# ---- store_unit ----
## src/rtl/store_unit_pkg.sv

```systemverilog
// Shared types for the RV32I store-execution controller.
package store_unit_pkg;

    typedef enum logic [1:0] {
        sk_sb      = 2'd0,
        sk_sh      = 2'd1,
        sk_sw      = 2'd2,
        sk_invalid = 2'd3
    } store_kind_t;

endpackage

```

## src/rtl/store_unit.sv

```systemverilog
// Store-execution controller: turns one decoded store into one or two
// lane-positioned write beats on the 32-bit data-memory port.
module store_unit
    import store_unit_pkg::*;
(
    input  logic        clk,
    input  logic        rst,
    input  logic        req_valid,
    output logic        req_ready,
    input  store_kind_t req_kind,
    input  logic [31:0] req_addr,
    input  logic [31:0] req_data,
    output logic        mem_req,
    output logic [31:0] mem_addr,
    output logic [31:0] mem_wdata,
    output logic [3:0]  mem_be,
    input  logic        mem_gnt,
    output logic        done,
    output logic        err,
    output logic        busy
);

    typedef enum logic [1:0] {
        IDLE  = 2'd0,
        BEAT0 = 2'd1,
        BEAT1 = 2'd2,
        RESP  = 2'd3
    } state_t;

    state_t      state;

    logic [31:0] b1_addr;
    logic [31:0] b1_wdata;
    logic [3:0]  b1_be;
    logic        split_q;

    logic [3:0]  mask4;
    logic [31:0] data_t;
    logic [7:0]  mask8;
    logic [63:0] data64;
    logic [31:0] beat0_addr;
    logic [31:0] beat1_addr;

    // Lane placement of the incoming request; only feeds capture registers.
    always_comb begin
        mask4  = 4'b0000;
        data_t = 32'd0;
        case (req_kind)
            sk_sb: begin
                mask4  = 4'b0001;
                data_t = {24'd0, req_data[7:0]};
            end
            sk_sh: begin
                mask4  = 4'b0011;
                data_t = {16'd0, req_data[15:0]};
            end
            sk_sw: begin
                mask4  = 4'b1111;
                data_t = req_data;
            end
            default: begin
                mask4  = 4'b0000;
                data_t = 32'd0;
            end
        endcase
        mask8      = 8'(mask4) << req_addr[1:0];
        data64     = 64'(data_t) << {req_addr[1:0], 3'b000};
        beat0_addr = {req_addr[31:2], 2'b00};
        beat1_addr = beat0_addr + 32'd4;
    end

    always_ff @(posedge clk) begin
        if (rst) begin
            state     <= IDLE;
            req_ready <= 1'b0;
            mem_req   <= 1'b0;
            mem_addr  <= 32'd0;
            mem_wdata <= 32'd0;
            mem_be    <= 4'd0;
            done      <= 1'b0;
            err       <= 1'b0;
            busy      <= 1'b0;
            b1_addr   <= 32'd0;
            b1_wdata  <= 32'd0;
            b1_be     <= 4'd0;
            split_q   <= 1'b0;
        end else begin
            case (state)
                IDLE: begin
                    req_ready <= 1'b1;
                    if (req_ready && req_valid) begin
                        req_ready <= 1'b0;
                        busy      <= 1'b1;
                        if (req_kind == sk_invalid) begin
                            state <= RESP;
                            done  <= 1'b1;
                            err   <= 1'b1;
                        end else begin
                            state     <= BEAT0;
                            mem_req   <= 1'b1;
                            mem_addr  <= beat0_addr;
                            mem_wdata <= data64[31:0];
                            mem_be    <= mask8[3:0];
                            b1_addr   <= beat1_addr;
                            b1_wdata  <= data64[63:32];
                            b1_be     <= mask8[7:4];
                            split_q   <= |mask8[7:4];
                        end
                    end
                end
                BEAT0: begin
                    if (mem_gnt) begin
                        if (split_q) begin
                            state     <= BEAT1;
                            mem_addr  <= b1_addr;
                            mem_wdata <= b1_wdata;
                            mem_be    <= b1_be;
                        end else begin
                            state     <= RESP;
                            mem_req   <= 1'b0;
                            mem_addr  <= 32'd0;
                            mem_wdata <= 32'd0;
                            mem_be    <= 4'd0;
                            done      <= 1'b1;
                        end
                    end
                end
                BEAT1: begin
                    if (mem_gnt) begin
                        state     <= RESP;
                        mem_req   <= 1'b0;
                        mem_addr  <= 32'd0;
                        mem_wdata <= 32'd0;
                        mem_be    <= 4'd0;
                        done      <= 1'b1;
                    end
                end
                RESP: begin
                    state     <= IDLE;
                    done      <= 1'b0;
                    err       <= 1'b0;
                    busy      <= 1'b0;
                    req_ready <= 1'b1;
                    split_q   <= 1'b0;
                end
                default: state <= IDLE;
            endcase
        end
    end

endmodule

```

## config.mk

```make
export PLATFORM = sky130hd
export DESIGN_NAME = store_unit
export DESIGN_NICKNAME = d
export VERILOG_FILES = /design/src/rtl/store_unit_pkg.sv /design/src/rtl/store_unit.sv
export SDC_FILE = /design/constraint.sdc
export NUM_CORES = 1
export LEC_CHECK = 0
export CAP_MARGIN = 20
export CORE_ASPECT_RATIO = 0.5
export CORE_MARGIN = 8
export CORE_UTILIZATION = 46
export DETAILED_ROUTE_END_ITERATION = 7
export GPL_TIMING_DRIVEN = 0
export HOLD_SLACK_MARGIN = 0.1
export PLACE_DENSITY = 0.76
export SLEW_MARGIN = 20
export SYNTH_ARGS = -nofsm -noshare
export SYNTH_HDL_FRONTEND = slang
export SYNTH_SLANG_ARGS = --single-unit
```

## constraint.sdc

```tcl
create_clock -name clk -period 1.85 [get_ports clk]
set_input_delay 0.185 -clock clk [delete_from_list [all_inputs] [get_ports clk]]
set_output_delay 0.185 -clock clk [all_outputs]
set_load 0.1 [all_outputs]
```

# ---- hb_task_queue_banked ----
--- src/rtl/hb_task_pkg.sv ---
// Shared types and width helpers for the banked task queue.
package hb_task_pkg;

    typedef enum logic {
        ARB_RR   = 1'b0,
        ARB_PRIO = 1'b1
    } arb_mode_e;

    // Width of an index into `value` slots, never narrower than one bit.
    function automatic int clog2_min1(input int value);
        return (value <= 2) ? 1 : $clog2(value);
    endfunction

endpackage

--- src/rtl/hb_task_fifo.sv ---
// Circular-buffer task FIFO with a combinational head read and synchronous flush.
module hb_task_fifo
    import hb_task_pkg::*;
#(
    parameter  int DATA_W = 32,
    parameter  int DEPTH  = 16,
    localparam int PTR_W  = clog2_min1(DEPTH),
    localparam int CNT_W  = $clog2(DEPTH + 1)
) (
    input  logic              clk,
    input  logic              reset,
    input  logic              flush,
    input  logic              push,
    input  logic [DATA_W-1:0] push_data,
    input  logic              pop,
    output logic [DATA_W-1:0] head,
    output logic              full,
    output logic              empty,
    output logic [CNT_W-1:0]  count
);

    logic [DATA_W-1:0] mem [DEPTH];
    logic [PTR_W-1:0]  rd_ptr;
    logic [PTR_W-1:0]  wr_ptr;
    logic              push_en;
    logic              pop_en;

    assign full    = (count == CNT_W'(DEPTH));
    assign empty   = (count == '0);
    assign head    = mem[rd_ptr];
    assign push_en = push && !full && !flush;
    assign pop_en  = pop && !empty && !flush;

    // DEPTH is a power of two, so the pointers wrap by plain overflow.
    always_ff @(posedge clk or negedge reset) begin
        if (!reset) begin
            rd_ptr <= '0;
            wr_ptr <= '0;
            count  <= '0;
        end else if (flush) begin
            rd_ptr <= '0;
            wr_ptr <= '0;
            count  <= '0;
        end else begin
            if (push_en) wr_ptr <= wr_ptr + PTR_W'(1);
            if (pop_en)  rd_ptr <= rd_ptr + PTR_W'(1);
            case ({push_en, pop_en})
                2'b10:   count <= count + CNT_W'(1);
                2'b01:   count <= count - CNT_W'(1);
                default: count <= count;
            endcase
        end
    end

    always_ff @(posedge clk) begin
        if (push_en) mem[wr_ptr] <= push_data;
    end

endmodule

--- src/rtl/hb_task_queue_banked.sv ---
// Banked task queue: NUM_BANKS FIFOs behind one push port, arbitrated into one registered pop port.
module hb_task_queue_banked
    import hb_task_pkg::*;
#(
    parameter  int DATA_W    = 32,
    parameter  int DEPTH     = 16,
    parameter  int NUM_BANKS = 4,
    localparam int BANK_W    = clog2_min1(NUM_BANKS),
    localparam int CNT_W     = $clog2(DEPTH + 1)
) (
    input  logic                       clk,
    input  logic                       reset,
    input  logic                       push_valid,
    input  logic [BANK_W-1:0]          push_bank,
    input  logic [DATA_W-1:0]          push_data,
    output logic                       push_ready,
    output logic                       out_valid,
    output logic [DATA_W-1:0]          out_data,
    output logic [BANK_W-1:0]          out_bank,
    input  logic                       out_ready,
    input  logic                       arb_mode,
    input  logic                       flush,
    output logic [NUM_BANKS*CNT_W-1:0] occupancy,
    output logic                       overflow_err
);

    logic [NUM_BANKS-1:0] bank_push;
    logic [NUM_BANKS-1:0] bank_pop;
    logic [NUM_BANKS-1:0] bank_full;
    logic [NUM_BANKS-1:0] bank_empty;
    logic [NUM_BANKS-1:0] nonempty;
    logic [NUM_BANKS-1:0] rr_mask;
    logic [NUM_BANKS-1:0] pick_vec;
    logic [DATA_W-1:0]    bank_head  [NUM_BANKS];
    logic [CNT_W-1:0]     bank_count [NUM_BANKS];
    logic [BANK_W-1:0]    rr_ptr;
    logic [BANK_W-1:0]    grant;
    logic                 load;

    // Both ports transfer on a rising edge where valid & ready are high; ready never depends on valid.
    assign push_ready = !bank_full[push_bank];
    assign nonempty   = ~bank_empty;
    assign load       = (!out_valid || out_ready) && (|nonempty);

    for (genvar g = 0; g < NUM_BANKS; g++) begin : g_bank
        assign bank_push[g] = push_valid && !flush && (push_bank == BANK_W'(g)) && !bank_full[g];
        assign bank_pop[g]  = load && !flush && (grant == BANK_W'(g));
        assign occupancy[g*CNT_W +: CNT_W] = bank_count[g];

        hb_task_fifo #(
            .DATA_W (DATA_W),
            .DEPTH  (DEPTH)
        ) u_fifo (
            .clk       (clk),
            .reset     (reset),
            .flush     (flush),
            .push      (bank_push[g]),
            .push_data (push_data),
            .pop       (bank_pop[g]),
            .head      (bank_head[g]),
            .full      (bank_full[g]),
            .empty     (bank_empty[g]),
            .count     (bank_count[g])
        );
    end

    // Rotate-mask encoder: banks at or above rr_ptr first, else wrap to the lowest non-empty bank.
    always_comb begin
        grant = '0;
        for (int i = 0; i < NUM_BANKS; i++) begin
            rr_mask[i] = (i >= int'(rr_ptr));
        end
        if (arb_mode_e'(arb_mode) == ARB_PRIO || (nonempty & rr_mask) == '0) begin
            pick_vec = nonempty;
        end else begin
            pick_vec = nonempty & rr_mask;
        end
        for (int i = NUM_BANKS - 1; i >= 0; i--) begin
            if (pick_vec[i]) grant = BANK_W'(i);
        end
    end

    always_ff @(posedge clk or negedge reset) begin
        if (!reset) begin
            out_valid    <= 1'b0;
            out_data     <= '0;
            out_bank     <= '0;
            rr_ptr       <= '0;
            overflow_err <= 1'b0;
        end else if (flush) begin
            out_valid    <= 1'b0;
            rr_ptr       <= '0;
            overflow_err <= 1'b0;
        end else begin
            if (load) begin
                out_valid <= 1'b1;
                out_data  <= bank_head[grant];
                out_bank  <= grant;
                if (arb_mode_e'(arb_mode) == ARB_RR) rr_ptr <= grant + BANK_W'(1);
            end else if (!out_valid || out_ready) begin
                out_valid <= 1'b0;
            end
            if (push_valid && bank_full[push_bank]) overflow_err <= 1'b1;
        end
    end

endmodule

--- config.mk ---
export PLATFORM = sky130hd
export DESIGN_NAME = hb_task_queue_banked
export DESIGN_NICKNAME = d
export VERILOG_FILES = /design/src/rtl/hb_task_pkg.sv /design/src/rtl/hb_task_fifo.sv /design/src/rtl/hb_task_queue_banked.sv
export SDC_FILE = /design/constraint.sdc
export NUM_CORES = 2
export LEC_CHECK = 0
export ABC_AREA = 1
export ABC_CLOCK_PERIOD_IN_PS = 5300
export CORE_ASPECT_RATIO = 0.5
export CORE_MARGIN = 4
export CORE_UTILIZATION = 40
export DETAILED_ROUTE_END_ITERATION = 8
export PLACE_DENSITY = 0.51
export SLEW_MARGIN = 20
export SYNTH_ARGS = -nofsm -noshare
export SYNTH_HDL_FRONTEND = slang
export SYNTH_SLANG_ARGS = --single-unit
--- constraint.sdc ---
create_clock -name clk -period 5.3 [get_ports clk]
set_input_delay 1.06 -clock clk [delete_from_list [all_inputs] [get_ports clk]]
set_output_delay 1.06 -clock clk [all_outputs]
set_load 0.02 [all_outputs]
# ---- logic_gate_pipe ----
$ cat src/rtl/logic_gate_pipe.sv
// rtl/logic_gate_pipe.sv - bitwise gate with chain accumulator and handshaked result FIFO
// Optional feature macro: LGP_PARITY_EN adds the O_PAR even-parity output.
module logic_gate_pipe #(
    parameter int WIDTH = 8,
    parameter int DEPTH = 4,
    parameter int CNT_W = 16
) (
    input  logic             CLK,
    input  logic             RST,
    input  logic [WIDTH-1:0] I1,
    input  logic [WIDTH-1:0] I2,
    input  logic [2:0]       OP,
    input  logic             ACC,
    input  logic             FIRST,
    input  logic             IN_VALID,
    output logic             IN_READY,
    output logic [WIDTH-1:0] O,
    output logic             OUT_VALID,
    input  logic             OUT_READY,
    output logic [CNT_W-1:0] COUNT
`ifdef LGP_PARITY_EN
    ,
    output logic             O_PAR
`endif
);

    localparam int PTR_W = (DEPTH > 1) ? $clog2(DEPTH) : 1;
    localparam logic [PTR_W:0] DEPTH_OCC = (PTR_W + 1)'(DEPTH);

    logic [WIDTH-1:0] mem_q [DEPTH];
    logic [PTR_W-1:0] wr_ptr_q, wr_ptr_d;
    logic [PTR_W-1:0] rd_ptr_q, rd_ptr_d;
    logic [PTR_W:0]   occ_q, occ_d;
    logic [WIDTH-1:0] acc_q, acc_d;
    logic [CNT_W-1:0] count_q, count_d;

    logic             accept;
    logic             pop;
    logic [WIDTH-1:0] operand_b;
    logic [WIDTH-1:0] result_d;

    // IN_READY depends only on stored occupancy, never on OUT_READY.
    assign IN_READY  = (occ_q < DEPTH_OCC) & ~RST;
    assign OUT_VALID = (occ_q != '0);
    assign accept    = IN_VALID & IN_READY;
    assign pop       = OUT_VALID & OUT_READY;
    assign O         = OUT_VALID ? mem_q[rd_ptr_q] : '0;
    assign COUNT     = count_q;

`ifdef LGP_PARITY_EN
    assign O_PAR = ^O;
`endif

    assign operand_b = (ACC & ~FIRST) ? acc_q : I2;

    always_comb begin
        result_d = '0;
        case (OP)
            3'b000: result_d = I1 & operand_b;
            3'b001: result_d = I1 | operand_b;
            3'b010: result_d = I1 ^ operand_b;
            3'b011: result_d = ~(I1 & operand_b);
            3'b100: result_d = ~(I1 | operand_b);
            3'b101: result_d = ~(I1 ^ operand_b);
            3'b110: result_d = ~I1;
            3'b111: result_d = I1;
        endcase
    end

    always_comb begin
        wr_ptr_d = wr_ptr_q;
        rd_ptr_d = rd_ptr_q;
        occ_d    = occ_q;
        acc_d    = acc_q;
        count_d  = count_q;
        if (accept) begin
            wr_ptr_d = wr_ptr_q + 1'b1;
            acc_d    = result_d;
            count_d  = count_q + 1'b1;
        end
        if (pop) begin
            rd_ptr_d = rd_ptr_q + 1'b1;
        end
        case ({accept, pop})
            2'b10:   occ_d = occ_q + 1'b1;
            2'b01:   occ_d = occ_q - 1'b1;
            default: occ_d = occ_q;
        endcase
    end

    always_ff @(posedge CLK) begin
        if (RST) begin
            wr_ptr_q <= '0;
            rd_ptr_q <= '0;
            occ_q    <= '0;
            acc_q    <= '0;
            count_q  <= '0;
        end else begin
            wr_ptr_q <= wr_ptr_d;
            rd_ptr_q <= rd_ptr_d;
            occ_q    <= occ_d;
            acc_q    <= acc_d;
            count_q  <= count_d;
        end
    end

    // Storage needs no reset: O is masked to zero whenever the FIFO is empty.
    always_ff @(posedge CLK) begin
        if (accept) begin
            mem_q[wr_ptr_q] <= result_d;
        end
    end

endmodule

$ cat config.mk
export PLATFORM = sky130hd
export DESIGN_NAME = logic_gate_pipe
export DESIGN_NICKNAME = d
export VERILOG_FILES = /design/src/rtl/logic_gate_pipe.sv
export SDC_FILE = /design/constraint.sdc
export NUM_CORES = 1
export LEC_CHECK = 0
export CAP_MARGIN = 40
export CORE_MARGIN = 1
export CORE_UTILIZATION = 59
export DETAILED_ROUTE_END_ITERATION = 6
export GPL_TIMING_DRIVEN = 1
export PLACE_DENSITY = 0.87
export SYNTH_ARGS = -nofsm -noshare
export SYNTH_HDL_FRONTEND = slang
export SYNTH_SLANG_ARGS = --single-unit
$ cat constraint.sdc
create_clock -name CLK -period 8.31 [get_ports CLK]
set_input_delay 1.662 -clock CLK [delete_from_list [all_inputs] [get_ports CLK]]
set_output_delay 1.662 -clock CLK [all_outputs]
set_load 0.01 [all_outputs]
# ---- id_ex_hazard_stage ----
File: src/rtl/id_ex_hazard_stage.sv
// id_ex_hazard_stage
// ID/EX pipeline register for the 5-stage MIPS core. It also contains the
// load-use hazard detector and the EX-stage forwarding unit.
//
// Ports
//   clk, rst_n                      clock, async active-low reset
//   id_*                            decoded instruction from ID
//   flush                           taken branch/jump; squash the ID slot
//   ex_mem_rd/_reg_write            EX/MEM destination (forwarding source)
//   mem_wb_rd/_reg_write            MEM/WB destination (forwarding source)
//   ex_*                            registered operands/controls for EX
//   forward_a, forward_b            ALU operand mux selects (10 EX/MEM, 01 MEM/WB, 00 RF)
//   stall                           freeze PC and IF/ID this cycle
//   stall_count, flush_count        saturating event counters
module id_ex_hazard_stage #(
  parameter int REG_W       = 32,
  parameter int STALL_CNT_W = 16
) (
  input  logic                   clk,
  input  logic                   rst_n,
  input  logic                   id_valid,
  input  logic [REG_W-1:0]       id_read_data_1,
  input  logic [REG_W-1:0]       id_read_data_2,
  input  logic [REG_W-1:0]       id_imm,
  input  logic [4:0]             id_rs,
  input  logic [4:0]             id_rt,
  input  logic [4:0]             id_rd,
  input  logic [2:0]             id_alu_op,
  input  logic                   id_alu_src,
  input  logic                   id_reg_dst,
  input  logic                   id_mem_read,
  input  logic                   id_mem_write,
  input  logic                   id_reg_write,
  input  logic                   id_mem_to_reg,
  input  logic                   flush,
  input  logic [4:0]             ex_mem_rd,
  input  logic                   ex_mem_reg_write,
  input  logic [4:0]             mem_wb_rd,
  input  logic                   mem_wb_reg_write,
  output logic                   ex_valid,
  output logic [REG_W-1:0]       ex_read_data_1,
  output logic [REG_W-1:0]       ex_read_data_2,
  output logic [REG_W-1:0]       ex_imm,
  output logic [4:0]             ex_rs,
  output logic [4:0]             ex_rt,
  output logic [2:0]             ex_alu_op,
  output logic                   ex_alu_src,
  output logic                   ex_mem_read,
  output logic                   ex_mem_write,
  output logic                   ex_reg_write,
  output logic                   ex_mem_to_reg,
  output logic [4:0]             ex_write_reg,
  output logic [1:0]             forward_a,
  output logic [1:0]             forward_b,
  output logic                   stall,
  output logic [STALL_CNT_W-1:0] stall_count,
  output logic [STALL_CNT_W-1:0] flush_count
);

  logic bubble;

  // The rt compare is deliberately unconditional: stores and I-types that
  // do not read rt may stall needlessly, but no dependency is ever missed.
  assign stall = ex_mem_read & ex_valid & (ex_write_reg != 5'd0) & id_valid &
                 ((ex_write_reg == id_rs) | (ex_write_reg == id_rt));

  assign bubble = flush | stall;

  // EX/MEM is checked first so the youngest result wins.
  always_comb begin
    forward_a = 2'b00;
    forward_b = 2'b00;
    if (ex_mem_reg_write && (ex_mem_rd != 5'd0) && (ex_mem_rd == ex_rs))
      forward_a = 2'b10;
    else if (mem_wb_reg_write && (mem_wb_rd != 5'd0) && (mem_wb_rd == ex_rs))
      forward_a = 2'b01;
    if (ex_mem_reg_write && (ex_mem_rd != 5'd0) && (ex_mem_rd == ex_rt))
      forward_b = 2'b10;
    else if (mem_wb_reg_write && (mem_wb_rd != 5'd0) && (mem_wb_rd == ex_rt))
      forward_b = 2'b01;
  end

  always_ff @(posedge clk or negedge rst_n) begin
    if (!rst_n) begin
      ex_valid       <= 1'b0;
      ex_read_data_1 <= '0;
      ex_read_data_2 <= '0;
      ex_imm         <= '0;
      ex_rs          <= '0;
      ex_rt          <= '0;
      ex_alu_op      <= '0;
      ex_alu_src     <= 1'b0;
      ex_mem_read    <= 1'b0;
      ex_mem_write   <= 1'b0;
      ex_reg_write   <= 1'b0;
      ex_mem_to_reg  <= 1'b0;
      ex_write_reg   <= '0;
    end else if (bubble) begin
      // A bubble is a fully zeroed slot so it can never forward or stall.
      ex_valid       <= 1'b0;
      ex_read_data_1 <= '0;
      ex_read_data_2 <= '0;
      ex_imm         <= '0;
      ex_rs          <= '0;
      ex_rt          <= '0;
      ex_alu_op      <= '0;
      ex_alu_src     <= 1'b0;
      ex_mem_read    <= 1'b0;
      ex_mem_write   <= 1'b0;
      ex_reg_write   <= 1'b0;
      ex_mem_to_reg  <= 1'b0;
      ex_write_reg   <= '0;
    end else begin
      ex_valid       <= id_valid;
      ex_read_data_1 <= id_read_data_1;
      ex_read_data_2 <= id_read_data_2;
      ex_imm         <= id_imm;
      ex_rs          <= id_rs;
      ex_rt          <= id_rt;
      ex_alu_op      <= id_alu_op;
      ex_alu_src     <= id_alu_src;
      ex_mem_read    <= id_mem_read;
      ex_mem_write   <= id_mem_write;
      ex_reg_write   <= id_reg_write;
      ex_mem_to_reg  <= id_mem_to_reg;
      ex_write_reg   <= id_reg_dst ? id_rd : id_rt;
    end
  end

  // A stall coinciding with a flush is accounted as a flush only.
  always_ff @(posedge clk or negedge rst_n) begin
    if (!rst_n) begin
      stall_count <= '0;
      flush_count <= '0;
    end else begin
      if (stall && !flush && (stall_count != '1))
        stall_count <= stall_count + STALL_CNT_W'(1);
      if (flush && (flush_count != '1))
        flush_count <= flush_count + STALL_CNT_W'(1);
    end
  end

endmodule
File: config.mk
export PLATFORM = sky130hd
export DESIGN_NAME = id_ex_hazard_stage
export DESIGN_NICKNAME = d
export VERILOG_FILES = /design/src/rtl/id_ex_hazard_stage.sv
export SDC_FILE = /design/constraint.sdc
export NUM_CORES = 1
export LEC_CHECK = 0
export CAP_MARGIN = 20
export CORE_ASPECT_RATIO = 1.4
export CORE_MARGIN = 1
export CORE_UTILIZATION = 43
export DETAILED_ROUTE_END_ITERATION = 8
export PLACE_DENSITY = 0.83
export SETUP_SLACK_MARGIN = 0.4
export SYNTH_ARGS = -nofsm -noshare
export SYNTH_HDL_FRONTEND = slang
export SYNTH_SLANG_ARGS = --single-unit
File: constraint.sdc
create_clock -name clk -period 4.1 [get_ports clk]
set_clock_uncertainty 0.15 [all_clocks]
set_input_delay 0.615 -clock clk [delete_from_list [all_inputs] [get_ports clk]]
set_output_delay 0.615 -clock clk [all_outputs]
set_load 0.03 [all_outputs]
Fig. 1: logic_gate_pipe, register map, names as in the netlist
The bar under the picture is 20 microns long.
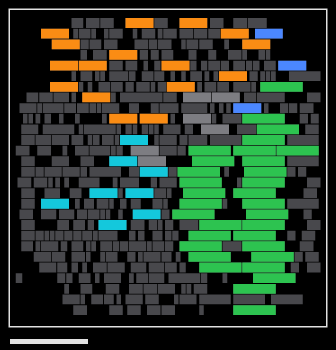
Key: mem_q = green [flops 32]; COUNT = orange [flops 16]; occ_q = blue [flops 3]; acc_q = cyan [flops 8]
sequential cell area share: 37.38%
sequential standard cell area: 1622 sq um
sequential power: 404 uW
post-layout util: 72.84%

==> impl_metrics.tcl, logic_gate_pipe <==
# metrics dict for downstream scripts
set metrics [dict create \
    status "complete, no violations" \
    ys_seq_share_pct 44.20 \
    rr_endpoint "occ_q[2]" \
    min_to "acc_q[5]" \
    maxCapViolations 0 \
    yosys.area.top_type_share_pct 26.19 \
    cts.sinks 65 \
    n_antenna_cell 0 \
    h-tree-depth 3 \
    die_h_microns 80.86 \
    cp_slowest_stage_delay_ps 480 \
    p_comb_share_pct 29.4 \
    ctsResizeCount 0 \
    multi_input_comb_cells 227 \
    ys_sh_simple_pct 16.03 \
    ir_worst_vdd_mv 0.1405 \
    grt_pass1_wl_microns 11250 \
    grt.overflow.total 0 \
    ys_cells 340 \
    drc 0 \
    slowest_stage "clkdlybuf4s50_1" \
    io_buffers 50 \
    rsz0062_at_grt "no" \
    critPathRequiredTime_ps 6650 \
    timing.hold.ws_ps 492.2 \
    grt_use_total_pct 23.11 \
    topCellsByArea "edfxtp_1 26%, dfxtp_1 18%, ha_1 7.5%" \
    area_growth_pct 18.25 \
    ys_sh_mux_pct 12.96 \
    worst-path-stages 4 \
    layout.area.comb_sq_um 1817 \
    path_cells "clkdlybuf4s50_1, buf_4, nor2_1, clkdlybuf4s50_1" \
    numSynthFlops 65 \
    top_layer_used "met4" \
    skew_ps 7.302 \
]
logic_gate_pipe: layer usage:
metal,vias up,global-route usage [%]
met5,-,0
met4,0,6.607
met3,8,6.180
met2,67,40.00
met1,1227,28.20
li1,1262,-
logic_gate_pipe: synthesized netlist by cell type, types with 6 or more instances:
library cell	number
ha_1	22
xnor2_1	8
nor2_1	39
dfxtp_1	33
edfxtp_1	32
nand3_1	6
nand2_1	18
a21oi_1	14
and2_1	13
mux2i_1	7
inv_1	28
nor2b_1	7
buf_2	7
nand2b_1	6
mux4_2	12
mux2_2	8
nor3_1	7
xor2_1	20
logic_gate_pipe: placed cells by master, fill, tap and decap left out, drive strengths merged, types with 12 or more instances in the layout:
cell           Yosys  final
nor2              39     39
clkdlybuf4s50      0     49
clkbuf             5     14
mux4              12     12
nand2             18     18
xor2              20     20
ha                22     22
and2              13     13
edfxtp            32     32
inv               28     28
a21oi             14     14
dfxtp             33     33
logic_gate_pipe: flip-flops by register name, summed over array words and instances, names as in the netlist, named ones only:
name	flops
mem_q	32
COUNT	16
acc_q	8
occ_q	3
rd_ptr_q	2
wr_ptr_q	2
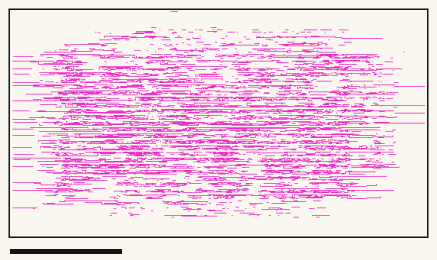
Fig. 2. M1 wires (store_unit).
The bar under the picture is 50 microns long.
The longest straight run is 45.1 microns. The wires run mostly horizontal.

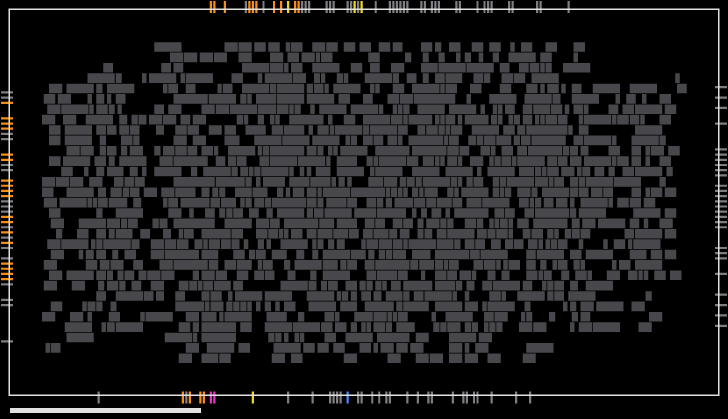
Fig. 3. I/O pins on the die edge (store_unit).
The bar under the picture is 50 microns long. Pins as bars across the die edge, other pins in grey.
Key: req_data = orange [pins 32, direction input, edge 18 west, 10 north, 4 south]; req_kind = magenta [pins 2, direction input, edge south]; mem_be = yellow [pins 4, direction output, edge 3 north, 1 south]; busy = blue [pins 1, direction output, edge south]
All pins by edge: 47 north, 35 west, 34 south, 27 east.

==> impl_metrics.tcl, store_unit <==
# metrics dict for downstream scripts
set metrics [dict create \
    critPathBufInv 2 \
    ys_sh_mux_pct 1.550 \
    power.density_nw_per_um2 1778 \
    grt_pass1_vias 7395 \
    tool_warnings 35 \
    coreArea_sq_um 14270 \
    worstSetupStartpointType "flop" \
    report.final.slew_viol_count 0 \
    setup_slack_ps -147.8 \
    drc 0 \
    ys_seq_share_pct 39.61 \
    setup_violations 14 \
    skew_ps 10.73 \
    numCtsBuffers 17 \
    slowest_stage "a311oi_1" \
    numSynthFlops 131 \
    lay_top_count "dfxtp_1" \
    use_met2_pct 42.28 \
    fp-utilization_pct 46.38 \
    seqPwrFrac_pct 23.6 \
    die_h_microns 100.8 \
    p_comb_share_pct 54.3 \
    xor_share_pct 1.455 \
    status "complete, but fails checks" \
    critPathRequiredTime_ps 2140 \
    crit_fanout 6 \
    crit_type "reg2reg" \
    rr_endpoint "mem_wdata[19]" \
    insertion_delay_ps 430 \
    min_from "req_addr[9]" \
    ys_sh_simple_pct 22.04 \
    violations "setup timing" \
    drive_gt1_share_pct 19.64 \
    h-tree-depth 4 \
    met3WireLength_microns 3403 \
    worstRegToRegCells 7 \
    crit_family "AND-OR/OR-AND gates" \
    yosysChipArea_sq_um 6620 \
    yosys.area.top_type "dfxtp_1" \
    grt.met1_usage_pct 33.79 \
    ff_type "dfxtp_1" \
    syn_inst 803 \
]
store_unit: area by class of cell:
type | count | area (sq um)
flip-flops and latches | 131 | 2629
fillers | 1212 | 4732
inverters | 16 | 65.06
plain buffers | 70 | 485.5
repair buffers | 167 | 1456
clock inverters | 14 | 200.2
clock buffers | 18 | 439.2
well taps | 198 | 247.7
multi-input cells | 582 | 4019
store_unit: state kept, by name, indices dropped and copies added, names as in the netlist, 2 cells and up:
register / flops
mem_wdata: 32
b1_addr: 30
mem_addr: 30
b1_wdata: 24
mem_be: 4
b1_be: 3
state: 2
store_unit: power by group through the flow:
stage,sequential [uW],combinational (uW),clock [uW]
after CTS,3990,8660,3690
final,4010,9220,3740
after global routing,4090,9600,3820
after detailed placement,4070,8550,0
after floorplan,7700,2640,0
after global placement,4050,8470,0
store_unit: worst register-to-register path: stages (launching register included):
cell	delay, ps
dfxtp_2	330
buf_4	140
ha_2	240
o21bai_4	240
o21a_1	240
buf_4	200
nor2_1	90
a311oi_1	390
store_unit: repair_timing:
action	in CTS	in global routing
hold buffers	1	0
setup endpoints to repair	200	135
gates cloned	0	3
endpoints found under the hold margin	1	0
pin swaps	11	22
gates resized	196	121
setup buffers	16	8
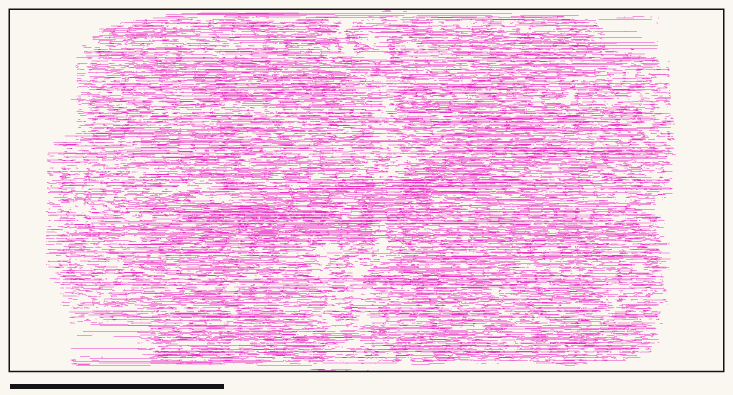
Fig. 4. M1 wires (hb_task_queue_banked).
The bar under the picture is 200 microns long.
The longest straight run is 256 microns. The wires run mostly horizontal. The layer holds 46% of the routed length. 6,862 nets have wire on it. The layer carries 126 mm of wire.

==> impl_metrics.tcl, hb_task_queue_banked <==
# metrics dict for downstream scripts
set metrics [dict create \
    status "complete, no violations" \
    endpoint_kind "flop" \
    row_count 120 \
    numCtsBuffers 204 \
    power.density_nw_per_um2 426.6 \
    clk_pin_slew_ps 60 \
    largest_reg_flops 2048 \
    ff_latch_area_sq_um 63790 \
    postPlaceCellArea_sq_um 91320 \
    ctsHoldBuffers 0 \
    busiest_layer "met2" \
    ys_cells 7131 \
    worst-path-stages 21 \
    insertion_delay_ps 850 \
    dp_hpwl_microns 162900 \
    wl_met1_microns 125600 \
]
==> hb_task_queue_banked: kinds of logic (layout without fill, tap and decap cells) <==
family | Yosys count | count (layout) | synth area share [%]
AOI/OAI and AO/OA | 1640 | 1640 | 10.68
xor gates and xnor gates | 10 | 10 | 0.1011
adders and majority gates | 40 | 40 | 0.6121
buffers and inverters | 739 | 934 | 3.452
DFF | 2138 | 2138 | 73.56
other | 0 | 3 | 0
and+or+nand+nor | 2564 | 2564 | 11.60
==> hb_task_queue_banked: through the flow <==
| step | instances | total power, uW | utilization, % | setup slack [ps] |
|---|---|---|---|---|
| 3_5_place_dp | 9838 | 27700 | 42.53 | 890.8 |
| 6_report | 10200 | 41620 | 45.43 | 1295 |
| 3_3_place_gp | 9838 | 27700 | 42.53 | 845.9 |
| 2_1_floorplan | 7131 | 24050 | - | 1698 |
| 5_1_grt | 10190 | 43310 | 45.43 | 895.6 |
| 4_1_cts | 10190 | 41820 | 45.43 | 1277 |
==> hb_task_queue_banked: report_power, final <==
part | switching (uW) | internal (uW) | leakage [uW]
logic | 6060 | 2090 | 0.0111
clock network | 6340 | 7890 | 0.00303
registers | 504 | 18700 | 0.0196
total | 12900 | 28700 | 0.0337
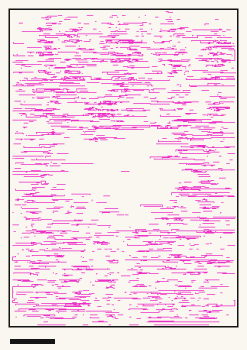
Fig. 5. M1 wires (id_ex_hazard_stage).
The bar under the picture is 20 microns long.
766 nets have wire on it. The longest straight run is 37.3 microns. The wires run mostly horizontal. The layer holds 36% of the routed length.

==> impl_metrics.tcl, id_ex_hazard_stage <==
# metrics dict for downstream scripts
set metrics [dict create \
    status "complete, no violations" \
    adder_share_pct 0.4238 \
    drt_iter0_drc 245 \
    clock_buffer_count 20 \
    ctsResizeCount 2 \
    postPlaceCellArea_sq_um 8986 \
    finalHoldViolCount 0 \
    top_regs "ex_imm: 32 flops, ex_read_data_1: 32 flops, ex_read_data_2: 32 flops" \
    pre_cts_slack_ps 319.2 \
    instances_no_fill 948 \
    worstSetupStartpointType "input pin" \
    edf_count 0 \
    buf_share_pct 30.94 \
    fp_nets 593 \
    net-switching-power_uw 1070 \
    endpoint_kind "primary output" \
    setup_slack_ps 579.9 \
    hold_class "in2async" \
    most_common_cell "dfrtp_1" \
    grt.overflow.total 0 \
    min_period_ps 3520 \
]
[id_ex_hazard_stage: worst paths after layout]
check,end,cells past startpoint,startpoint,slack (ps)
min reg2reg,stall_count[7],1,stall_count[7],340
min,ex_imm[31],1,rst_n,160
max reg2reg,ex_rs[1],5,ex_write_reg[1],1590
max in group asynchronous,ex_read_data_2[19],2,rst_n,2820
min in group clk,stall_count[7],1,stall_count[7],340
max,forward_a[0],6,ex_mem_rd[1],580
[id_ex_hazard_stage: cells by family after synthesis]
logic type	count (synthesis)
AOI/OAI and AO/OA	16
xor gates and xnor gates	58
adders and majority gates	2
buffers and inverters	19
DFF	152
muxes	6
and+or+nand+nor	202
[id_ex_hazard_stage: power groups by stage]
stage	clock (uW)	sequential, uW	combinational, uW
3_5_place_dp	0	1690	725
3_3_place_gp	0	1690	712
4_1_cts	1580	1660	729
2_1_floorplan	0	1870	147
5_1_grt	1650	1670	764
6_report	1550	1660	720
[id_ex_hazard_stage: worst max-delay path, cell delays in order]
cell and delay, ps:
clkdlybuf4s50_1 490, or4_1 530, o21ai_0 210, nor4_1 110, nor4_1 350, dlygate4sd2_1 440

==> screenshots <==
Clock wiring as the flow saved it.
(a)
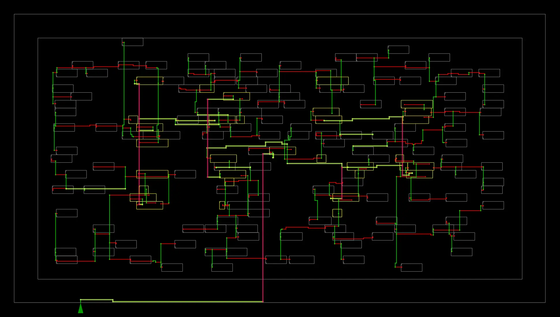
(b)
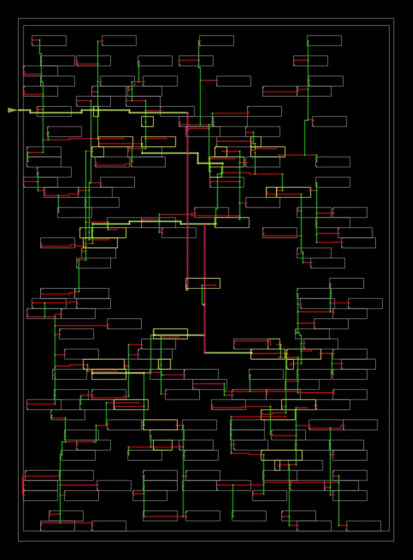
(c)
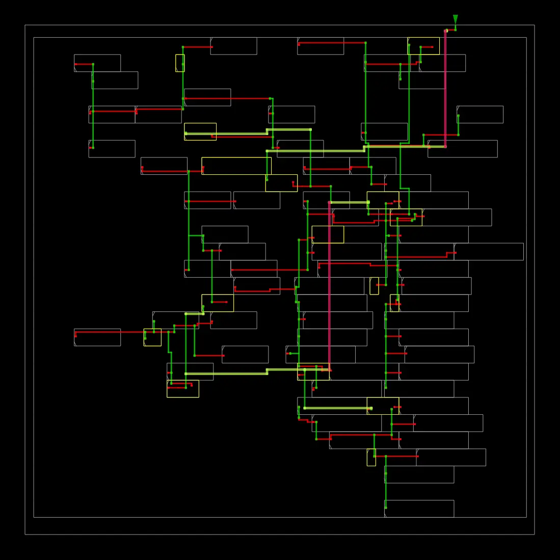
- fewest sequential cells: (c)
- (b) = id_ex_hazard_stage
- (a) = store_unit
- (c) = logic_gate_pipe


# ---- button_conditioner ----
Fig. 6: button_conditioner, register map, names as in the netlist
The bar under the picture is 20 microns long.
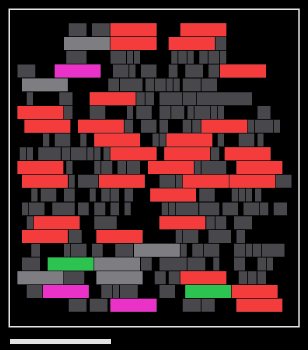

==> src/rtl/button_conditioner.sv <==
// Input front end for the player controller: synchronizes and debounces the start/up/down pads,
// and holds start/up presses as events until the next game_tick[0] consumes them.
module button_conditioner #(
   parameter int DB_CYCLES = 1000,
   parameter int CNT_W     = 10,
   parameter int REPEAT_UP = 1
) (
   input  logic       clk,
   input  logic       rst,
   input  logic [1:0] game_tick,
   input  logic       btn_start_raw,
   input  logic       btn_up_raw,
   input  logic       btn_down_raw,
   output logic       button_start,
   output logic       button_up,
   output logic       button_down,
   output logic [2:0] pressed
);

   localparam logic [CNT_W-1:0] CNT_LAST  = CNT_W'(DB_CYCLES - 1);
   localparam logic             REPEAT_EN = (REPEAT_UP != 0);

   logic [2:0] raw;
   logic [2:0] stable_lvl;
   logic [1:0] rise;
   logic       unused_tick;

   assign raw         = {btn_down_raw, btn_up_raw, btn_start_raw};
   assign unused_tick = game_tick[1];

   genvar gi;
   generate
      for (gi = 0; gi < 3; gi++) begin : g_chan
         logic             sync1_q, sync1_d;
         logic             sync2_q, sync2_d;
         logic             stable_q, stable_d;
         logic [CNT_W-1:0] cnt_q, cnt_d;

         // Any return to the current level restarts the count, so short glitches never flip it.
         always_comb begin
            sync1_d  = raw[gi];
            sync2_d  = sync1_q;
            stable_d = stable_q;
            cnt_d    = cnt_q;
            if (sync2_q == stable_q) begin
               cnt_d = '0;
            end else if (cnt_q == CNT_LAST) begin
               stable_d = sync2_q;
               cnt_d    = '0;
            end else begin
               cnt_d = cnt_q + 1'b1;
            end
         end

         always_ff @(posedge clk or posedge rst) begin
            if (rst) begin
               sync1_q  <= 1'b0;
               sync2_q  <= 1'b0;
               stable_q <= 1'b0;
               cnt_q    <= '0;
            end else begin
               sync1_q  <= sync1_d;
               sync2_q  <= sync2_d;
               stable_q <= stable_d;
               cnt_q    <= cnt_d;
            end
         end

         assign stable_lvl[gi] = stable_q;

         // Only start and up feed event latches; the rise is taken from the next-state value
         // so the latch sets on the same edge the debounced level goes high.
         if (gi < 2) begin : g_rise
            assign rise[gi] = stable_d & ~stable_q;
         end
      end
   endgenerate

   logic start_latch_q, start_latch_d;
   logic up_latch_q, up_latch_d;

   // Set wins over a coincident tick so a press landing on a tick edge is still reported.
   always_comb begin
      start_latch_d = start_latch_q;
      up_latch_d    = up_latch_q;
      if (game_tick[0]) begin
         start_latch_d = 1'b0;
         up_latch_d    = 1'b0;
      end
      if (rise[0]) start_latch_d = 1'b1;
      if (rise[1]) up_latch_d    = 1'b1;
   end

   always_ff @(posedge clk or posedge rst) begin
      if (rst) begin
         start_latch_q <= 1'b0;
         up_latch_q    <= 1'b0;
      end else begin
         start_latch_q <= start_latch_d;
         up_latch_q    <= up_latch_d;
      end
   end

   assign button_start = start_latch_q;
   assign button_up    = up_latch_q | (REPEAT_EN & stable_lvl[1]);
   assign button_down  = stable_lvl[2];
   assign pressed      = stable_lvl;

endmodule

==> config.mk <==
export PLATFORM = sky130hd
export DESIGN_NAME = button_conditioner
export DESIGN_NICKNAME = d
export VERILOG_FILES = /design/src/rtl/button_conditioner.sv
export SDC_FILE = /design/constraint.sdc
export NUM_CORES = 1
export LEC_CHECK = 0
export CORE_ASPECT_RATIO = 1.1
export CORE_UTILIZATION = 57
export CTS_CLUSTER_DIAMETER = 120
export DETAILED_ROUTE_END_ITERATION = 6
export PLACE_DENSITY = 0.78
export SLEW_MARGIN = 15
export SYNTH_ARGS = -nofsm -noshare
export SYNTH_HDL_FRONTEND = slang
export SYNTH_SLANG_ARGS = --single-unit
export TNS_END_PERCENT = 5
==> constraint.sdc <==
create_clock -name clk -period 1.9 [get_ports clk]
set_clock_uncertainty 0.05 [all_clocks]
set_input_delay 0.19 -clock clk [delete_from_list [all_inputs] [get_ports clk]]
set_output_delay 0.19 -clock clk [all_outputs]
set_load 0.005 [all_outputs]
# ---- hazard_fetch_stage ----
### src/rtl/hazard_fetch_stage.sv
// hazard_fetch_stage: PC/instruction-register fetch stage that stalls with NOP bubbles on register RAW hazards
//   clk             in   clock, all state on rising edge
//   rst_n           in   asynchronous active-low reset
//   i_en            in   run enable; when low a NOP slot is issued and pc holds
//   i_prog_last     in   word address of the last program instruction
//   o_imem_addr     out  instruction memory read address (= pc)
//   i_imem_data     in   instruction word at o_imem_addr, same cycle
//   o_instruction   out  registered instruction driving Control
//   o_instr_valid   out  slot came from memory rather than an internal bubble
//   o_pc            out  current fetch address
//   o_done          out  last program word has been issued
//   o_bubble_cnt    out  saturating count of hazard bubbles injected
module hazard_fetch_stage #(
   parameter int          ADDR_W       = 8,
   parameter int          HAZARD_DEPTH = 3,
   parameter logic [31:0] NOP_WORD     = 32'h1000_0280
) (
   input  logic              clk,
   input  logic              rst_n,
   input  logic              i_en,
   input  logic [ADDR_W-1:0] i_prog_last,
   output logic [ADDR_W-1:0] o_imem_addr,
   input  logic [31:0]       i_imem_data,
   output logic [31:0]       o_instruction,
   output logic              o_instr_valid,
   output logic [ADDR_W-1:0] o_pc,
   output logic              o_done,
   output logic [15:0]       o_bubble_cnt
);
   logic [ADDR_W-1:0] r_pc;
   logic [31:0]       r_instr;
   logic              r_valid;
   logic              r_done;
   logic [15:0]       r_bubbles;
   logic              r_sb_v [HAZARD_DEPTH];
   logic [4:0]        r_sb_r [HAZARD_DEPTH];
   logic [5:0]        w_op;
   logic [4:0]        w_rs;
   logic [4:0]        w_rt;
   logic              w_is_r;
   logic              w_is_lw;
   logic              w_is_sw;
   logic              w_use_a;
   logic              w_use_b;
   logic              w_has_dest;
   logic [4:0]        w_dest;
   logic              w_hazard;
   logic              w_issue;
   logic              w_stall;
   assign w_op       = i_imem_data[31:26];
   assign w_rs       = i_imem_data[25:21];
   assign w_rt       = i_imem_data[20:16];
   // funct 0 inside group R is the NOP encoding: no operands at all
   assign w_is_r     = (w_op == 6'b000100) && (i_imem_data[5:0] != 6'd0);
   assign w_is_lw    = (w_op == 6'b000101);
   assign w_is_sw    = (w_op == 6'b000110);
   assign w_use_a    = w_is_r || w_is_sw;
   assign w_use_b    = w_is_r || w_is_lw || w_is_sw;
   assign w_has_dest = w_is_r || w_is_lw;
   assign w_dest     = w_is_lw ? w_rs : i_imem_data[15:11];
   always_comb begin
      w_hazard = 1'b0;
      for (int i = 0; i < HAZARD_DEPTH; i++)
         if (r_sb_v[i] && ((w_use_a && r_sb_r[i] == w_rs) || (w_use_b && r_sb_r[i] == w_rt)))
            w_hazard = 1'b1;
   end
   // done and disable take priority, so only a genuine hazard counts as a bubble
   assign w_issue = !r_done && i_en && !w_hazard;
   assign w_stall = !r_done && i_en && w_hazard;
   always_ff @(posedge clk or negedge rst_n) begin
      if (!rst_n) begin
         r_pc      <= '0;
         r_instr   <= NOP_WORD;
         r_valid   <= 1'b0;
         r_done    <= 1'b0;
         r_bubbles <= '0;
         for (int i = 0; i < HAZARD_DEPTH; i++) begin
            r_sb_v[i] <= 1'b0;
            r_sb_r[i] <= '0;
         end
      end else begin
         r_instr <= w_issue ? i_imem_data : NOP_WORD;
         r_valid <= w_issue;
         if (w_issue && r_pc == i_prog_last)
            r_done <= 1'b1;
         else if (w_issue)
            r_pc <= r_pc + ADDR_W'(1);
         if (w_stall && r_bubbles != 16'hFFFF)
            r_bubbles <= r_bubbles + 16'd1;
         // the scoreboard ages every cycle; non-issuing slots shift in an empty entry
         r_sb_v[0] <= w_issue && w_has_dest;
         r_sb_r[0] <= w_dest;
         for (int i = 1; i < HAZARD_DEPTH; i++) begin
            r_sb_v[i] <= r_sb_v[i-1];
            r_sb_r[i] <= r_sb_r[i-1];
         end
      end
   end
   assign o_imem_addr   = r_pc;
   assign o_pc          = r_pc;
   assign o_instruction = r_instr;
   assign o_instr_valid = r_valid;
   assign o_done        = r_done;
   assign o_bubble_cnt  = r_bubbles;
endmodule

### config.mk
export PLATFORM = sky130hd
export DESIGN_NAME = hazard_fetch_stage
export DESIGN_NICKNAME = d
export VERILOG_FILES = /design/src/rtl/hazard_fetch_stage.sv
export SDC_FILE = /design/constraint.sdc
export NUM_CORES = 1
export LEC_CHECK = 0
export ABC_AREA = 1
export CORE_MARGIN = 2
export CORE_UTILIZATION = 43
export CTS_CLUSTER_SIZE = 14
export DETAILED_ROUTE_END_ITERATION = 6
export GPL_TIMING_DRIVEN = 0
export PLACE_DENSITY = 0.76
export SYNTH_ARGS = -nofsm -noshare
export SYNTH_HDL_FRONTEND = slang
export SYNTH_SLANG_ARGS = --single-unit
export TNS_END_PERCENT = 5
### constraint.sdc
create_clock -name clk -period 1.5 [get_ports clk]
set_input_delay 0.3 -clock clk [delete_from_list [all_inputs] [get_ports clk]]
set_output_delay 0.3 -clock clk [all_outputs]
set_load 0.005 [all_outputs]
# ---- robo_exec_ctrl ----
`config.mk`:
```
export PLATFORM = sky130hd
export DESIGN_NAME = robo_exec_ctrl
export DESIGN_NICKNAME = d
export VERILOG_FILES = /design/src/rtl/robo_pkg.sv /design/src/rtl/btn_debounce.sv /design/src/rtl/robo_exec_ctrl.sv
export SDC_FILE = /design/constraint.sdc
export NUM_CORES = 1
export LEC_CHECK = 0
export CORE_MARGIN = 8
export CORE_UTILIZATION = 25
export CTS_CLUSTER_SIZE = 25
export DETAILED_ROUTE_END_ITERATION = 6
export GPL_ROUTABILITY_DRIVEN = 0
export PLACE_DENSITY = 0.55
export REMOVE_ABC_BUFFERS = 1
export SYNTH_ARGS = -nofsm -noshare
export SYNTH_HDL_FRONTEND = slang
export SYNTH_HIERARCHICAL = 1
export SYNTH_SLANG_ARGS = --single-unit
export TNS_END_PERCENT = 1
```
`constraint.sdc`:
```
create_clock -name clock -period 1.9 [get_ports clock]
set_clock_uncertainty 0.2 [all_clocks]
set_input_delay 0.19 -clock clock [delete_from_list [all_inputs] [get_ports clock]]
set_output_delay 0.19 -clock clock [all_outputs]
set_load 0.02 [all_outputs]
```
`src/rtl/robo_pkg.sv`:
```
// Shared types and constants for the robot execution controller.
// Holds the FSM state enum, debris classes and removal duration helper.
package robo_pkg;

  typedef enum logic [1:0] {
    SRST   = 2'd0,
    RUN    = 2'd1,
    REMOVE = 2'd2,
    HALT   = 2'd3
  } state_e;

  localparam logic [1:0] NONE   = 2'd0;
  localparam logic [1:0] LEVE   = 2'd1;
  localparam logic [1:0] MEDIO  = 2'd2;
  localparam logic [1:0] PESADO = 2'd3;

  localparam logic [3:0] REMOVE_MULT = 4'd3;

  function automatic logic [3:0] removal_ticks(
    input logic [1:0] tipo
  );
    return 4'(tipo) * REMOVE_MULT;
  endfunction

endpackage

```
`src/rtl/btn_debounce.sv`:
```
// Button conditioner: 2-flop synchronizer, stability counter, rise pulse.
// Ports: clock, reset (async low), btn (raw), pulse (one cycle per press).
module btn_debounce
  import robo_pkg::*;
#(
  parameter int DEB_CYCLES = 4
) (
  input  logic clock,
  input  logic reset,
  input  logic btn,
  output logic pulse
);

  localparam int CW = $clog2(DEB_CYCLES + 1);
  localparam logic [CW-1:0] CMAX = CW'(DEB_CYCLES);

  logic          sync1_q, sync1_d;
  logic          sync2_q, sync2_d;
  logic          stable_q, stable_d;
  logic          pulse_q, pulse_d;
  logic [CW-1:0] cnt_q, cnt_d;

  // A new level is adopted only after an unbroken
  // run of differing samples; any agreeing sample
  // restarts the run.
  always_comb begin
    sync1_d  = btn;
    sync2_d  = sync1_q;
    stable_d = stable_q;
    pulse_d  = 1'b0;
    cnt_d    = '0;
    if (sync2_q != stable_q) begin
      if (cnt_q == CMAX) begin
        stable_d = sync2_q;
        pulse_d  = sync2_q;
      end else begin
        cnt_d = cnt_q + CW'(1);
      end
    end
  end

  always_ff @(posedge clock or negedge reset) begin
    if (!reset) begin
      sync1_q  <= 1'b0;
      sync2_q  <= 1'b0;
      stable_q <= 1'b0;
      pulse_q  <= 1'b0;
      cnt_q    <= '0;
    end else begin
      sync1_q  <= sync1_d;
      sync2_q  <= sync2_d;
      stable_q <= stable_d;
      pulse_q  <= pulse_d;
      cnt_q    <= cnt_d;
    end
  end

  assign pulse = pulse_q;

endmodule

```
`src/rtl/robo_exec_ctrl.sv`:
```
// Robot execution controller: tick source, removal stall, halt latch.
// Ports: buttons, removal request/class, anomaly in; enables/status out.
module robo_exec_ctrl
  import robo_pkg::*;
#(
  parameter int TICK_DIV   = 4,
  parameter int DEB_CYCLES = 4
) (
  input  logic       clock,
  input  logic       reset,
  input  logic       btn_reset,
  input  logic       btn_mode,
  input  logic       btn_step,
  input  logic       recolher_entulho,
  input  logic [1:0] entulho_tipo,
  input  logic       anomalia,
  output logic       robo_en,
  output logic       robo_rst_n,
  output logic       step_mode,
  output logic       removendo,
  output logic [3:0] entulho_restante,
  output logic       entulho_limpo,
  output logic       halted
);

  localparam int DW = $clog2(TICK_DIV);
  localparam logic [DW-1:0] DMAX = DW'(TICK_DIV - 1);

  logic p_reset, p_mode, p_step;

  btn_debounce #(.DEB_CYCLES(DEB_CYCLES)) u_deb_reset (
    .clock (clock),
    .reset (reset),
    .btn   (btn_reset),
    .pulse (p_reset)
  );

  btn_debounce #(.DEB_CYCLES(DEB_CYCLES)) u_deb_mode (
    .clock (clock),
    .reset (reset),
    .btn   (btn_mode),
    .pulse (p_mode)
  );

  btn_debounce #(.DEB_CYCLES(DEB_CYCLES)) u_deb_step (
    .clock (clock),
    .reset (reset),
    .btn   (btn_step),
    .pulse (p_step)
  );

  state_e          state_q, state_d;
  logic            srst_q, srst_d;
  logic [DW-1:0]   div_q, div_d;
  logic            mode_q, mode_d;
  logic [3:0]      rest_q, rest_d;
  logic            en_q, en_d;
  logic            limpo_q, limpo_d;
  logic            wrap, tick, start_rm;

  always_comb begin
    state_d  = state_q;
    srst_d   = srst_q;
    mode_d   = mode_q ^ p_mode;
    rest_d   = rest_q;
    en_d     = 1'b0;
    limpo_d  = 1'b0;
    wrap     = (div_q == DMAX);
    div_d    = (p_mode || wrap) ? '0 : div_q + DW'(1);
    // A mode toggle swallows any tick of that cycle.
    tick     = !p_mode && (mode_q ? p_step : wrap);
    start_rm = recolher_entulho && (entulho_tipo != NONE);
    if (p_reset) begin
      state_d = SRST;
      srst_d  = 1'b0;
      div_d   = '0;
      rest_d  = '0;
    end else begin
      unique case (state_q)
        SRST: begin
          div_d  = '0;
          rest_d = '0;
          srst_d = 1'b1;
          if (srst_q) state_d = RUN;
        end
        RUN: begin
          if (anomalia) begin
            state_d = HALT;
          end else if (tick) begin
            if (start_rm) begin
              rest_d  = removal_ticks(entulho_tipo);
              state_d = REMOVE;
            end else begin
              en_d = 1'b1;
            end
          end
        end
        REMOVE: begin
          if (anomalia) begin
            state_d = HALT;
            rest_d  = '0;
          end else if (tick) begin
            rest_d = rest_q - 4'd1;
            if (rest_q == 4'd1) begin
              limpo_d = 1'b1;
              state_d = RUN;
            end
          end
        end
        HALT: ;
        default: state_d = SRST;
      endcase
    end
  end

  always_ff @(posedge clock or negedge reset) begin
    if (!reset) begin
      state_q <= SRST;
      srst_q  <= 1'b0;
      div_q   <= '0;
      mode_q  <= 1'b0;
      rest_q  <= '0;
      en_q    <= 1'b0;
      limpo_q <= 1'b0;
    end else begin
      state_q <= state_d;
      srst_q  <= srst_d;
      div_q   <= div_d;
      mode_q  <= mode_d;
      rest_q  <= rest_d;
      en_q    <= en_d;
      limpo_q <= limpo_d;
    end
  end

  assign robo_en          = en_q;
  assign entulho_limpo    = limpo_q;
  assign step_mode        = mode_q;
  assign entulho_restante = rest_q;
  assign robo_rst_n       = (state_q != SRST);
  assign removendo        = (state_q == REMOVE);
  assign halted           = (state_q == HALT);

endmodule

```
# ---- carp_fetch ----
$ cat src/rtl/carp_fetch_pkg.sv
// Shared defaults and state encoding for the CARP instruction fetch unit.
package carp_fetch_pkg;

  localparam int unsigned ADDR_W_DEF   = 16;
  localparam int unsigned INSTR_W_DEF  = 16;
  localparam logic [15:0] RESET_PC_DEF = 16'h0000;

  typedef enum logic [1:0] {
    RUN,
    FLUSH,
    HALT
  } fetch_state_t;

endpackage

$ cat src/rtl/carp_fetch_fifo.sv
// Prefetch buffer: DEPTH-entry FIFO with synchronous flush and occupancy count.
module carp_fetch_fifo #(
  parameter int unsigned W     = 32,
  parameter int unsigned DEPTH = 2,
  parameter int unsigned PTR_W = $clog2(DEPTH)
) (
  input  logic             clk,
  input  logic             rst_n,
  input  logic             flush,
  input  logic             push,
  input  logic [W-1:0]     wdata,
  input  logic             pop,
  output logic [W-1:0]     rdata,
  output logic [PTR_W:0]   count
);

  localparam int unsigned CNT_W = PTR_W + 1;

  logic [W-1:0]     mem [DEPTH];
  logic [PTR_W-1:0] wr_ptr;
  logic [PTR_W-1:0] rd_ptr;

  // Pointers wrap naturally because DEPTH is a power of two.
  always_ff @(posedge clk) begin
    if (!rst_n) begin
      wr_ptr <= '0;
      rd_ptr <= '0;
      count  <= '0;
    end else if (flush) begin
      wr_ptr <= '0;
      rd_ptr <= '0;
      count  <= '0;
    end else begin
      if (push) wr_ptr <= wr_ptr + PTR_W'(1);
      if (pop)  rd_ptr <= rd_ptr + PTR_W'(1);
      count <= count + CNT_W'(push) - CNT_W'(pop);
    end
  end

  always_ff @(posedge clk) begin
    if (push && !flush) mem[wr_ptr] <= wdata;
  end

  assign rdata = mem[rd_ptr];

endmodule

$ cat src/rtl/carp_fetch.sv
// Instruction fetch: issues sequential program-memory reads into a prefetch
// buffer, handles redirects (flushing stale reads) and halt/drain.
module carp_fetch
  import carp_fetch_pkg::*;
#(
  parameter int unsigned        ADDR_W   = ADDR_W_DEF,
  parameter int unsigned        INSTR_W  = INSTR_W_DEF,
  parameter logic [ADDR_W-1:0]  RESET_PC = ADDR_W'(RESET_PC_DEF),
  parameter int unsigned        DEPTH    = 2
) (
  input  logic               CLK,
  input  logic               RST,
  output logic               imem_en,
  output logic [ADDR_W-1:0]  imem_addr,
  input  logic [INSTR_W-1:0] imem_rdata,
  output logic               if_valid,
  output logic [INSTR_W-1:0] if_instr,
  output logic [ADDR_W-1:0]  if_pc,
  input  logic               dec_ready,
  input  logic               redirect_valid,
  input  logic [ADDR_W-1:0]  redirect_pc,
  input  logic               halt_req,
  output logic               halted
);

  localparam int unsigned PTR_W   = $clog2(DEPTH);
  localparam int unsigned CNT_W   = PTR_W + 1;
  localparam int unsigned OCC_W   = CNT_W + 1;
  localparam int unsigned ENTRY_W = ADDR_W + INSTR_W;

  fetch_state_t       state;
  fetch_state_t       state_nxt;
  logic [ADDR_W-1:0]  pc;
  logic [ADDR_W-1:0]  pc_nxt;
  logic [ADDR_W-1:0]  rsp_pc;
  logic               inflight;
  logic               issue;
  logic               flush;
  logic               pop;
  logic               push;
  logic               space;
  logic [OCC_W-1:0]   occ;
  logic [CNT_W-1:0]   count;
  logic [ENTRY_W-1:0] head;

  assign pop   = if_valid & dec_ready;
  assign occ   = OCC_W'(count) + OCC_W'(inflight) - OCC_W'(pop);
  assign space = occ < OCC_W'(DEPTH);
  // A response landing in FLUSH belongs to the pre-redirect stream.
  assign push  = inflight & (state != FLUSH);

  always_ff @(posedge CLK) begin
    if (!RST) begin
      state    <= RUN;
      pc       <= RESET_PC;
      inflight <= 1'b0;
    end else begin
      state    <= state_nxt;
      pc       <= pc_nxt;
      inflight <= issue;
    end
  end

  always_ff @(posedge CLK) begin
    if (issue) rsp_pc <= pc;
  end

  // Issue decision does not wait on redirect; a read issued in the redirect
  // cycle is dropped by the following FLUSH cycle.
  always_comb begin
    state_nxt = state;
    pc_nxt    = pc;
    issue     = 1'b0;
    flush     = 1'b0;
    unique case (state)
      RUN: begin
        issue = space & (redirect_valid | ~halt_req);
        if (redirect_valid) begin
          flush     = 1'b1;
          pc_nxt    = redirect_pc;
          state_nxt = issue ? FLUSH : RUN;
        end else begin
          if (issue)    pc_nxt    = pc + ADDR_W'(1);
          if (halt_req) state_nxt = HALT;
        end
      end
      FLUSH: begin
        issue = 1'b1;
        if (redirect_valid) begin
          flush     = 1'b1;
          pc_nxt    = redirect_pc;
          state_nxt = FLUSH;
        end else begin
          pc_nxt    = pc + ADDR_W'(1);
          state_nxt = RUN;
        end
      end
      HALT: begin
        if (redirect_valid) begin
          flush     = 1'b1;
          pc_nxt    = redirect_pc;
          state_nxt = RUN;
        end
      end
      default: state_nxt = RUN;
    endcase
  end

  carp_fetch_fifo #(
    .W     (ENTRY_W),
    .DEPTH (DEPTH)
  ) u_fifo (
    .clk   (CLK),
    .rst_n (RST),
    .flush (flush),
    .push  (push),
    .wdata ({rsp_pc, imem_rdata}),
    .pop   (pop),
    .rdata (head),
    .count (count)
  );

  assign imem_en   = RST & issue;
  assign imem_addr = pc;
  assign if_valid  = (count != '0);
  assign if_pc     = head[ENTRY_W-1:INSTR_W];
  assign if_instr  = head[INSTR_W-1:0];
  assign halted    = (state == HALT) & (count == '0) & ~inflight;

endmodule

$ cat config.mk
export PLATFORM = sky130hd
export DESIGN_NAME = carp_fetch
export DESIGN_NICKNAME = d
export VERILOG_FILES = /design/src/rtl/carp_fetch_pkg.sv /design/src/rtl/carp_fetch_fifo.sv /design/src/rtl/carp_fetch.sv
export SDC_FILE = /design/constraint.sdc
export NUM_CORES = 1
export LEC_CHECK = 0
export CAP_MARGIN = 5
export CELL_PAD_IN_SITES_DETAIL_PLACEMENT = 1
export CELL_PAD_IN_SITES_GLOBAL_PLACEMENT = 1
export CORE_UTILIZATION = 41
export CTS_CLUSTER_DIAMETER = 40
export DETAILED_ROUTE_END_ITERATION = 16
export GPL_ROUTABILITY_DRIVEN = 1
export PLACE_DENSITY_LB_ADDON = 0.1
export SYNTH_ARGS = -nofsm -noshare
export SYNTH_HDL_FRONTEND = slang
export SYNTH_SLANG_ARGS = --single-unit
$ cat constraint.sdc
create_clock -name CLK -period 3.5 [get_ports CLK]
set_clock_uncertainty 0.2 [all_clocks]
set_input_delay 0.35 -clock CLK [delete_from_list [all_inputs] [get_ports CLK]]
set_output_delay 0.35 -clock CLK [all_outputs]
set_load 0.01 [all_outputs]
Fig. 7: hazard_fetch_stage, I/O pins on the die edge
The bar under the picture is 20 microns long. Pins as bars across the die edge, other pins in grey.
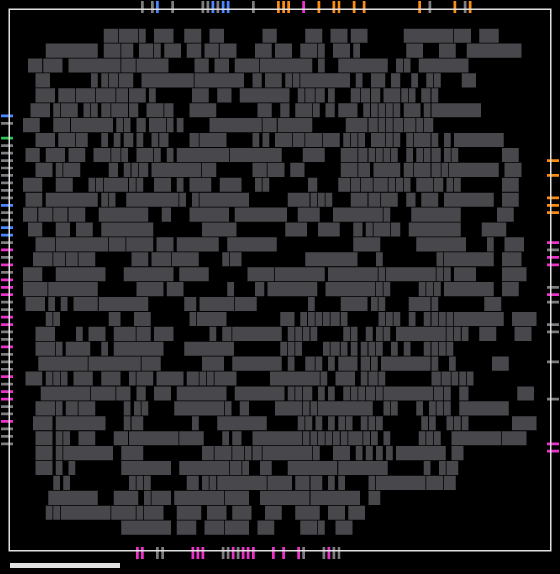
Key: o_bubble_cnt = orange [pins 16, direction output, edge 11 north, 5 east]; o_pc = blue [pins 8, direction output, edge 4 west, 4 north]; o_instruction = magenta [pins 32, direction output, edge 13 south, 12 west, 6 east, 1 north]; i_en = green [pins 1, direction input, edge west]

==> impl_metrics.tcl, hazard_fetch_stage <==
# metrics dict for downstream scripts
set metrics [dict create \
    status "complete, but fails checks" \
    violations "setup timing" \
    nFlopsAndLatches 76 \
    numSynthFlops 76 \
    crit_path_end "o_imem_addr[6]" \
    buffers 142 \
    setup_slack_ps -74.12 \
    fin_crit_sh_pct 104.9 \
    dominant_cells "sequential cells" \
    row_count 34 \
    die_area_sq_um 9708 \
    topCellsByArea "dfrtp_1 48%, nand2_1 14%, nor2_1 6.3%" \
    tightest_slew_ps 450.9 \
    regToRegSetupSlack_ps -70 \
    setup_violations 41 \
    final_util_pct 64.73 \
    buf_share_pct 24.83 \
    grt_pass1_wl_microns 15700 \
    drive_gt1_share_pct 22.54 \
    hold_class "in2reg" \
    seq_share_pct 34.19 \
    layout.area.comb_sq_um 1755 \
]
-- hazard_fetch_stage: report_power, final --
group | switching [uW] | leakage, uW | internal, uW
Sequential | 24.2 | 0.000992 | 2070
Clock | 782 | 0.0000848 | 591
Combinational | 187 | 0.00225 | 154
-- hazard_fetch_stage: routing by layer --
metal | share of wire [%] | GRT usage [%] | routed length (microns) | vias to the layer above
met5 | 0 | 0 | 0 | -
met4 | 1.2 | 6.428 | 112 | 0
met3 | 8.3 | 6.170 | 803 | 10
met2 | 48 | 32.86 | 4664 | 129
met1 | 42 | 25.64 | 4037 | 1630
li1 | - | - | - | 1736
-- hazard_fetch_stage: logic make-up (layout without fill, tap and decap cells) --
| logic type | Yosys count | count (layout) | share of synthesized area (%) |
|---|---|---|---|
| buffers and inverters | 83 | 223 | 9.476 |
| DFF | 76 | 76 | 49.59 |
| xor gates and xnor gates | 26 | 26 | 5.926 |
| AOI/OAI and AO/OA | 20 | 20 | 2.963 |
| adders and majority gates | 2 | 2 | 0.6511 |
| and+or+nand+nor | 273 | 274 | 31.39 |
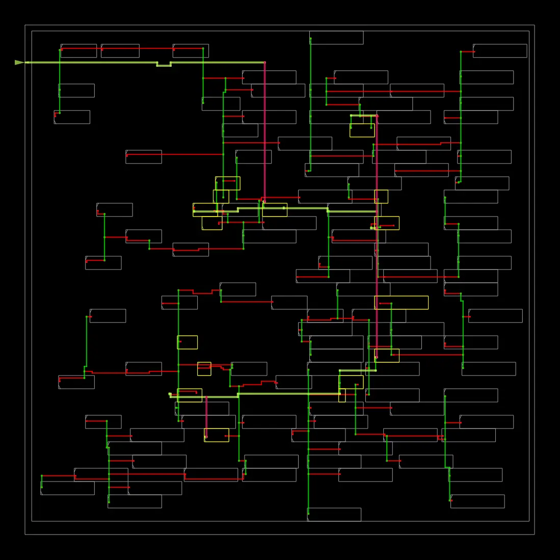
Fig. 8. Clock wiring as the flow saved it (carp_fetch).
Seq cells: 104
Power Clock: 771 uW
clock buffers: 9
TritonCTS Sinks: 104

==> impl_metrics.tcl, carp_fetch <==
# metrics dict for downstream scripts
set metrics [dict create \
    status "complete, no violations" \
    syn_inst 308 \
    fp_nets 350 \
    clkCellAreaFrac_pct 3.657 \
    grt_pass1_vias 2890 \
    fin_crit_sh_pct 94.52 \
    clkPwrFrac_pct 25.6 \
    ys_sh_mux_pct 8.350 \
    critPathRequiredTime_ps 2950 \
    cp_slowest_stage_delay_ps 430 \
    layout.area.comb_sq_um 1353 \
    grt_max_degree 33 \
    io_pins 88 \
    ctsResizeCount 2 \
    finalHoldViolCount 0 \
    path_cells "inv_1, nand2_1, and2_4, ha_1, inv_1, nand2_1, fa_1, and2b_2, nand3_1, nand2_1, and2_1, dlygate4sd2_1" \
    cts_root_buf "clkbuf_8" \
    h-tree-depth 3 \
    most_common_cell "edfxtp_1" \
    largest_reg_flops 64 \
    ys_cells 308 \
    fin_nets 444 \
    dp_hpwl_microns 6194 \
    row_count 37 \
    lay_top_count "clkdlybuf4s50_1" \
    edf_count 80 \
    min_from "rsp_pc[10]" \
    die_h_microns 104.6 \
    drc 0 \
    setup_slack_ps 191.9 \
    numCtsBuffers 9 \
    buffers 95 \
    ctsHoldBuffers 0 \
    fillers 1040 \
    grt_use_total_pct 17.45 \
    multi_input_comb_cells 186 \
    die_area_sq_um 10940 \
]
carp_fetch: power groups by stage:
stage | Clock [uW] | Combinational, uW | Sequential [uW]
floorplan | 0 | 295 | 1650
global placement | 0 | 576 | 1670
detailed placement | 0 | 592 | 1690
CTS | 794 | 593 | 1660
global route | 841 | 634 | 1680
finish | 771 | 585 | 1650
carp_fetch: worst max-delay path by stage:
stage	startpoint	end	slack, ps	depth (start not counted)
6_report	u_fifo.count[1]	imem_en	190	12
5_1_grt	u_fifo.count[1]	imem_en	20	12
4_1_cts	u_fifo.count[1]	imem_en	100	12
3_5_place_dp	dec_ready	imem_en	40	11
3_3_place_gp	dec_ready	imem_en	120	11
2_1_floorplan	u_fifo.count[1]	imem_en	320	11
carp_fetch: per-stage QoR:
| step | hold WS (ps) | cell area, sq um | total power (uW) |
|---|---|---|---|
| floorplan | 221.5 | 4315 | 1947 |
| global placement | 224.2 | 5369 | 2245 |
| detailed placement | 235.3 | 5369 | 2277 |
| CTS | 259.1 | 5573 | 3044 |
| global route | 265.7 | 5577 | 3153 |
| finish | 253.2 | 5577 | 3009 |
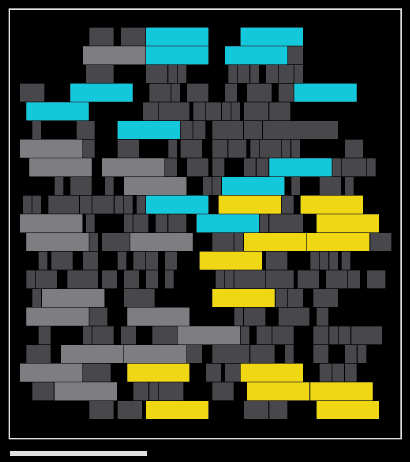
Fig. 9. Sequential cells coloured by instance or generate block (button_conditioner).
The bar under the picture is 20 microns long.
Key: g_chan[1] = yellow [flops 13]; g_chan[2] = cyan [flops 12]
chip area: 3549 sq um
post-layout util: 68.12%
final std cells w/o fill: 230

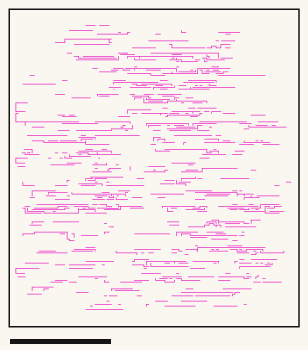
Fig. 10. M1 wires (button_conditioner).
The bar under the picture is 20 microns long.
The layer carries 1,410 microns of wire. The wires run mostly horizontal. The longest straight run is 13.3 microns. The layer holds 46% of the routed length.

About Fig. 6:
Key: g_chan.stable_q = green [flops 2]; g_chan.sync2_q = magenta [flops 3]; g_chan.cnt_q = red [flops 30, where spread over the die]
Another 6 sequential cells are not coloured.

==> impl_metrics.tcl, button_conditioner <==
# metrics dict for downstream scripts
set metrics [dict create \
    fp-utilization_pct 60.94 \
    edf_count 0 \
    drt_iter0_drc 45 \
    rsz0062_at_grt "no" \
    insertion_delay_ps 340 \
    area_growth_pct 11.79 \
    syn_inst 179 \
    numCtsBuffers 5 \
    ff_type "dfrtp_1" \
    crit_type "reg2out" \
    leakagePower_uw 0.0009585 \
    status "complete, no violations" \
    largest_reg_flops 30 \
    placed_cells 222 \
    wl_met2_microns 1511 \
    post_synth.cell_area_avg_sq_um 10.55 \
    setup_slack_ps 123.2 \
    crit_path_end "button_up" \
    busiest_layer "met2" \
    yosys.area.top_type "dfrtp_1" \
    cts_tree "built" \
    fin_crit_sh_pct 93.52 \
    dominant_cells "sequential cells" \
    slowest_stage "clkdlybuf4s50_1" \
    ys_seq_share_pct 54.30 \
    endpoint_kind "primary output" \
    ir_worst_vdd_mv 0.5899 \
    wl_per_cell_microns 13.40 \
    buf_share_pct 5.569 \
    nFlopsAndLatches 41 \
    wl_microns 3082 \
]
button_conditioner: cell usage in the layout (no fill, tap or decap), types with 2 or more instances in the layout:
| cell type | synthesis | layout |
|---|---|---|
| clkbuf_4 | 0 | 5 |
| nor2_1 | 30 | 30 |
| nand3_1 | 13 | 13 |
| nand2b_1 | 5 | 5 |
| inv_1 | 8 | 8 |
| mux2_1 | 2 | 2 |
| xor2_1 | 8 | 8 |
| nand2_1 | 10 | 10 |
| and4bb_1 | 3 | 3 |
| xnor2_1 | 13 | 13 |
| a21oi_1 | 7 | 7 |
| nand4_1 | 4 | 4 |
| o21ai_0 | 2 | 2 |
| dfrtp_1 | 41 | 41 |
| o22ai_1 | 2 | 2 |
| and3_1 | 4 | 4 |
| clkdlybuf4s50_1 | 0 | 11 |
| nor3_1 | 4 | 4 |
| ha_1 | 3 | 3 |
| a31oi_1 | 2 | 2 |
button_conditioner: logic make-up (layout without fill, tap and decap cells):
group / Yosys count / count (layout) / share of synthesized area, %
buf+inv: 11 / 28 / 2.781
flops: 41 / 41 / 54.30
simple gates: 82 / 82 / 23.18
compound gates: 18 / 18 / 6.026
fa+ha+maj: 3 / 3 / 1.987
xor+xnor: 21 / 21 / 9.735
mux: 3 / 3 / 1.986
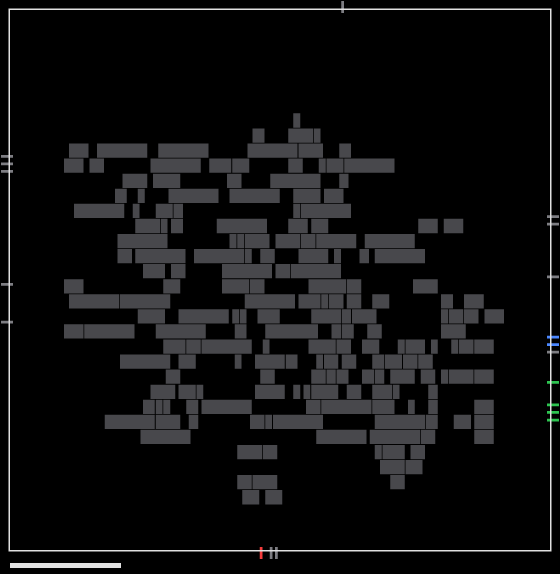
Fig. 11. I/O pins on the die edge (robo_exec_ctrl).
The bar under the picture is 20 microns long. Pins as bars across the die edge, other pins in grey.
Key: entulho_tipo = blue [pins 2, direction input, edge east]; entulho_restante = green [pins 4, direction output, edge east]; robo_rst_n = red [pins 1, direction output, edge south]
All pins by edge: 10 east, 5 west, 3 south, 1 north.
Die Span X: 97.47 microns
I/O Buffers: 18
die height: 97.47 microns

==> impl_metrics.tcl, robo_exec_ctrl <==
# metrics dict for downstream scripts
set metrics [dict create \
    antenna_found_initial 0 \
    status "complete, but fails checks" \
    dr.pass1.iters 4 \
    setup_violations 6 \
    seq-power_uw 1060 \
    postLayoutCellArea_sq_um 2236 \
    tool_warnings 36 \
    grt_use_total_pct 7.137 \
    row_count 29 \
    worst-path-stages 6 \
    busiest_layer "met2" \
    p_int_uw 1961 \
    hold_class "in2async" \
    drive_gt1_share_pct 25.79 \
    endpoint_kind "flop" \
    grt.overflow.total 0 \
    clk_pin_slew_ps 60 \
    wl_per_cell_microns 11.76 \
    worstSetupStartpointType "flop" \
    met3WireLength_microns 148 \
    rsz0062_at_grt "yes" \
    syn_area_sq_um 1659 \
    rr_endpoint "state_q[1]" \
    violations "setup timing" \
    setup_slack_ps -101.6 \
    cp-startpoint "state_q[0]" \
    topCellsByArea "dfrtp_1 50%, ha_1 12%, mux2_2 4.8%" \
    finalHoldViolCount 0 \
    yosysWarnings 6 \
    ctsHoldBuffers 0 \
    die_area_sq_um 9499 \
    seqPwrFrac_pct 35.0 \
    final_cell_mix "32 x dfrtp_1, 21 x buf_4, 15 x clkdlybuf4s50_1" \
    ff_type "dfrtp_1" \
    xor_share_pct 2.112 \
    final_util_pct 35.01 \
    grt_max_degree 34 \
    insertion_delay_ps 280 \
    timing.hold.ws_ps 102.3 \
    wl_met1_microns 1507 \
    drt_iter0_drc 41 \
    fin_crit_sh_pct 105.3 \
    ctsResizeCount 9 \
    p_comb_share_pct 47.5 \
    post_cts_buffers 0 \
    adder_share_pct 12.07 \
    ys_cells 146 \
    power_uw 3029 \
    max_freq_mhz 499.6 \
]
[robo_exec_ctrl: state kept, by name, indices dropped and copies added (netlist names)]
signal                flops
u_deb_mode/sync1_q        1
u_deb_mode/sync2_q        1
u_deb_mode/cnt_q          3
entulho_limpo             1
u_deb_step/pulse          1
u_deb_step/cnt_q          3
entulho_restante          4
robo_en                   1
u_deb_step/sync2_q        1
u_deb_step/stable_q       1
u_deb_reset/sync1_q       1
srst_q                    1
u_deb_reset/stable_q      1
u_deb_mode/stable_q       1
u_deb_reset/sync2_q       1
u_deb_reset/cnt_q         3
u_deb_reset/pulse         1
state_q                   2
div_q                     2
u_deb_step/sync1_q        1
step_mode                 1
u_deb_mode/pulse          1
[robo_exec_ctrl: cell type report]
| class | instances | area, sq um |
|---|---|---|
| fillers | 655 | 4150 |
| clock buffers | 7 | 86.33 |
| well taps | 77 | 96.34 |
| flip-flops and latches | 33 | 827.0 |
| inverters | 15 | 56.30 |
| repair buffers | 39 | 337.8 |
| multi-input cells | 96 | 832.0 |

# ---- decode_ctrl_pipe_flat ----
===== src/rtl/decode_pkg.sv =====
// Shared decode definitions: opcodes, control encodings and the E-stage control bundle.
// The optional multiply/divide fields are present only when DECODE_MULDIV_EN is defined.
package decode_pkg;

   localparam logic [6:0] OP_LOAD   = 7'd3;
   localparam logic [6:0] OP_FENCE  = 7'd15;
   localparam logic [6:0] OP_IMM    = 7'd19;
   localparam logic [6:0] OP_AUIPC  = 7'd23;
   localparam logic [6:0] OP_STORE  = 7'd35;
   localparam logic [6:0] OP_R      = 7'd51;
   localparam logic [6:0] OP_LUI    = 7'd55;
   localparam logic [6:0] OP_BRANCH = 7'd99;
   localparam logic [6:0] OP_JALR   = 7'd103;
   localparam logic [6:0] OP_JAL    = 7'd111;

   localparam logic [6:0] F7_BASE   = 7'b0000000;
   localparam logic [6:0] F7_ALT    = 7'b0100000;
   localparam logic [6:0] F7_MULDIV = 7'b0000001;

   localparam logic [1:0] RES_ALU = 2'b00;
   localparam logic [1:0] RES_MEM = 2'b01;
   localparam logic [1:0] RES_PC4 = 2'b10;
   localparam logic [1:0] RES_IMM = 2'b11;

   localparam logic [1:0] ALU_ADD = 2'b00;
   localparam logic [1:0] ALU_BR  = 2'b01;
   localparam logic [1:0] ALU_FN  = 2'b10;
   localparam logic [1:0] ALU_DEF = 2'b11;

   localparam logic [2:0] IMM_I   = 3'b000;
   localparam logic [2:0] IMM_U   = 3'b001;
   localparam logic [2:0] IMM_S   = 3'b010;
   localparam logic [2:0] IMM_B   = 3'b011;
   localparam logic [2:0] IMM_J   = 3'b100;
   localparam logic [2:0] IMM_DEF = 3'b111;

   typedef struct packed {
      logic       reg_write;
      logic [1:0] result_src;
      logic       mem_write;
      logic       jump;
      logic       jump_reg;
      logic       branch;
      logic [1:0] alu_op;
      logic       alu_src;
      logic       rd1_src;
`ifdef DECODE_MULDIV_EN
      logic       muldiv;
      logic [2:0] funct;
`endif
   } ctrl_t;

   // Bubble and illegal-decode value: every enable low, selects at their defaults.
   localparam ctrl_t CTRL_BUBBLE = '{
      reg_write:  1'b0,
      result_src: RES_ALU,
      mem_write:  1'b0,
      jump:       1'b0,
      jump_reg:   1'b0,
      branch:     1'b0,
      alu_op:     ALU_DEF,
      alu_src:    1'b1,
`ifdef DECODE_MULDIV_EN
      rd1_src:    1'b0,
      muldiv:     1'b0,
      funct:      3'b000
`else
      rd1_src:    1'b0
`endif
   };

endpackage


===== src/rtl/decode_ctrl_pipe_if.sv =====
// Decode/E-stage bus between the pipeline front end and decode_ctrl_pipe.
// MulDivE/FunctE exist only when DECODE_MULDIV_EN is defined.
interface decode_ctrl_pipe_if #(parameter int CNT_W = 8);
   logic [31:0]      InstrD;
   logic             ValidD;
   logic             StallD;
   logic             FlushE;
   logic             HaltClr;
   logic [2:0]       ImmSrcD;
   logic             RegWriteE;
   logic [1:0]       ResultSrcE;
   logic             MemWriteE;
   logic             JumpE;
   logic             JumpRegE;
   logic             BranchE;
   logic [1:0]       ALUOpE;
   logic             ALUSrcE;
   logic             RD1SrcE;
   logic             ValidE;
   logic             IllegalE;
   logic             Halted;
   logic [CNT_W-1:0] IllegalCount;
`ifdef DECODE_MULDIV_EN
   logic             MulDivE;
   logic [2:0]       FunctE;
`endif

   modport master (
      output InstrD, ValidD, StallD, FlushE, HaltClr,
      input  ImmSrcD, RegWriteE, ResultSrcE, MemWriteE, JumpE, JumpRegE, BranchE,
             ALUOpE, ALUSrcE, RD1SrcE, ValidE, IllegalE, Halted, IllegalCount
`ifdef DECODE_MULDIV_EN
      , input MulDivE, FunctE
`endif
   );

   modport slave (
      input  InstrD, ValidD, StallD, FlushE, HaltClr,
      output ImmSrcD, RegWriteE, ResultSrcE, MemWriteE, JumpE, JumpRegE, BranchE,
             ALUOpE, ALUSrcE, RD1SrcE, ValidE, IllegalE, Halted, IllegalCount
`ifdef DECODE_MULDIV_EN
      , output MulDivE, FunctE
`endif
   );
endinterface


===== src/rtl/decode_table.sv =====
// Combinational opcode decode: control bundle, immediate select and illegal flag.
// With DECODE_MULDIV_EN, R-type funct7 is checked and the M-extension row is recognised.
module decode_table
   import decode_pkg::*;
(
   input  logic [31:0] instr,
   output ctrl_t       ctrl,
   output logic        illegal,
   output logic [2:0]  imm_src
);

   logic unused_instr;
   assign unused_instr = ^instr;

   always_comb begin
      ctrl    = CTRL_BUBBLE;
      imm_src = IMM_DEF;
      illegal = 1'b0;
      case (instr[6:0])
         OP_R: begin
            ctrl.reg_write = 1'b1;
            ctrl.alu_src   = 1'b0;
            ctrl.alu_op    = ALU_FN;
`ifdef DECODE_MULDIV_EN
            if (instr[31:25] == F7_MULDIV)
               ctrl.muldiv = 1'b1;
            else if (instr[31:25] != F7_BASE && instr[31:25] != F7_ALT)
               illegal = 1'b1;
`endif
         end
         OP_LOAD: begin
            ctrl.reg_write  = 1'b1;
            ctrl.result_src = RES_MEM;
            ctrl.alu_op     = ALU_ADD;
            imm_src         = IMM_I;
         end
         OP_IMM: begin
            ctrl.reg_write = 1'b1;
            ctrl.alu_op    = ALU_FN;
            imm_src        = IMM_I;
         end
         OP_AUIPC: begin
            ctrl.reg_write = 1'b1;
            ctrl.rd1_src   = 1'b1;
            imm_src        = IMM_U;
         end
         OP_LUI: begin
            ctrl.reg_write  = 1'b1;
            ctrl.result_src = RES_IMM;
            imm_src         = IMM_U;
         end
         OP_STORE: begin
            ctrl.mem_write = 1'b1;
            ctrl.alu_op    = ALU_ADD;
            imm_src        = IMM_S;
         end
         OP_BRANCH: begin
            ctrl.branch  = 1'b1;
            ctrl.alu_op  = ALU_BR;
            ctrl.alu_src = 1'b0;
            imm_src      = IMM_B;
         end
         OP_JALR: begin
            ctrl.jump_reg   = 1'b1;
            ctrl.reg_write  = 1'b1;
            ctrl.result_src = RES_PC4;
            imm_src         = IMM_I;
         end
         OP_JAL: begin
            ctrl.jump       = 1'b1;
            ctrl.reg_write  = 1'b1;
            ctrl.result_src = RES_PC4;
            imm_src         = IMM_J;
         end
         OP_FENCE: ;
         default: illegal = 1'b1;
      endcase
      if (instr[1:0] != 2'b11)
         illegal = 1'b1;
`ifdef DECODE_MULDIV_EN
      ctrl.funct = instr[14:12];
`endif
      if (illegal) begin
         ctrl    = CTRL_BUBBLE;
         imm_src = IMM_DEF;
      end
   end

endmodule


===== src/rtl/decode_ctrl_pipe.sv =====
// Decode-to-E control register with illegal-instruction halt FSM and saturating counter.
// Optional MulDivE/FunctE outputs are enabled by DECODE_MULDIV_EN.
//
// state  | meaning
// S_RUN  | instructions issue into E normally
// S_HALT | illegal seen; E receives bubbles until HaltClr
module decode_ctrl_pipe
   import decode_pkg::*;
#(
   parameter int CNT_W           = 8,
   parameter int HALT_ON_ILLEGAL = 1
)(
   input  logic              clk,
   input  logic              rst_n,
   decode_ctrl_pipe_if.slave bus
);

   localparam logic [0:0] S_RUN  = 1'b0;
   localparam logic [0:0] S_HALT = 1'b1;
   localparam bit HALT_EN = (HALT_ON_ILLEGAL != 0);

   logic [0:0]       state;
   ctrl_t            ctrl_d;
   ctrl_t            ctrl_e;
   logic             illegal_d;
   logic [2:0]       imm_d;
   logic             valid_e;
   logic             illegal_e;
   logic [CNT_W-1:0] cnt;
   logic             update;
   logic             illegal_load;

   decode_table u_table (
      .instr   (bus.InstrD),
      .ctrl    (ctrl_d),
      .illegal (illegal_d),
      .imm_src (imm_d)
   );

   assign update       = bus.ValidD & ~bus.StallD & ~bus.FlushE & (state == S_RUN);
   assign illegal_load = update & illegal_d;

   always_ff @(posedge clk or negedge rst_n) begin
      if (!rst_n) begin
         ctrl_e    <= CTRL_BUBBLE;
         valid_e   <= 1'b0;
         illegal_e <= 1'b0;
      end else if (bus.FlushE || !bus.StallD) begin
         if (update) begin
            ctrl_e    <= ctrl_d;
            valid_e   <= 1'b1;
            illegal_e <= illegal_d;
         end else begin
            ctrl_e    <= CTRL_BUBBLE;
            valid_e   <= 1'b0;
            illegal_e <= 1'b0;
         end
      end
   end

   // HaltClr is evaluated in HALT only, so a coincident instruction is dropped (update needs RUN).
   always_ff @(posedge clk or negedge rst_n) begin
      if (!rst_n)
         state <= S_RUN;
      else begin
         case (state)
            S_RUN:   if (illegal_load && HALT_EN) state <= S_HALT;
            S_HALT:  if (bus.HaltClr) state <= S_RUN;
            default: state <= S_RUN;
         endcase
      end
   end

   always_ff @(posedge clk or negedge rst_n) begin
      if (!rst_n)
         cnt <= '0;
      else if (illegal_load && cnt != {CNT_W{1'b1}})
         cnt <= cnt + CNT_W'(1);
   end

   assign bus.ImmSrcD      = imm_d;
   assign bus.RegWriteE    = ctrl_e.reg_write;
   assign bus.ResultSrcE   = ctrl_e.result_src;
   assign bus.MemWriteE    = ctrl_e.mem_write;
   assign bus.JumpE        = ctrl_e.jump;
   assign bus.JumpRegE     = ctrl_e.jump_reg;
   assign bus.BranchE      = ctrl_e.branch;
   assign bus.ALUOpE       = ctrl_e.alu_op;
   assign bus.ALUSrcE      = ctrl_e.alu_src;
   assign bus.RD1SrcE      = ctrl_e.rd1_src;
   assign bus.ValidE       = valid_e;
   assign bus.IllegalE     = illegal_e;
   assign bus.Halted       = (state == S_HALT);
   assign bus.IllegalCount = cnt;
`ifdef DECODE_MULDIV_EN
   assign bus.MulDivE      = ctrl_e.muldiv;
   assign bus.FunctE       = ctrl_e.funct;
`endif

endmodule


===== src/flat_wrapper.sv =====
// flat-port wrapper written by rule: the top's interface ports become plain ports
module decode_ctrl_pipe_flat import decode_pkg::*;
#(
   parameter int CNT_W           = 8,
   parameter int HALT_ON_ILLEGAL = 1
)
  (clk, rst_n, bus_InstrD, bus_ValidD, bus_StallD, bus_FlushE, bus_HaltClr, bus_ImmSrcD, bus_RegWriteE, bus_ResultSrcE, bus_MemWriteE, bus_JumpE, bus_JumpRegE, bus_BranchE, bus_ALUOpE, bus_ALUSrcE, bus_RD1SrcE, bus_ValidE, bus_IllegalE, bus_Halted, bus_IllegalCount);
  decode_ctrl_pipe_if #(.CNT_W(CNT_W)) bus_i ();
  input  logic clk;
  input  logic rst_n;
  input wire logic [$bits(bus_i.InstrD)-1:0] bus_InstrD;
  input wire logic [$bits(bus_i.ValidD)-1:0] bus_ValidD;
  input wire logic [$bits(bus_i.StallD)-1:0] bus_StallD;
  input wire logic [$bits(bus_i.FlushE)-1:0] bus_FlushE;
  input wire logic [$bits(bus_i.HaltClr)-1:0] bus_HaltClr;
  output wire logic [$bits(bus_i.ImmSrcD)-1:0] bus_ImmSrcD;
  output wire logic [$bits(bus_i.RegWriteE)-1:0] bus_RegWriteE;
  output wire logic [$bits(bus_i.ResultSrcE)-1:0] bus_ResultSrcE;
  output wire logic [$bits(bus_i.MemWriteE)-1:0] bus_MemWriteE;
  output wire logic [$bits(bus_i.JumpE)-1:0] bus_JumpE;
  output wire logic [$bits(bus_i.JumpRegE)-1:0] bus_JumpRegE;
  output wire logic [$bits(bus_i.BranchE)-1:0] bus_BranchE;
  output wire logic [$bits(bus_i.ALUOpE)-1:0] bus_ALUOpE;
  output wire logic [$bits(bus_i.ALUSrcE)-1:0] bus_ALUSrcE;
  output wire logic [$bits(bus_i.RD1SrcE)-1:0] bus_RD1SrcE;
  output wire logic [$bits(bus_i.ValidE)-1:0] bus_ValidE;
  output wire logic [$bits(bus_i.IllegalE)-1:0] bus_IllegalE;
  output wire logic [$bits(bus_i.Halted)-1:0] bus_Halted;
  output wire logic [$bits(bus_i.IllegalCount)-1:0] bus_IllegalCount;
  assign bus_i.InstrD = bus_InstrD;
  assign bus_i.ValidD = bus_ValidD;
  assign bus_i.StallD = bus_StallD;
  assign bus_i.FlushE = bus_FlushE;
  assign bus_i.HaltClr = bus_HaltClr;
  assign bus_ImmSrcD = bus_i.ImmSrcD;
  assign bus_RegWriteE = bus_i.RegWriteE;
  assign bus_ResultSrcE = bus_i.ResultSrcE;
  assign bus_MemWriteE = bus_i.MemWriteE;
  assign bus_JumpE = bus_i.JumpE;
  assign bus_JumpRegE = bus_i.JumpRegE;
  assign bus_BranchE = bus_i.BranchE;
  assign bus_ALUOpE = bus_i.ALUOpE;
  assign bus_ALUSrcE = bus_i.ALUSrcE;
  assign bus_RD1SrcE = bus_i.RD1SrcE;
  assign bus_ValidE = bus_i.ValidE;
  assign bus_IllegalE = bus_i.IllegalE;
  assign bus_Halted = bus_i.Halted;
  assign bus_IllegalCount = bus_i.IllegalCount;
  decode_ctrl_pipe #(.CNT_W(CNT_W), .HALT_ON_ILLEGAL(HALT_ON_ILLEGAL)) u_core (.clk(clk), .rst_n(rst_n), .bus(bus_i));
endmodule

===== config.mk =====
export PLATFORM = sky130hd
export DESIGN_NAME = decode_ctrl_pipe_flat
export DESIGN_NICKNAME = d
export VERILOG_FILES = /design/src/rtl/decode_pkg.sv /design/src/rtl/decode_ctrl_pipe_if.sv /design/src/rtl/decode_table.sv /design/src/rtl/decode_ctrl_pipe.sv /design/src/flat_wrapper.sv
export SDC_FILE = /design/constraint.sdc
export NUM_CORES = 1
export LEC_CHECK = 0
export ABC_AREA = 1
export CORE_UTILIZATION = 39
export DETAILED_ROUTE_END_ITERATION = 12
export PLACE_DENSITY = 0.74
export SETUP_SLACK_MARGIN = 0.5
export SLEW_MARGIN = 40
export SYNTH_ARGS = -nofsm -noshare
export SYNTH_HDL_FRONTEND = slang
export SYNTH_HIERARCHICAL = 1
export SYNTH_SLANG_ARGS = --single-unit

===== constraint.sdc =====
create_clock -name clk -period 1.8 [get_ports clk]
set_clock_uncertainty 0.2 [all_clocks]
set_input_delay 0.18 -clock clk [delete_from_list [all_inputs] [get_ports clk]]
set_output_delay 0.18 -clock clk [all_outputs]
set_load 0.02 [all_outputs]

# ---- rr_arb_mux ----
$ cat src/rtl/rr_arb_mux_pkg.sv
// Shared definitions for the round-robin / fixed-priority arbitrating mux:
// mode encodings, output-stage states and the select-width derivation.
package rr_arb_mux_pkg;

  localparam logic RR_MODE  = 1'b0;
  localparam logic FIX_MODE = 1'b1;

  typedef enum logic {
    ST_EMPTY = 1'b0,
    ST_FULL  = 1'b1
  } out_state_t;

  // A single channel still needs one bit of select so the port never vanishes.
  function automatic int sel_width(input int n);
    return (n <= 2) ? 1 : $clog2(n);
  endfunction

endpackage

$ cat src/rtl/rr_arb_grant.sv
// Combinational grant logic: one-hot grant plus encoded index, either scanning
// round-robin from the channel after LAST or taking the lowest set request.
module rr_arb_grant
  import rr_arb_mux_pkg::*;
#(
  parameter int NUM_CH    = 4,
  parameter int SEL_WIDTH = 2
) (
  input  logic [NUM_CH-1:0]    req,
  input  logic [SEL_WIDTH-1:0] last,
  input  logic                 mode,
  output logic [NUM_CH-1:0]    grant,
  output logic [SEL_WIDTH-1:0] idx
);

  logic found;
  int   ch;

  always_comb begin
    grant = '0;
    idx   = '0;
    found = 1'b0;
    ch    = 0;
    if (mode == FIX_MODE) begin
      for (int i = 0; i < NUM_CH; i++) begin
        if (!found && req[i]) begin
          found    = 1'b1;
          grant[i] = 1'b1;
          idx      = SEL_WIDTH'(i);
        end
      end
    end else begin
      // Offsets 1..NUM_CH visit every channel once, ending on LAST itself.
      for (int k = 1; k <= NUM_CH; k++) begin
        ch = int'(last) + k;
        if (ch >= NUM_CH) ch = ch - NUM_CH;
        if (!found && req[ch]) begin
          found     = 1'b1;
          grant[ch] = 1'b1;
          idx       = SEL_WIDTH'(ch);
        end
      end
    end
  end

endmodule

$ cat src/rtl/rr_arb_mux.sv
// Registered N-channel arbitrating multiplexer with valid/ready on both sides.
// Note: OUT_READY reaches IN_READY combinationally through load_en.
module rr_arb_mux
  import rr_arb_mux_pkg::*;
#(
  parameter int DATA_WIDTH = 32,
  parameter int NUM_CH     = 4,
  parameter int SEL_WIDTH  = 2
) (
  input  logic                         CLK,
  input  logic                         RST,
  input  logic                         MODE,
  input  logic [NUM_CH-1:0]            IN_VALID,
  output logic [NUM_CH-1:0]            IN_READY,
  input  logic [NUM_CH*DATA_WIDTH-1:0] IN_DATA,
  output logic                         OUT_VALID,
  input  logic                         OUT_READY,
  output logic [DATA_WIDTH-1:0]        OUT_DATA,
  output logic [SEL_WIDTH-1:0]         OUT_SEL
);

  out_state_t             state, state_nxt;
  logic                   load_en;
  logic                   push;
  logic [NUM_CH-1:0]      grant;
  logic [SEL_WIDTH-1:0]   grant_idx;
  logic [SEL_WIDTH-1:0]   last;
  logic [DATA_WIDTH-1:0]  masked [NUM_CH];
  logic [DATA_WIDTH-1:0]  sel_data;

  assign OUT_VALID = (state == ST_FULL);
  assign load_en   = !OUT_VALID || OUT_READY;

  rr_arb_grant #(
    .NUM_CH    (NUM_CH),
    .SEL_WIDTH (SEL_WIDTH)
  ) u_grant (
    .req   (IN_VALID),
    .last  (last),
    .mode  (MODE),
    .grant (grant),
    .idx   (grant_idx)
  );

  assign IN_READY = load_en ? grant : '0;
  assign push     = |IN_READY;

  for (genvar i = 0; i < NUM_CH; i++) begin : g_mask
    assign masked[i] = IN_DATA[i*DATA_WIDTH +: DATA_WIDTH] & {DATA_WIDTH{grant[i]}};
  end

  always_comb begin
    sel_data = '0;
    for (int i = 0; i < NUM_CH; i++) begin
      sel_data = sel_data | masked[i];
    end
  end

  always_ff @(posedge CLK or negedge RST) begin
    if (!RST) state <= ST_EMPTY;
    else      state <= state_nxt;
  end

  // The stage refills or drains only when the held word is gone or leaving.
  always_comb begin
    state_nxt = state;
    if (load_en) state_nxt = push ? ST_FULL : ST_EMPTY;
  end

  always_ff @(posedge CLK or negedge RST) begin
    if (!RST) begin
      OUT_DATA <= '0;
      OUT_SEL  <= '0;
      last     <= SEL_WIDTH'(NUM_CH - 1);
    end else if (push) begin
      OUT_DATA <= sel_data;
      OUT_SEL  <= grant_idx;
      if (MODE == RR_MODE) last <= grant_idx;
    end
  end

endmodule

$ cat config.mk
export PLATFORM = sky130hd
export DESIGN_NAME = rr_arb_mux
export DESIGN_NICKNAME = d
export VERILOG_FILES = /design/src/rtl/rr_arb_mux_pkg.sv /design/src/rtl/rr_arb_grant.sv /design/src/rtl/rr_arb_mux.sv
export SDC_FILE = /design/constraint.sdc
export NUM_CORES = 1
export LEC_CHECK = 0
export ABC_AREA = 1
export CORE_ASPECT_RATIO = 1.1
export CORE_UTILIZATION = 41
export CTS_CLUSTER_SIZE = 8
export DETAILED_ROUTE_END_ITERATION = 16
export PLACE_DENSITY_LB_ADDON = 0.3
export SLEW_MARGIN = 20
export SYNTH_ARGS = -nofsm -noshare
export SYNTH_HDL_FRONTEND = slang
export SYNTH_SLANG_ARGS = --single-unit
$ cat constraint.sdc
create_clock -name CLK -period 5.16 [get_ports CLK]
set_input_delay 1.032 -clock CLK [delete_from_list [all_inputs] [get_ports CLK]]
set_output_delay 1.032 -clock CLK [all_outputs]
set_load 0.02 [all_outputs]
# ---- id_ex_reg ----
==> config.mk <==
export PLATFORM = sky130hd
export DESIGN_NAME = id_ex_reg
export DESIGN_NICKNAME = d
export VERILOG_FILES = /design/src/rtl/pipe_pkg.sv /design/src/rtl/hazard_detect.sv /design/src/rtl/id_ex_reg.sv
export SDC_FILE = /design/constraint.sdc
export NUM_CORES = 1
export LEC_CHECK = 0
export CAP_MARGIN = 20
export CORE_MARGIN = 5
export CORE_UTILIZATION = 37
export DETAILED_ROUTE_END_ITERATION = 6
export PLACE_DENSITY_LB_ADDON = 0.08
export SETUP_SLACK_MARGIN = 0.5
export SLEW_MARGIN = 20
export SYNTH_ARGS = -nofsm -noshare
export SYNTH_HDL_FRONTEND = slang
export SYNTH_SLANG_ARGS = --single-unit
export TNS_END_PERCENT = 50
==> constraint.sdc <==
create_clock -name clk -period 6.1 [get_ports clk]
set_input_delay 1.83 -clock clk [delete_from_list [all_inputs] [get_ports clk]]
set_output_delay 1.83 -clock clk [all_outputs]
set_load 0.02 [all_outputs]
==> src/rtl/pipe_pkg.sv <==
// Shared pipeline definitions: control-bundle layout, bubble constant and
// default datapath/register-index widths.
package pipe_pkg;

    localparam int unsigned DW_DEFAULT = 32;
    localparam int unsigned RW_DEFAULT = 5;
    localparam int unsigned CTRL_W     = 12;
    localparam int unsigned ALUOP_W    = 5;
    localparam int unsigned FF_W       = 6;
    localparam int unsigned CNT_W      = 16;

    // Bit positions inside the control bundle
    localparam int unsigned CTRL_ALUOP_HI = 11;
    localparam int unsigned CTRL_ALUOP_LO = 7;
    localparam int unsigned CTRL_ALUSRC   = 6;
    localparam int unsigned CTRL_REGDST   = 5;
    localparam int unsigned CTRL_MEMREAD  = 4;
    localparam int unsigned CTRL_MEMWRITE = 3;
    localparam int unsigned CTRL_MEMTOREG = 2;
    localparam int unsigned CTRL_REGWRITE = 1;
    localparam int unsigned CTRL_BRANCH   = 0;

    typedef struct packed {
        logic [ALUOP_W-1:0] alu_op;
        logic               alu_src;
        logic               reg_dst;
        logic               mem_read;
        logic               mem_write;
        logic               mem_to_reg;
        logic               reg_write;
        logic               branch;
    } ctrl_t;

    // All-zero control: no writes, no memory access, no branch
    localparam logic [CTRL_W-1:0] CTRL_NOP = 12'h000;
    localparam logic [CNT_W-1:0]  CNT_MAX  = 16'hFFFF;

endpackage

==> src/rtl/hazard_detect.sv <==
// Combinational load-use detector.
// Flags a stall when the instruction in EX is a valid load whose destination
// (rt, not $zero) is a source of the valid instruction currently in ID.
// Ports: ex_valid, ex_mem_read, ex_rt (EX side); id_valid, id_rs, id_rt (ID
// side); load_use_c (combinational stall request).
module hazard_detect
    import pipe_pkg::*;
#(
    parameter int unsigned RW = RW_DEFAULT
) (
    input  logic          ex_valid,
    input  logic          ex_mem_read,
    input  logic [RW-1:0] ex_rt,
    input  logic          id_valid,
    input  logic [RW-1:0] id_rs,
    input  logic [RW-1:0] id_rt,
    output logic          load_use_c
);

    logic rt_nonzero;
    logic rt_match;

    assign rt_nonzero = (ex_rt != RW'(0));
    assign rt_match   = (ex_rt == id_rs) | (ex_rt == id_rt);
    assign load_use_c = ex_valid & ex_mem_read & rt_nonzero & id_valid & rt_match;

endmodule

==> src/rtl/id_ex_reg.sv <==
// ID/EX pipeline register with stall (hold), flush (bubble) and a saturating
// bubble counter. Optional built-in load-use detection is compiled in when
// ID_EX_LOAD_USE_DETECT_EN is defined; otherwise hazard_stall is tied to 0 and
// bubbles come only from flush.
// Ports: clk, reset (async, active-high); stall, flush; id_* decoded
// instruction in; ex_* registered instruction out (ex_aluOp/ex_ff are slices
// of ex_ctrl/ex_imm); hazard_stall combinational load-use request;
// bubble_cnt saturating count of inserted bubbles.
module id_ex_reg
    import pipe_pkg::*;
#(
    parameter int unsigned DW = DW_DEFAULT,
    parameter int unsigned RW = RW_DEFAULT
) (
    input  logic               clk,
    input  logic               reset,
    input  logic               stall,
    input  logic               flush,
    input  logic               id_valid,
    input  logic [CTRL_W-1:0]  id_ctrl,
    input  logic [DW-1:0]      id_pc4,
    input  logic [DW-1:0]      id_rs_data,
    input  logic [DW-1:0]      id_rt_data,
    input  logic [DW-1:0]      id_imm,
    input  logic [RW-1:0]      id_rs,
    input  logic [RW-1:0]      id_rt,
    input  logic [RW-1:0]      id_rd,
    output logic               ex_valid,
    output logic [CTRL_W-1:0]  ex_ctrl,
    output logic [ALUOP_W-1:0] ex_aluOp,
    output logic [FF_W-1:0]    ex_ff,
    output logic [DW-1:0]      ex_pc4,
    output logic [DW-1:0]      ex_rs_data,
    output logic [DW-1:0]      ex_rt_data,
    output logic [DW-1:0]      ex_imm,
    output logic [RW-1:0]      ex_rs,
    output logic [RW-1:0]      ex_rt,
    output logic [RW-1:0]      ex_rd,
    output logic               hazard_stall,
    output logic [CNT_W-1:0]   bubble_cnt
);

    ctrl_t ctrl_q;
    logic  bubble;

    assign ex_ctrl  = ctrl_q;
    assign ex_aluOp = ctrl_q.alu_op;
    assign ex_ff    = ex_imm[FF_W-1:0];

`ifdef ID_EX_LOAD_USE_DETECT_EN
    hazard_detect #(
        .RW (RW)
    ) u_hazard_detect (
        .ex_valid    (ex_valid),
        .ex_mem_read (ctrl_q.mem_read),
        .ex_rt       (ex_rt),
        .id_valid    (id_valid),
        .id_rs       (id_rs),
        .id_rt       (id_rt),
        .load_use_c  (hazard_stall)
    );
`else
    assign hazard_stall = 1'b0;
`endif

    // Flush wins over stall; a load-use bubble only when not externally stalled
    assign bubble = flush | (hazard_stall & ~stall);

    // Pipeline register: reset > bubble (flush) > stall > bubble (hazard) > load
    always_ff @(posedge clk or posedge reset) begin
        if (reset) begin
            ex_valid   <= 1'b0;
            ctrl_q     <= ctrl_t'(CTRL_NOP);
            ex_pc4     <= '0;
            ex_rs_data <= '0;
            ex_rt_data <= '0;
            ex_imm     <= '0;
            ex_rs      <= '0;
            ex_rt      <= '0;
            ex_rd      <= '0;
            bubble_cnt <= '0;
        end else if (bubble) begin
            ex_valid   <= 1'b0;
            ctrl_q     <= ctrl_t'(CTRL_NOP);
            ex_pc4     <= '0;
            ex_rs_data <= '0;
            ex_rt_data <= '0;
            ex_imm     <= '0;
            ex_rs      <= '0;
            ex_rt      <= '0;
            ex_rd      <= '0;
            if (bubble_cnt != CNT_MAX) begin
                bubble_cnt <= bubble_cnt + 16'd1;
            end
        end else if (!stall) begin
            ex_valid   <= id_valid;
            ctrl_q     <= ctrl_t'(id_ctrl);
            ex_pc4     <= id_pc4;
            ex_rs_data <= id_rs_data;
            ex_rt_data <= id_rt_data;
            ex_imm     <= id_imm;
            ex_rs      <= id_rs;
            ex_rt      <= id_rt;
            ex_rd      <= id_rd;
        end
    end

endmodule

# ---- branch_tracker ----
File: src/rtl/branch_tracker_pkg.sv
// Shared definitions for the branch tracker: default sizes and the packed
// in-flight entry layout {index, pred, pc, target}, target in the low bits.
package branch_tracker_pkg;

   localparam int PC_W      = 32;
   localparam int IDX_W_DEF = 8;
   localparam int DEPTH_DEF = 8;

   localparam int TGT_LSB  = 0;
   localparam int PC_LSB   = TGT_LSB + PC_W;
   localparam int PRED_BIT = PC_LSB + PC_W;
   localparam int IDX_LSB  = PRED_BIT + 1;

   function automatic int entry_w(input int idx_w);
      return IDX_LSB + idx_w;
   endfunction

endpackage

File: src/rtl/branch_fifo.sv
// DEPTH-entry synchronous FIFO with push, pop and a single-cycle clear that
// wins over push. Everything holds while en is low.
module branch_fifo #(
   parameter int W     = 8,
   parameter int DEPTH = 8
) (
   input  logic                   clk,
   input  logic                   rst_n,
   input  logic                   en,
   input  logic                   push,
   input  logic                   pop,
   input  logic                   clear,
   input  logic [W-1:0]           din,
   output logic [W-1:0]           dout,
   output logic [$clog2(DEPTH):0] count,
   output logic                   full,
   output logic                   empty
);

   localparam int AW = $clog2(DEPTH);
   localparam int CW = AW + 1;

   logic [W-1:0]  mem [DEPTH];
   logic [AW-1:0] wr_ptr;
   logic [AW-1:0] rd_ptr;
   logic          do_push;
   logic          do_pop;

   assign full    = (count == CW'(DEPTH));
   assign empty   = (count == '0);
   assign do_push = push && !full;
   assign do_pop  = pop && !empty;
   assign dout    = mem[rd_ptr];

   // Pointers wrap modulo DEPTH; count tells full from empty.
   always_ff @(posedge clk or negedge rst_n) begin
      if (!rst_n) begin
         wr_ptr <= '0;
         rd_ptr <= '0;
         count  <= '0;
      end else if (en) begin
         if (clear) begin
            wr_ptr <= '0;
            rd_ptr <= '0;
            count  <= '0;
         end else begin
            if (do_push) wr_ptr <= wr_ptr + 1'b1;
            if (do_pop)  rd_ptr <= rd_ptr + 1'b1;
            count <= count + CW'(do_push) - CW'(do_pop);
         end
      end
   end

   always_ff @(posedge clk) begin
      if (en && do_push && !clear) mem[wr_ptr] <= din;
   end

endmodule

File: src/rtl/branch_tracker.sv
// In-flight branch tracker: FIFO of predictions, compare-and-retire at the head,
// registered BHT update pulses and redirect. Optional stats: BRANCH_TRACKER_STATS_EN.
module branch_tracker
   import branch_tracker_pkg::*;
#(
   parameter int DEPTH = DEPTH_DEF,
   parameter int IDX_W = IDX_W_DEF
) (
   input  logic                   clk,
   input  logic                   rst_n,
   input  logic                   rdy,
   input  logic                   alloc_valid,
   output logic                   alloc_ready,
   input  logic [PC_W-1:0]        alloc_pc,
   input  logic                   alloc_pred,
   input  logic [PC_W-1:0]        alloc_target,
   input  logic                   res_valid,
   input  logic                   res_taken,
   output logic                   right,
   output logic                   wrong,
   output logic [IDX_W-1:0]       index_bht2,
   output logic                   redirect_valid,
   output logic [PC_W-1:0]        redirect_pc,
   output logic [$clog2(DEPTH):0] count
`ifdef BRANCH_TRACKER_STATS_EN
   ,
   output logic [31:0]            stat_right,
   output logic [31:0]            stat_wrong
`endif
);

   localparam int EW = entry_w(IDX_W);

   // Handshake: an alloc transfers on a rdy-high edge where alloc_valid and
   // alloc_ready are both 1; alloc_ready depends only on registered count.
   logic [EW-1:0]    alloc_entry;
   logic [EW-1:0]    head;
   logic             full;
   logic             empty;
   logic             resolve;
   logic             hit;
   logic [IDX_W-1:0] head_idx;
   logic             head_pred;
   logic [PC_W-1:0]  head_pc;
   logic [PC_W-1:0]  head_tgt;

   assign alloc_entry = {alloc_pc[IDX_W+1:2], alloc_pred, alloc_pc, alloc_target};
   assign head_idx    = head[IDX_LSB +: IDX_W];
   assign head_pred   = head[PRED_BIT];
   assign head_pc     = head[PC_LSB +: PC_W];
   assign head_tgt    = head[TGT_LSB +: PC_W];

   assign alloc_ready = !full;
   assign resolve     = res_valid && !empty;
   assign hit         = (res_taken == head_pred);

   // A mispredict clears the queue; clear beats push so a same-cycle alloc is dropped.
   branch_fifo #(
      .W     (EW),
      .DEPTH (DEPTH)
   ) u_fifo (
      .clk   (clk),
      .rst_n (rst_n),
      .en    (rdy),
      .push  (alloc_valid),
      .pop   (resolve && hit),
      .clear (resolve && !hit),
      .din   (alloc_entry),
      .dout  (head),
      .count (count),
      .full  (full),
      .empty (empty)
   );

   always_ff @(posedge clk or negedge rst_n) begin
      if (!rst_n) begin
         right          <= 1'b0;
         wrong          <= 1'b0;
         redirect_valid <= 1'b0;
         index_bht2     <= '0;
         redirect_pc    <= '0;
      end else if (rdy) begin
         right          <= resolve && hit;
         wrong          <= resolve && !hit;
         redirect_valid <= resolve && !hit;
         if (resolve) index_bht2 <= head_idx;
         if (resolve && !hit) redirect_pc <= res_taken ? head_tgt : head_pc + 32'd4;
      end
   end

`ifdef BRANCH_TRACKER_STATS_EN
   always_ff @(posedge clk or negedge rst_n) begin
      if (!rst_n) begin
         stat_right <= '0;
         stat_wrong <= '0;
      end else if (rdy && resolve) begin
         if (hit) stat_right <= stat_right + 32'd1;
         else     stat_wrong <= stat_wrong + 32'd1;
      end
   end
`endif

endmodule

File: config.mk
export PLATFORM = sky130hd
export DESIGN_NAME = branch_tracker
export DESIGN_NICKNAME = d
export VERILOG_FILES = /design/src/rtl/branch_tracker_pkg.sv /design/src/rtl/branch_fifo.sv /design/src/rtl/branch_tracker.sv
export SDC_FILE = /design/constraint.sdc
export NUM_CORES = 1
export LEC_CHECK = 0
export CAP_MARGIN = 5
export CORE_ASPECT_RATIO = 0.6
export CORE_UTILIZATION = 45
export CTS_CLUSTER_SIZE = 16
export DETAILED_ROUTE_END_ITERATION = 10
export PLACE_DENSITY_LB_ADDON = 0.12
export SLEW_MARGIN = 25
export SYNTH_ARGS = -nofsm -noshare
export SYNTH_HDL_FRONTEND = slang
export SYNTH_SLANG_ARGS = --single-unit
export TNS_END_PERCENT = 100
File: constraint.sdc
create_clock -name clk -period 17 [get_ports clk]
set_clock_uncertainty 0.2 [all_clocks]
set_input_delay 3.4 -clock clk [delete_from_list [all_inputs] [get_ports clk]]
set_output_delay 3.4 -clock clk [all_outputs]
set_load 0.01 [all_outputs]
Fig. 12: id_ex_reg, zoomed window
The bar under the picture is 20 microns long. Region (49, 79) to (99, 129) microns. Cells in grey, sequential cells in the stronger grey; small squares are vias.
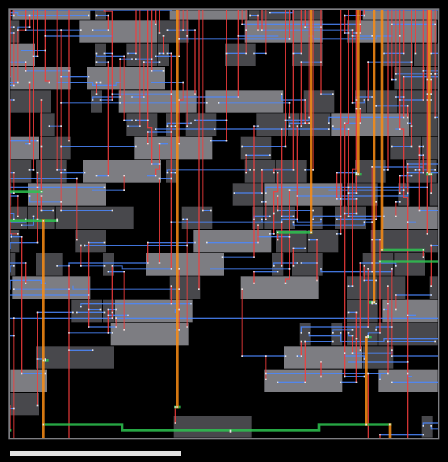
Key: metal 1 = blue; metal 3 = green; metal 2 = red; metal 4 = orange
Most frequent: clkdlybuf4s50_1 (28), dfrtp_1 (23), nor2_1 (18). Sequential cells in the window: 23. 96 logic cells have their middle in the window. Netlist names of flops here include ex_rt_data (9), ex_imm (8), bubble_cnt (3).

==> impl_metrics.tcl, id_ex_reg <==
# metrics dict for downstream scripts
set metrics [dict create \
    fp_nets 756 \
    die_w_microns 148.9 \
    clkCellAreaFrac_pct 5.286 \
    report.final.slew_viol_count 0 \
    buf_share_pct 31.00 \
    numSynthFlops 172 \
    fp-utilization_pct 37.92 \
    min_from "ex_rd[3]" \
    multi_input_comb_cells 373 \
    crit_path_end "bubble_cnt[7]" \
    grt.overflow.total 0 \
    io_pins 344 \
    ir_worst_vdd_mv 0.1823 \
    yosys.area.top_type_share_pct 60.28 \
    buffers 348 \
    rsz0062_at_grt "no" \
    ctsResizeCount 0 \
    row_count 50 \
    fin_nets 1075 \
    clk_pin_slew_ps 60 \
    ff_type "dfrtp_1" \
    layout.area.comb_sq_um 2580 \
    pre_cts_slack_ps 2390 \
    yosysUniqueCellTypes 31 \
    regToRegSetupSlack_ps 4340 \
    min_period_ps 3483 \
    yosys.area.top_type "dfrtp_1" \
    dp_hpwl_microns 15940 \
    drc 0 \
    inv_count 2 \
    skew_ps 9.832 \
    numCtsBuffers 17 \
    final_util_pct 60.21 \
    crit_type "reg2out" \
    leakagePower_uw 0.005261 \
    drive_gt1_share_pct 4.968 \
    crit_family "buffers and inverters" \
    status "complete, no violations" \
    h-tree-depth 4 \
    die_area_sq_um 22180 \
    worstSetupStartpointType "flop" \
    clock_path_buffers 2 \
    yosysChipArea_sq_um 7141 \
    cp.arrival_ps 1650 \
]
## id_ex_reg: cells by family after synthesis
group / share of synthesized area, %
AND-OR/OR-AND: 1.262
XOR/XNOR: 0.9813
adder cells (fa/ha/maj): 0.1752
buffers and inverters: 3.592
flip-flops: 60.28
multiplexers: 22.32
other: 0.05252
AND/OR/NAND/NOR: 11.34
## id_ex_reg: Yosys cell counts, types with 2 or more instances
library cell,number
a21oi_1,4
a31oi_1,2
and3_1,2
and4_1,3
buf_1,4
buf_2,16
buf_4,13
clkbuf_1,15
dfrtp_1,172
inv_1,2
mux2_2,2
mux2i_1,157
nand2_1,6
nand3_1,7
nand4_1,4
nor2_1,162
nor3_1,3
o21ai_0,2
xnor2_1,3
xor2_1,5
## id_ex_reg: metal layers
metal  up-vias  global-route usage [%]  wire length [microns]
met2       250                   31.86                  10730
met3        41                   7.475                   2128
met1      2713                   22.78                   8376
li1       2612                       -                      -
met5         -                       0                     11
met4         2                   8.101                    666
## id_ex_reg: report_power, final
group	internal, uW	switching, uW	total [uW]
Clock	665	441	1110
Sequential	1220	72.4	1290
Combinational	317	299	616
Total	2200	812	3020
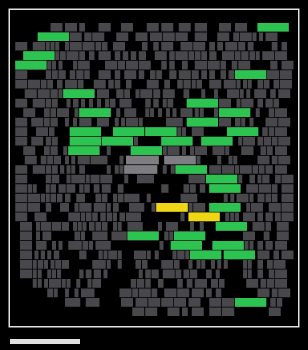
Fig. 13. Register map, names as in the netlist (rr_arb_mux).
The bar under the picture is 20 microns long.
Key: OUT_SEL = yellow [flops 2]; OUT_DATA = green [flops 32]

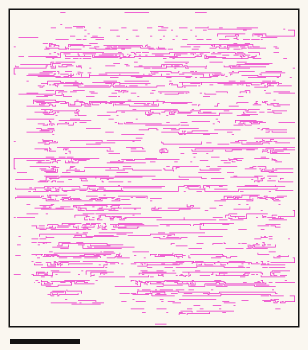
Fig. 14. M1 wires (rr_arb_mux).
The bar under the picture is 20 microns long.
The layer holds 38% of the routed length. 618 nets have wire on it.
via count of the routed design: 3,839
WL final: 11,080 microns
met1 Use GR: 33.27%

==> impl_metrics.tcl, rr_arb_mux <==
# metrics dict for downstream scripts
set metrics [dict create \
    skew_ps 6.724 \
    yosysUniqueCellTypes 27 \
    p_int_uw 1223 \
    grt.overflow.total 0 \
    cts.sinks 37 \
    worstSetupStartpointType "input pin" \
    comb-cell-share_pct 37.22 \
    dr.pass1.iters 5 \
    timing.hold.ws_ps 472.9 \
    crit_fanout 33 \
    syn_area_sq_um 2928 \
    min_from "OUT_DATA[26]" \
    topCellsByArea "dfrtp_1 30%, nand3_1 25%, nand2_1 17%" \
    dominant_cells "non-clock buffers" \
    r2r_start "last[0]" \
    post_synth.cell_area_avg_sq_um 6.594 \
    ys_top_logic_family "simple AND/OR/NAND/NOR gates" \
    status "complete, no violations" \
    ctsResizeCount 0 \
    yosys.area.top_type "dfrtp_1" \
    avgViaCountPerCell 5.621 \
    min_period_ps 4207 \
    ys_sh_aoi_pct 2.137 \
]
## rr_arb_mux: layer usage
metal  global-route usage [%]  vias to the layer above
li1                         -                     1831
met1                    33.27                     1765
met2                    51.17                      215
met3                    4.545                       28
met4                    9.052                        0
met5                        0                        -
## rr_arb_mux: worst max-delay path: cells and delay by family
| family | cells | cell delay [ps] |
|---|---|---|
| buffers and inverters | 4 | 1400 |
| AND/OR/NAND/NOR | 2 | 740 |
## rr_arb_mux: state kept, by name, summed over array words and instances, names as in the netlist
signal,count
OUT_DATA,32
last,2
OUT_VALID,1
OUT_SEL,2
## rr_arb_mux: synth_stat cells, drive strengths merged (3+ instances only)
library cell and count:
clkbuf 20, nand4 32, buf 12, nand3 151, ha 8, o21ai 3, a21oi 4, nor2 10
nand2 138, dfrtp 35, inv 21
## rr_arb_mux: power groups by stage
stage                     logic, uW  clock network, uW  registers (uW)
after floorplan                 935                  0             718
after global routing           1900                210             572
after CTS                      1750                198             554
after detailed placement       1740                  0             557
final                          1750                192             555
after global placement         1710                  0             549
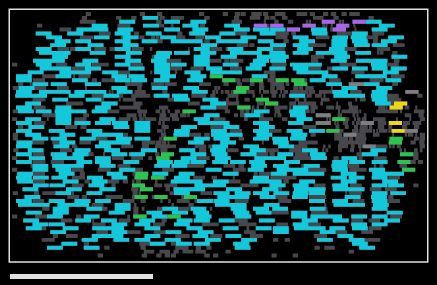
Fig. 15. Register map, names as in the netlist (branch_tracker).
The bar under the picture is 100 microns long.
Key: u_fifo.mem = cyan [flops 520, where spread over the die]; u_fifo.count = yellow [flops 4, where east]; index_bht2 = purple [flops 8, where north-east]; redirect_pc = green [flops 32]
sequential standard cell area: 16,930 sq um
post-layout util: 52.88%
sequential cell area share: 64.76%

==> impl_metrics.tcl, branch_tracker <==
# metrics dict for downstream scripts
set metrics [dict create \
    status "complete, but fails checks" \
    violations "DRC" \
    power.group.top "registers" \
    yosys.area.top_type_share_pct 69.18 \
    report.final.slew_viol_count 0 \
    cts.sinks 572 \
    grt.overflow.total 0 \
    path_cells "clkdlybuf4s50_1, clkinv_1, xnor2_1, nor2_1, nor2_1, nand2_1, nor2_4, buf_16, buf_4" \
    top_layer_used "met4" \
    placed_cells 1860 \
    switching_share_pct 29.67 \
    yosysWarnings 0 \
    wl_microns 49120 \
    die_w_microns 291.1 \
    setup_slack_ps 10090 \
    crit_fanout 39 \
    hold_class "reg2reg" \
    drc 2 \
    crit_path_end "u_fifo.mem[7][6]" \
    routabilityCongestion 0.7796 \
    vias 10870 \
    endpoint_kind "flop" \
]
## branch_tracker: worst register-to-register path, stage by stage, from the launching register on
cell	delay, ps
dfrtp_4	940
mux4_2	630
mux2i_1	590
xnor2_1	360
nor2_1	120
nor2_1	230
nand2_1	210
nor2_4	520
buf_16	240
buf_4	610
## branch_tracker: cell type report
class                   count  area, sq um  area share (%)
well taps                 650        813.3           3.112
inverters                  12        45.04          0.1723
multi-input cells         482         5333           20.40
flip-flops and latches    572        16930           64.76
repair buffers            145         1399           5.352
clock buffers              74         1445           5.529
clock inverters            24        175.2          0.6702
## branch_tracker: synthesized netlist by cell type, types with 3 or more instances
cell type / n
ha_1: 9
xnor2_1: 16
nor3_1: 28
xor2_1: 10
nand3_1: 8
o21ai_1: 9
or2_2: 3
nor2b_1: 3
clkbuf_1: 18
inv_1: 11
nor4_1: 6
nand2_1: 56
mux4_1: 8
mux4_2: 120
buf_1: 9
a22oi_1: 4
nor2_1: 28
or3_1: 4
buf_4: 8
buf_6: 5
dfrtp_1: 52
a21oi_1: 29
buf_2: 16
mux2_2: 8
o21ai_0: 37
edfxtp_1: 520
mux2i_1: 59
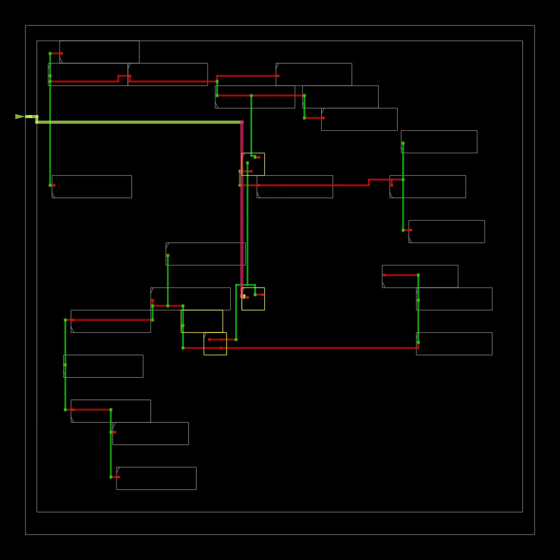
Fig. 16. Clock wiring as the flow saved it (decode_ctrl_pipe_flat).
Power Clock: 274 uW
Seq cells: 22
clock buffers: 4
Insertion Delay late pin: 300 ps
TritonCTS Sinks: 22

==> impl_metrics.tcl, decode_ctrl_pipe_flat <==
# metrics dict for downstream scripts
set metrics [dict create \
    topCellsByArea "dfrtp_1 34%, nand2_1 16%, nand3_1 9.7%" \
    die_w_microns 61.70 \
    multi_input_comb_cells 138 \
    grt.overflow.total 0 \
    wl_per_cell_microns 13.25 \
    edf_count 0 \
    syn_inst 190 \
    layout.area.comb_sq_um 854.6 \
    setup_violations 0 \
    buffers 90 \
    power.density_nw_per_um2 563.7 \
    coreArea_sq_um 3363 \
    die_h_microns 61.70 \
    numSynthFlops 22 \
    n_antenna_cell 0 \
    max_freq_mhz 641.3 \
    status "complete, no violations" \
    setup_slack_ps 240.7 \
    ff_type "dfrtp_1" \
    fin_nets 320 \
    routabilityCongestion 0.9178 \
    crit_fanout 6 \
    report.final.slew_viol_count 0 \
    tap_cells 46 \
    yosys.area.top_type_share_pct 34.20 \
    yosysUniqueCellTypes 24 \
    adder_share_pct 0.9001 \
    ctsResizeCount 178 \
    yosysChipArea_sq_um 1390 \
    dominant_cells "combinational gates" \
    antenna_found_initial 0 \
    grt_pass1_wl_microns 6465 \
    ys_cells 190 \
    lay_top_count "nand2_1" \
    r2r_start "u_core/bus.IllegalCount[1]" \
    post_cts_buffers 22 \
    xor_share_pct 1.890 \
    postLayoutCellArea_sq_um 2421 \
    ys_seq_share_pct 39.87 \
    final_antenna_net_count 0 \
    yosysWarnings 6 \
    worstSetupStartpointType "input pin" \
    rr_endpoint "u_core/bus.IllegalCount[1]" \
    largest_reg_flops 8 \
    clk_pin_slew_ps 120 \
    ir_worst_vdd_mv 0.5480 \
    io_buffers 37 \
]
[decode_ctrl_pipe_flat: critical path, cell delays in order]
cell and delay (ps):
buf_2 160, inv_2 120, nor2_8 70, nand2_2 70
clkinv_1 110, a21oi_1 230, nand2_1 110, buf_6 140
[decode_ctrl_pipe_flat: power breakdown]
group	leakage (uW)	switching (uW)	total, uW	internal (uW)
registers	0.000279	55.0	597	542
clock network	0.0000210	151	274	123
logic	0.00101	257	494	237
[decode_ctrl_pipe_flat: through the flow]
step | util, % | hold slack, ps | instances | TNS (ps)
6_report | 71.99 | 8.311 | 326 | 0
5_1_grt | 71.99 | 50.72 | 326 | 0
4_1_cts | 67.82 | 19.60 | 319 | 0
3_5_place_dp | 60.97 | 295.3 | 293 | -5729
3_3_place_gp | 60.97 | 293.6 | 293 | -5633
2_1_floorplan | - | -315.6 | 190 | 0
[decode_ctrl_pipe_flat: metal layers]
metal / vias to the layer above / wire [microns] / global-route usage (%)
li1: 773 / - / -
met1: 757 / 1767 / 27.24
met2: 55 / 2150 / 40.55
met3: 16 / 223 / 2.899
met4: 0 / 179 / 12.38
met5: - / 0 / 0

## Gallery

I/O pins on the die edge.
shot_01.png
The bar under the picture is 50 microns long. Pins as bars across the die edge, other pins in grey.
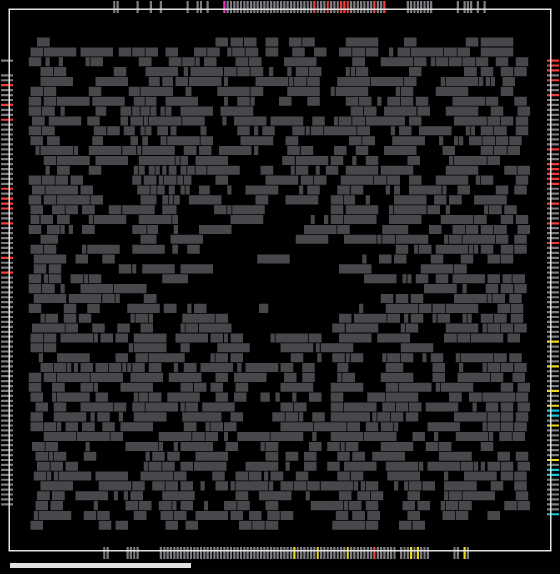
shot_02.png
The bar under the picture is 100 microns long. Pins as bars across the die edge, other pins in grey.
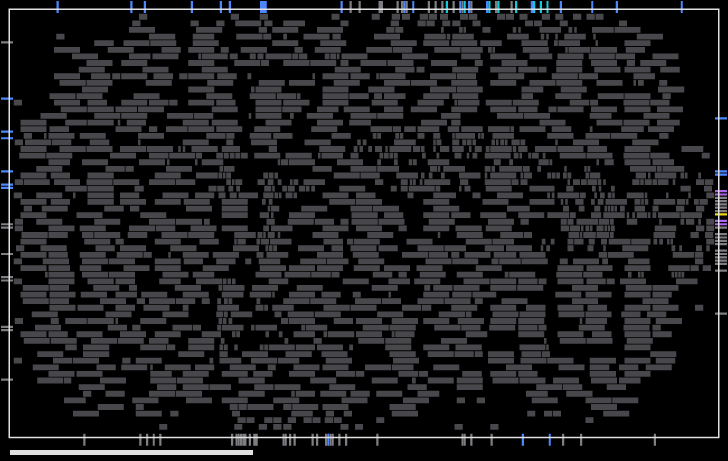
shot_03.png
The bar under the picture is 20 microns long. Pins as bars across the die edge, other pins in grey.
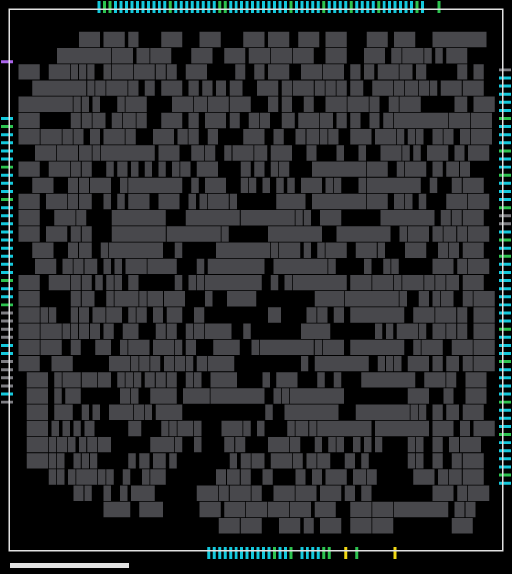
shot_04.png
The bar under the picture is 20 microns long. Pins as bars across the die edge, other pins in grey.
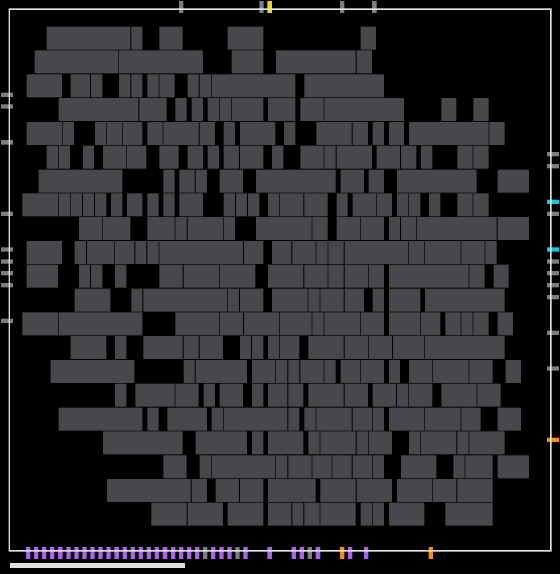
- decode_ctrl_pipe_flat = shot_04.png
- rr_arb_mux = shot_03.png
- id_ex_reg = shot_01.png
- branch_tracker = shot_02.png

Key to shot_01.png:
Key: ex_imm = red [pins 32, direction output, edge 14 east, 10 west, 7 north, 1 south]; hazard_stall = magenta [pins 1, direction output, edge north]; id_ctrl = yellow [pins 12, direction input, edge 6 south, 6 east]; ex_aluOp = cyan [pins 5, direction output, edge east]



==> notes/layouts.md <==
Pictures saved along the way, in no particular order.

I/O pins on the die edge.
Plate I
The bar under the picture is 20 microns long. Pins as bars across the die edge, other pins in grey.
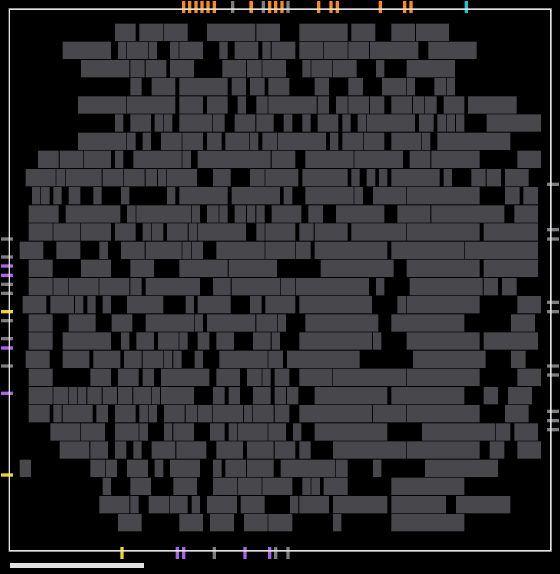
Plate II
The bar under the picture is 200 microns long. Pins as bars across the die edge, other pins in grey.
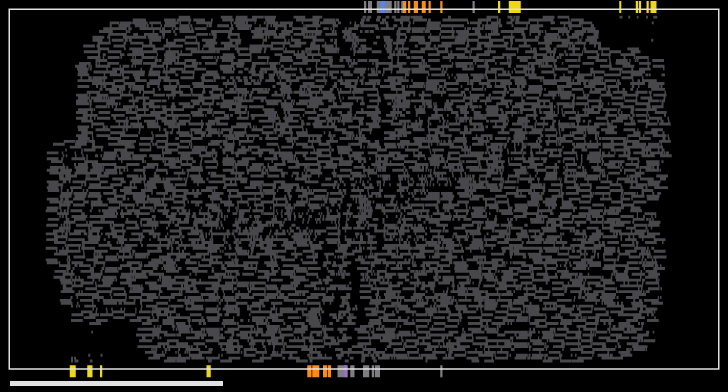
Plate III
The bar under the picture is 20 microns long. Pins as bars across the die edge, other pins in grey.
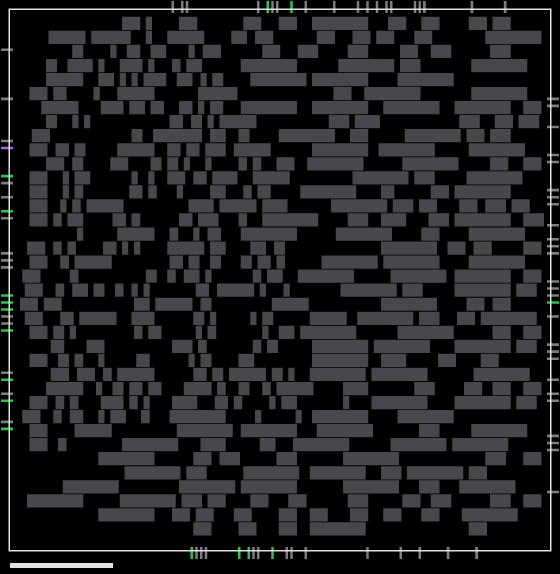
Plate IV
The bar under the picture is 20 microns long. Pins as bars across the die edge, other pins in grey.
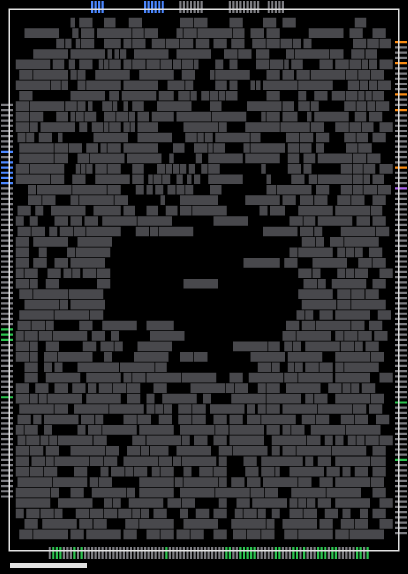
Plate V
The bar under the picture is 20 microns long. Pins as bars across the die edge, other pins in grey.
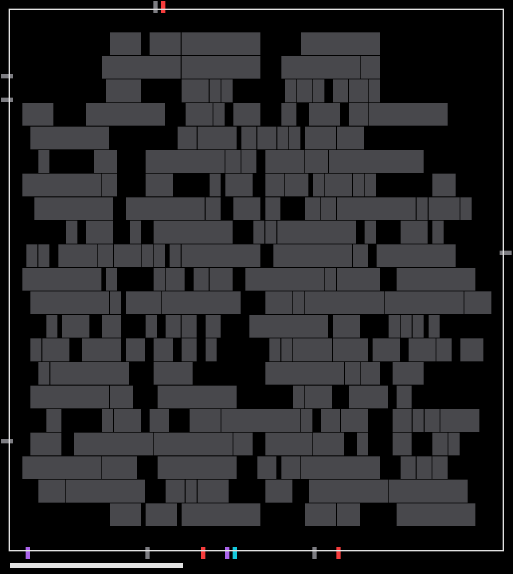
- Plate I = logic_gate_pipe
- Plate III = carp_fetch
- Plate IV = id_ex_hazard_stage
- Plate II = hb_task_queue_banked
- Plate V = button_conditioner
Of these, largest die: Plate II

Key to Plate V:
Key: pressed = red [pins 3, direction output, edge 2 south, 1 north]; game_tick = purple [pins 2, direction input, edge south]; button_start = cyan [pins 1, direction output, edge south]
All pins by edge: 7 south, 3 west, 2 north, 1 east.


==> gallery <==
Register map, names as in the netlist.
image #1
The bar under the picture is 20 microns long.
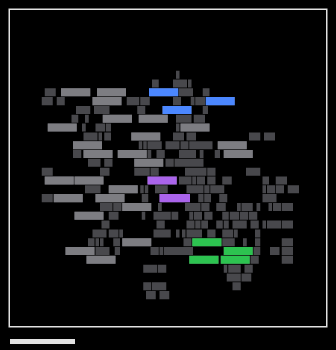
image #2
The bar under the picture is 20 microns long.
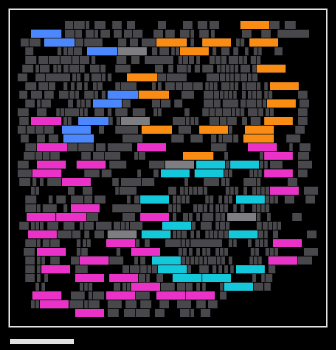
image #3
The bar under the picture is 20 microns long.
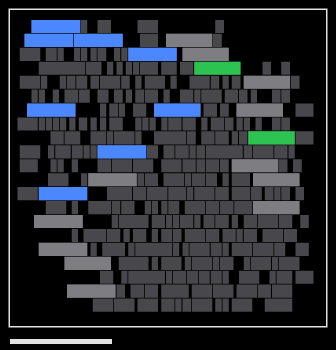
image #4
The bar under the picture is 50 microns long.
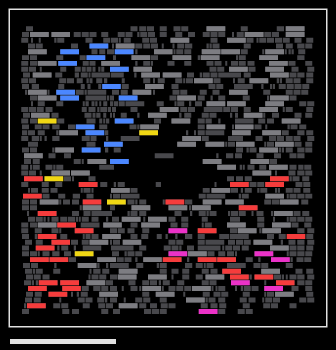
image #5
The bar under the picture is 20 microns long.
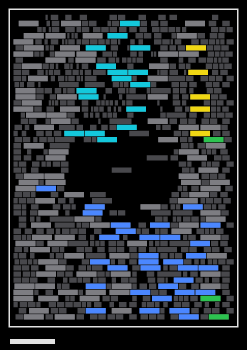
image #6
The bar under the picture is 50 microns long.
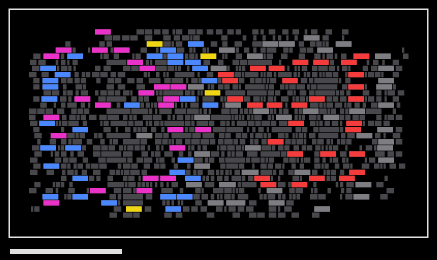
Of these, largest die: image #4
Image #2 is hazard_fetch_stage.
Image #6 is store_unit.
Image #4 is id_ex_reg.
Image #1 is robo_exec_ctrl.
Image #5 is id_ex_hazard_stage.
Image #3 is decode_ctrl_pipe_flat.

Key to image #3:
Key: u_core/bus.ResultSrcE = green [flops 2]; u_core/bus.IllegalCount = blue [flops 8]
Another 12 sequential cells are not coloured.

Power figures rest on the tool's default switching activity, not on a simulated workload.
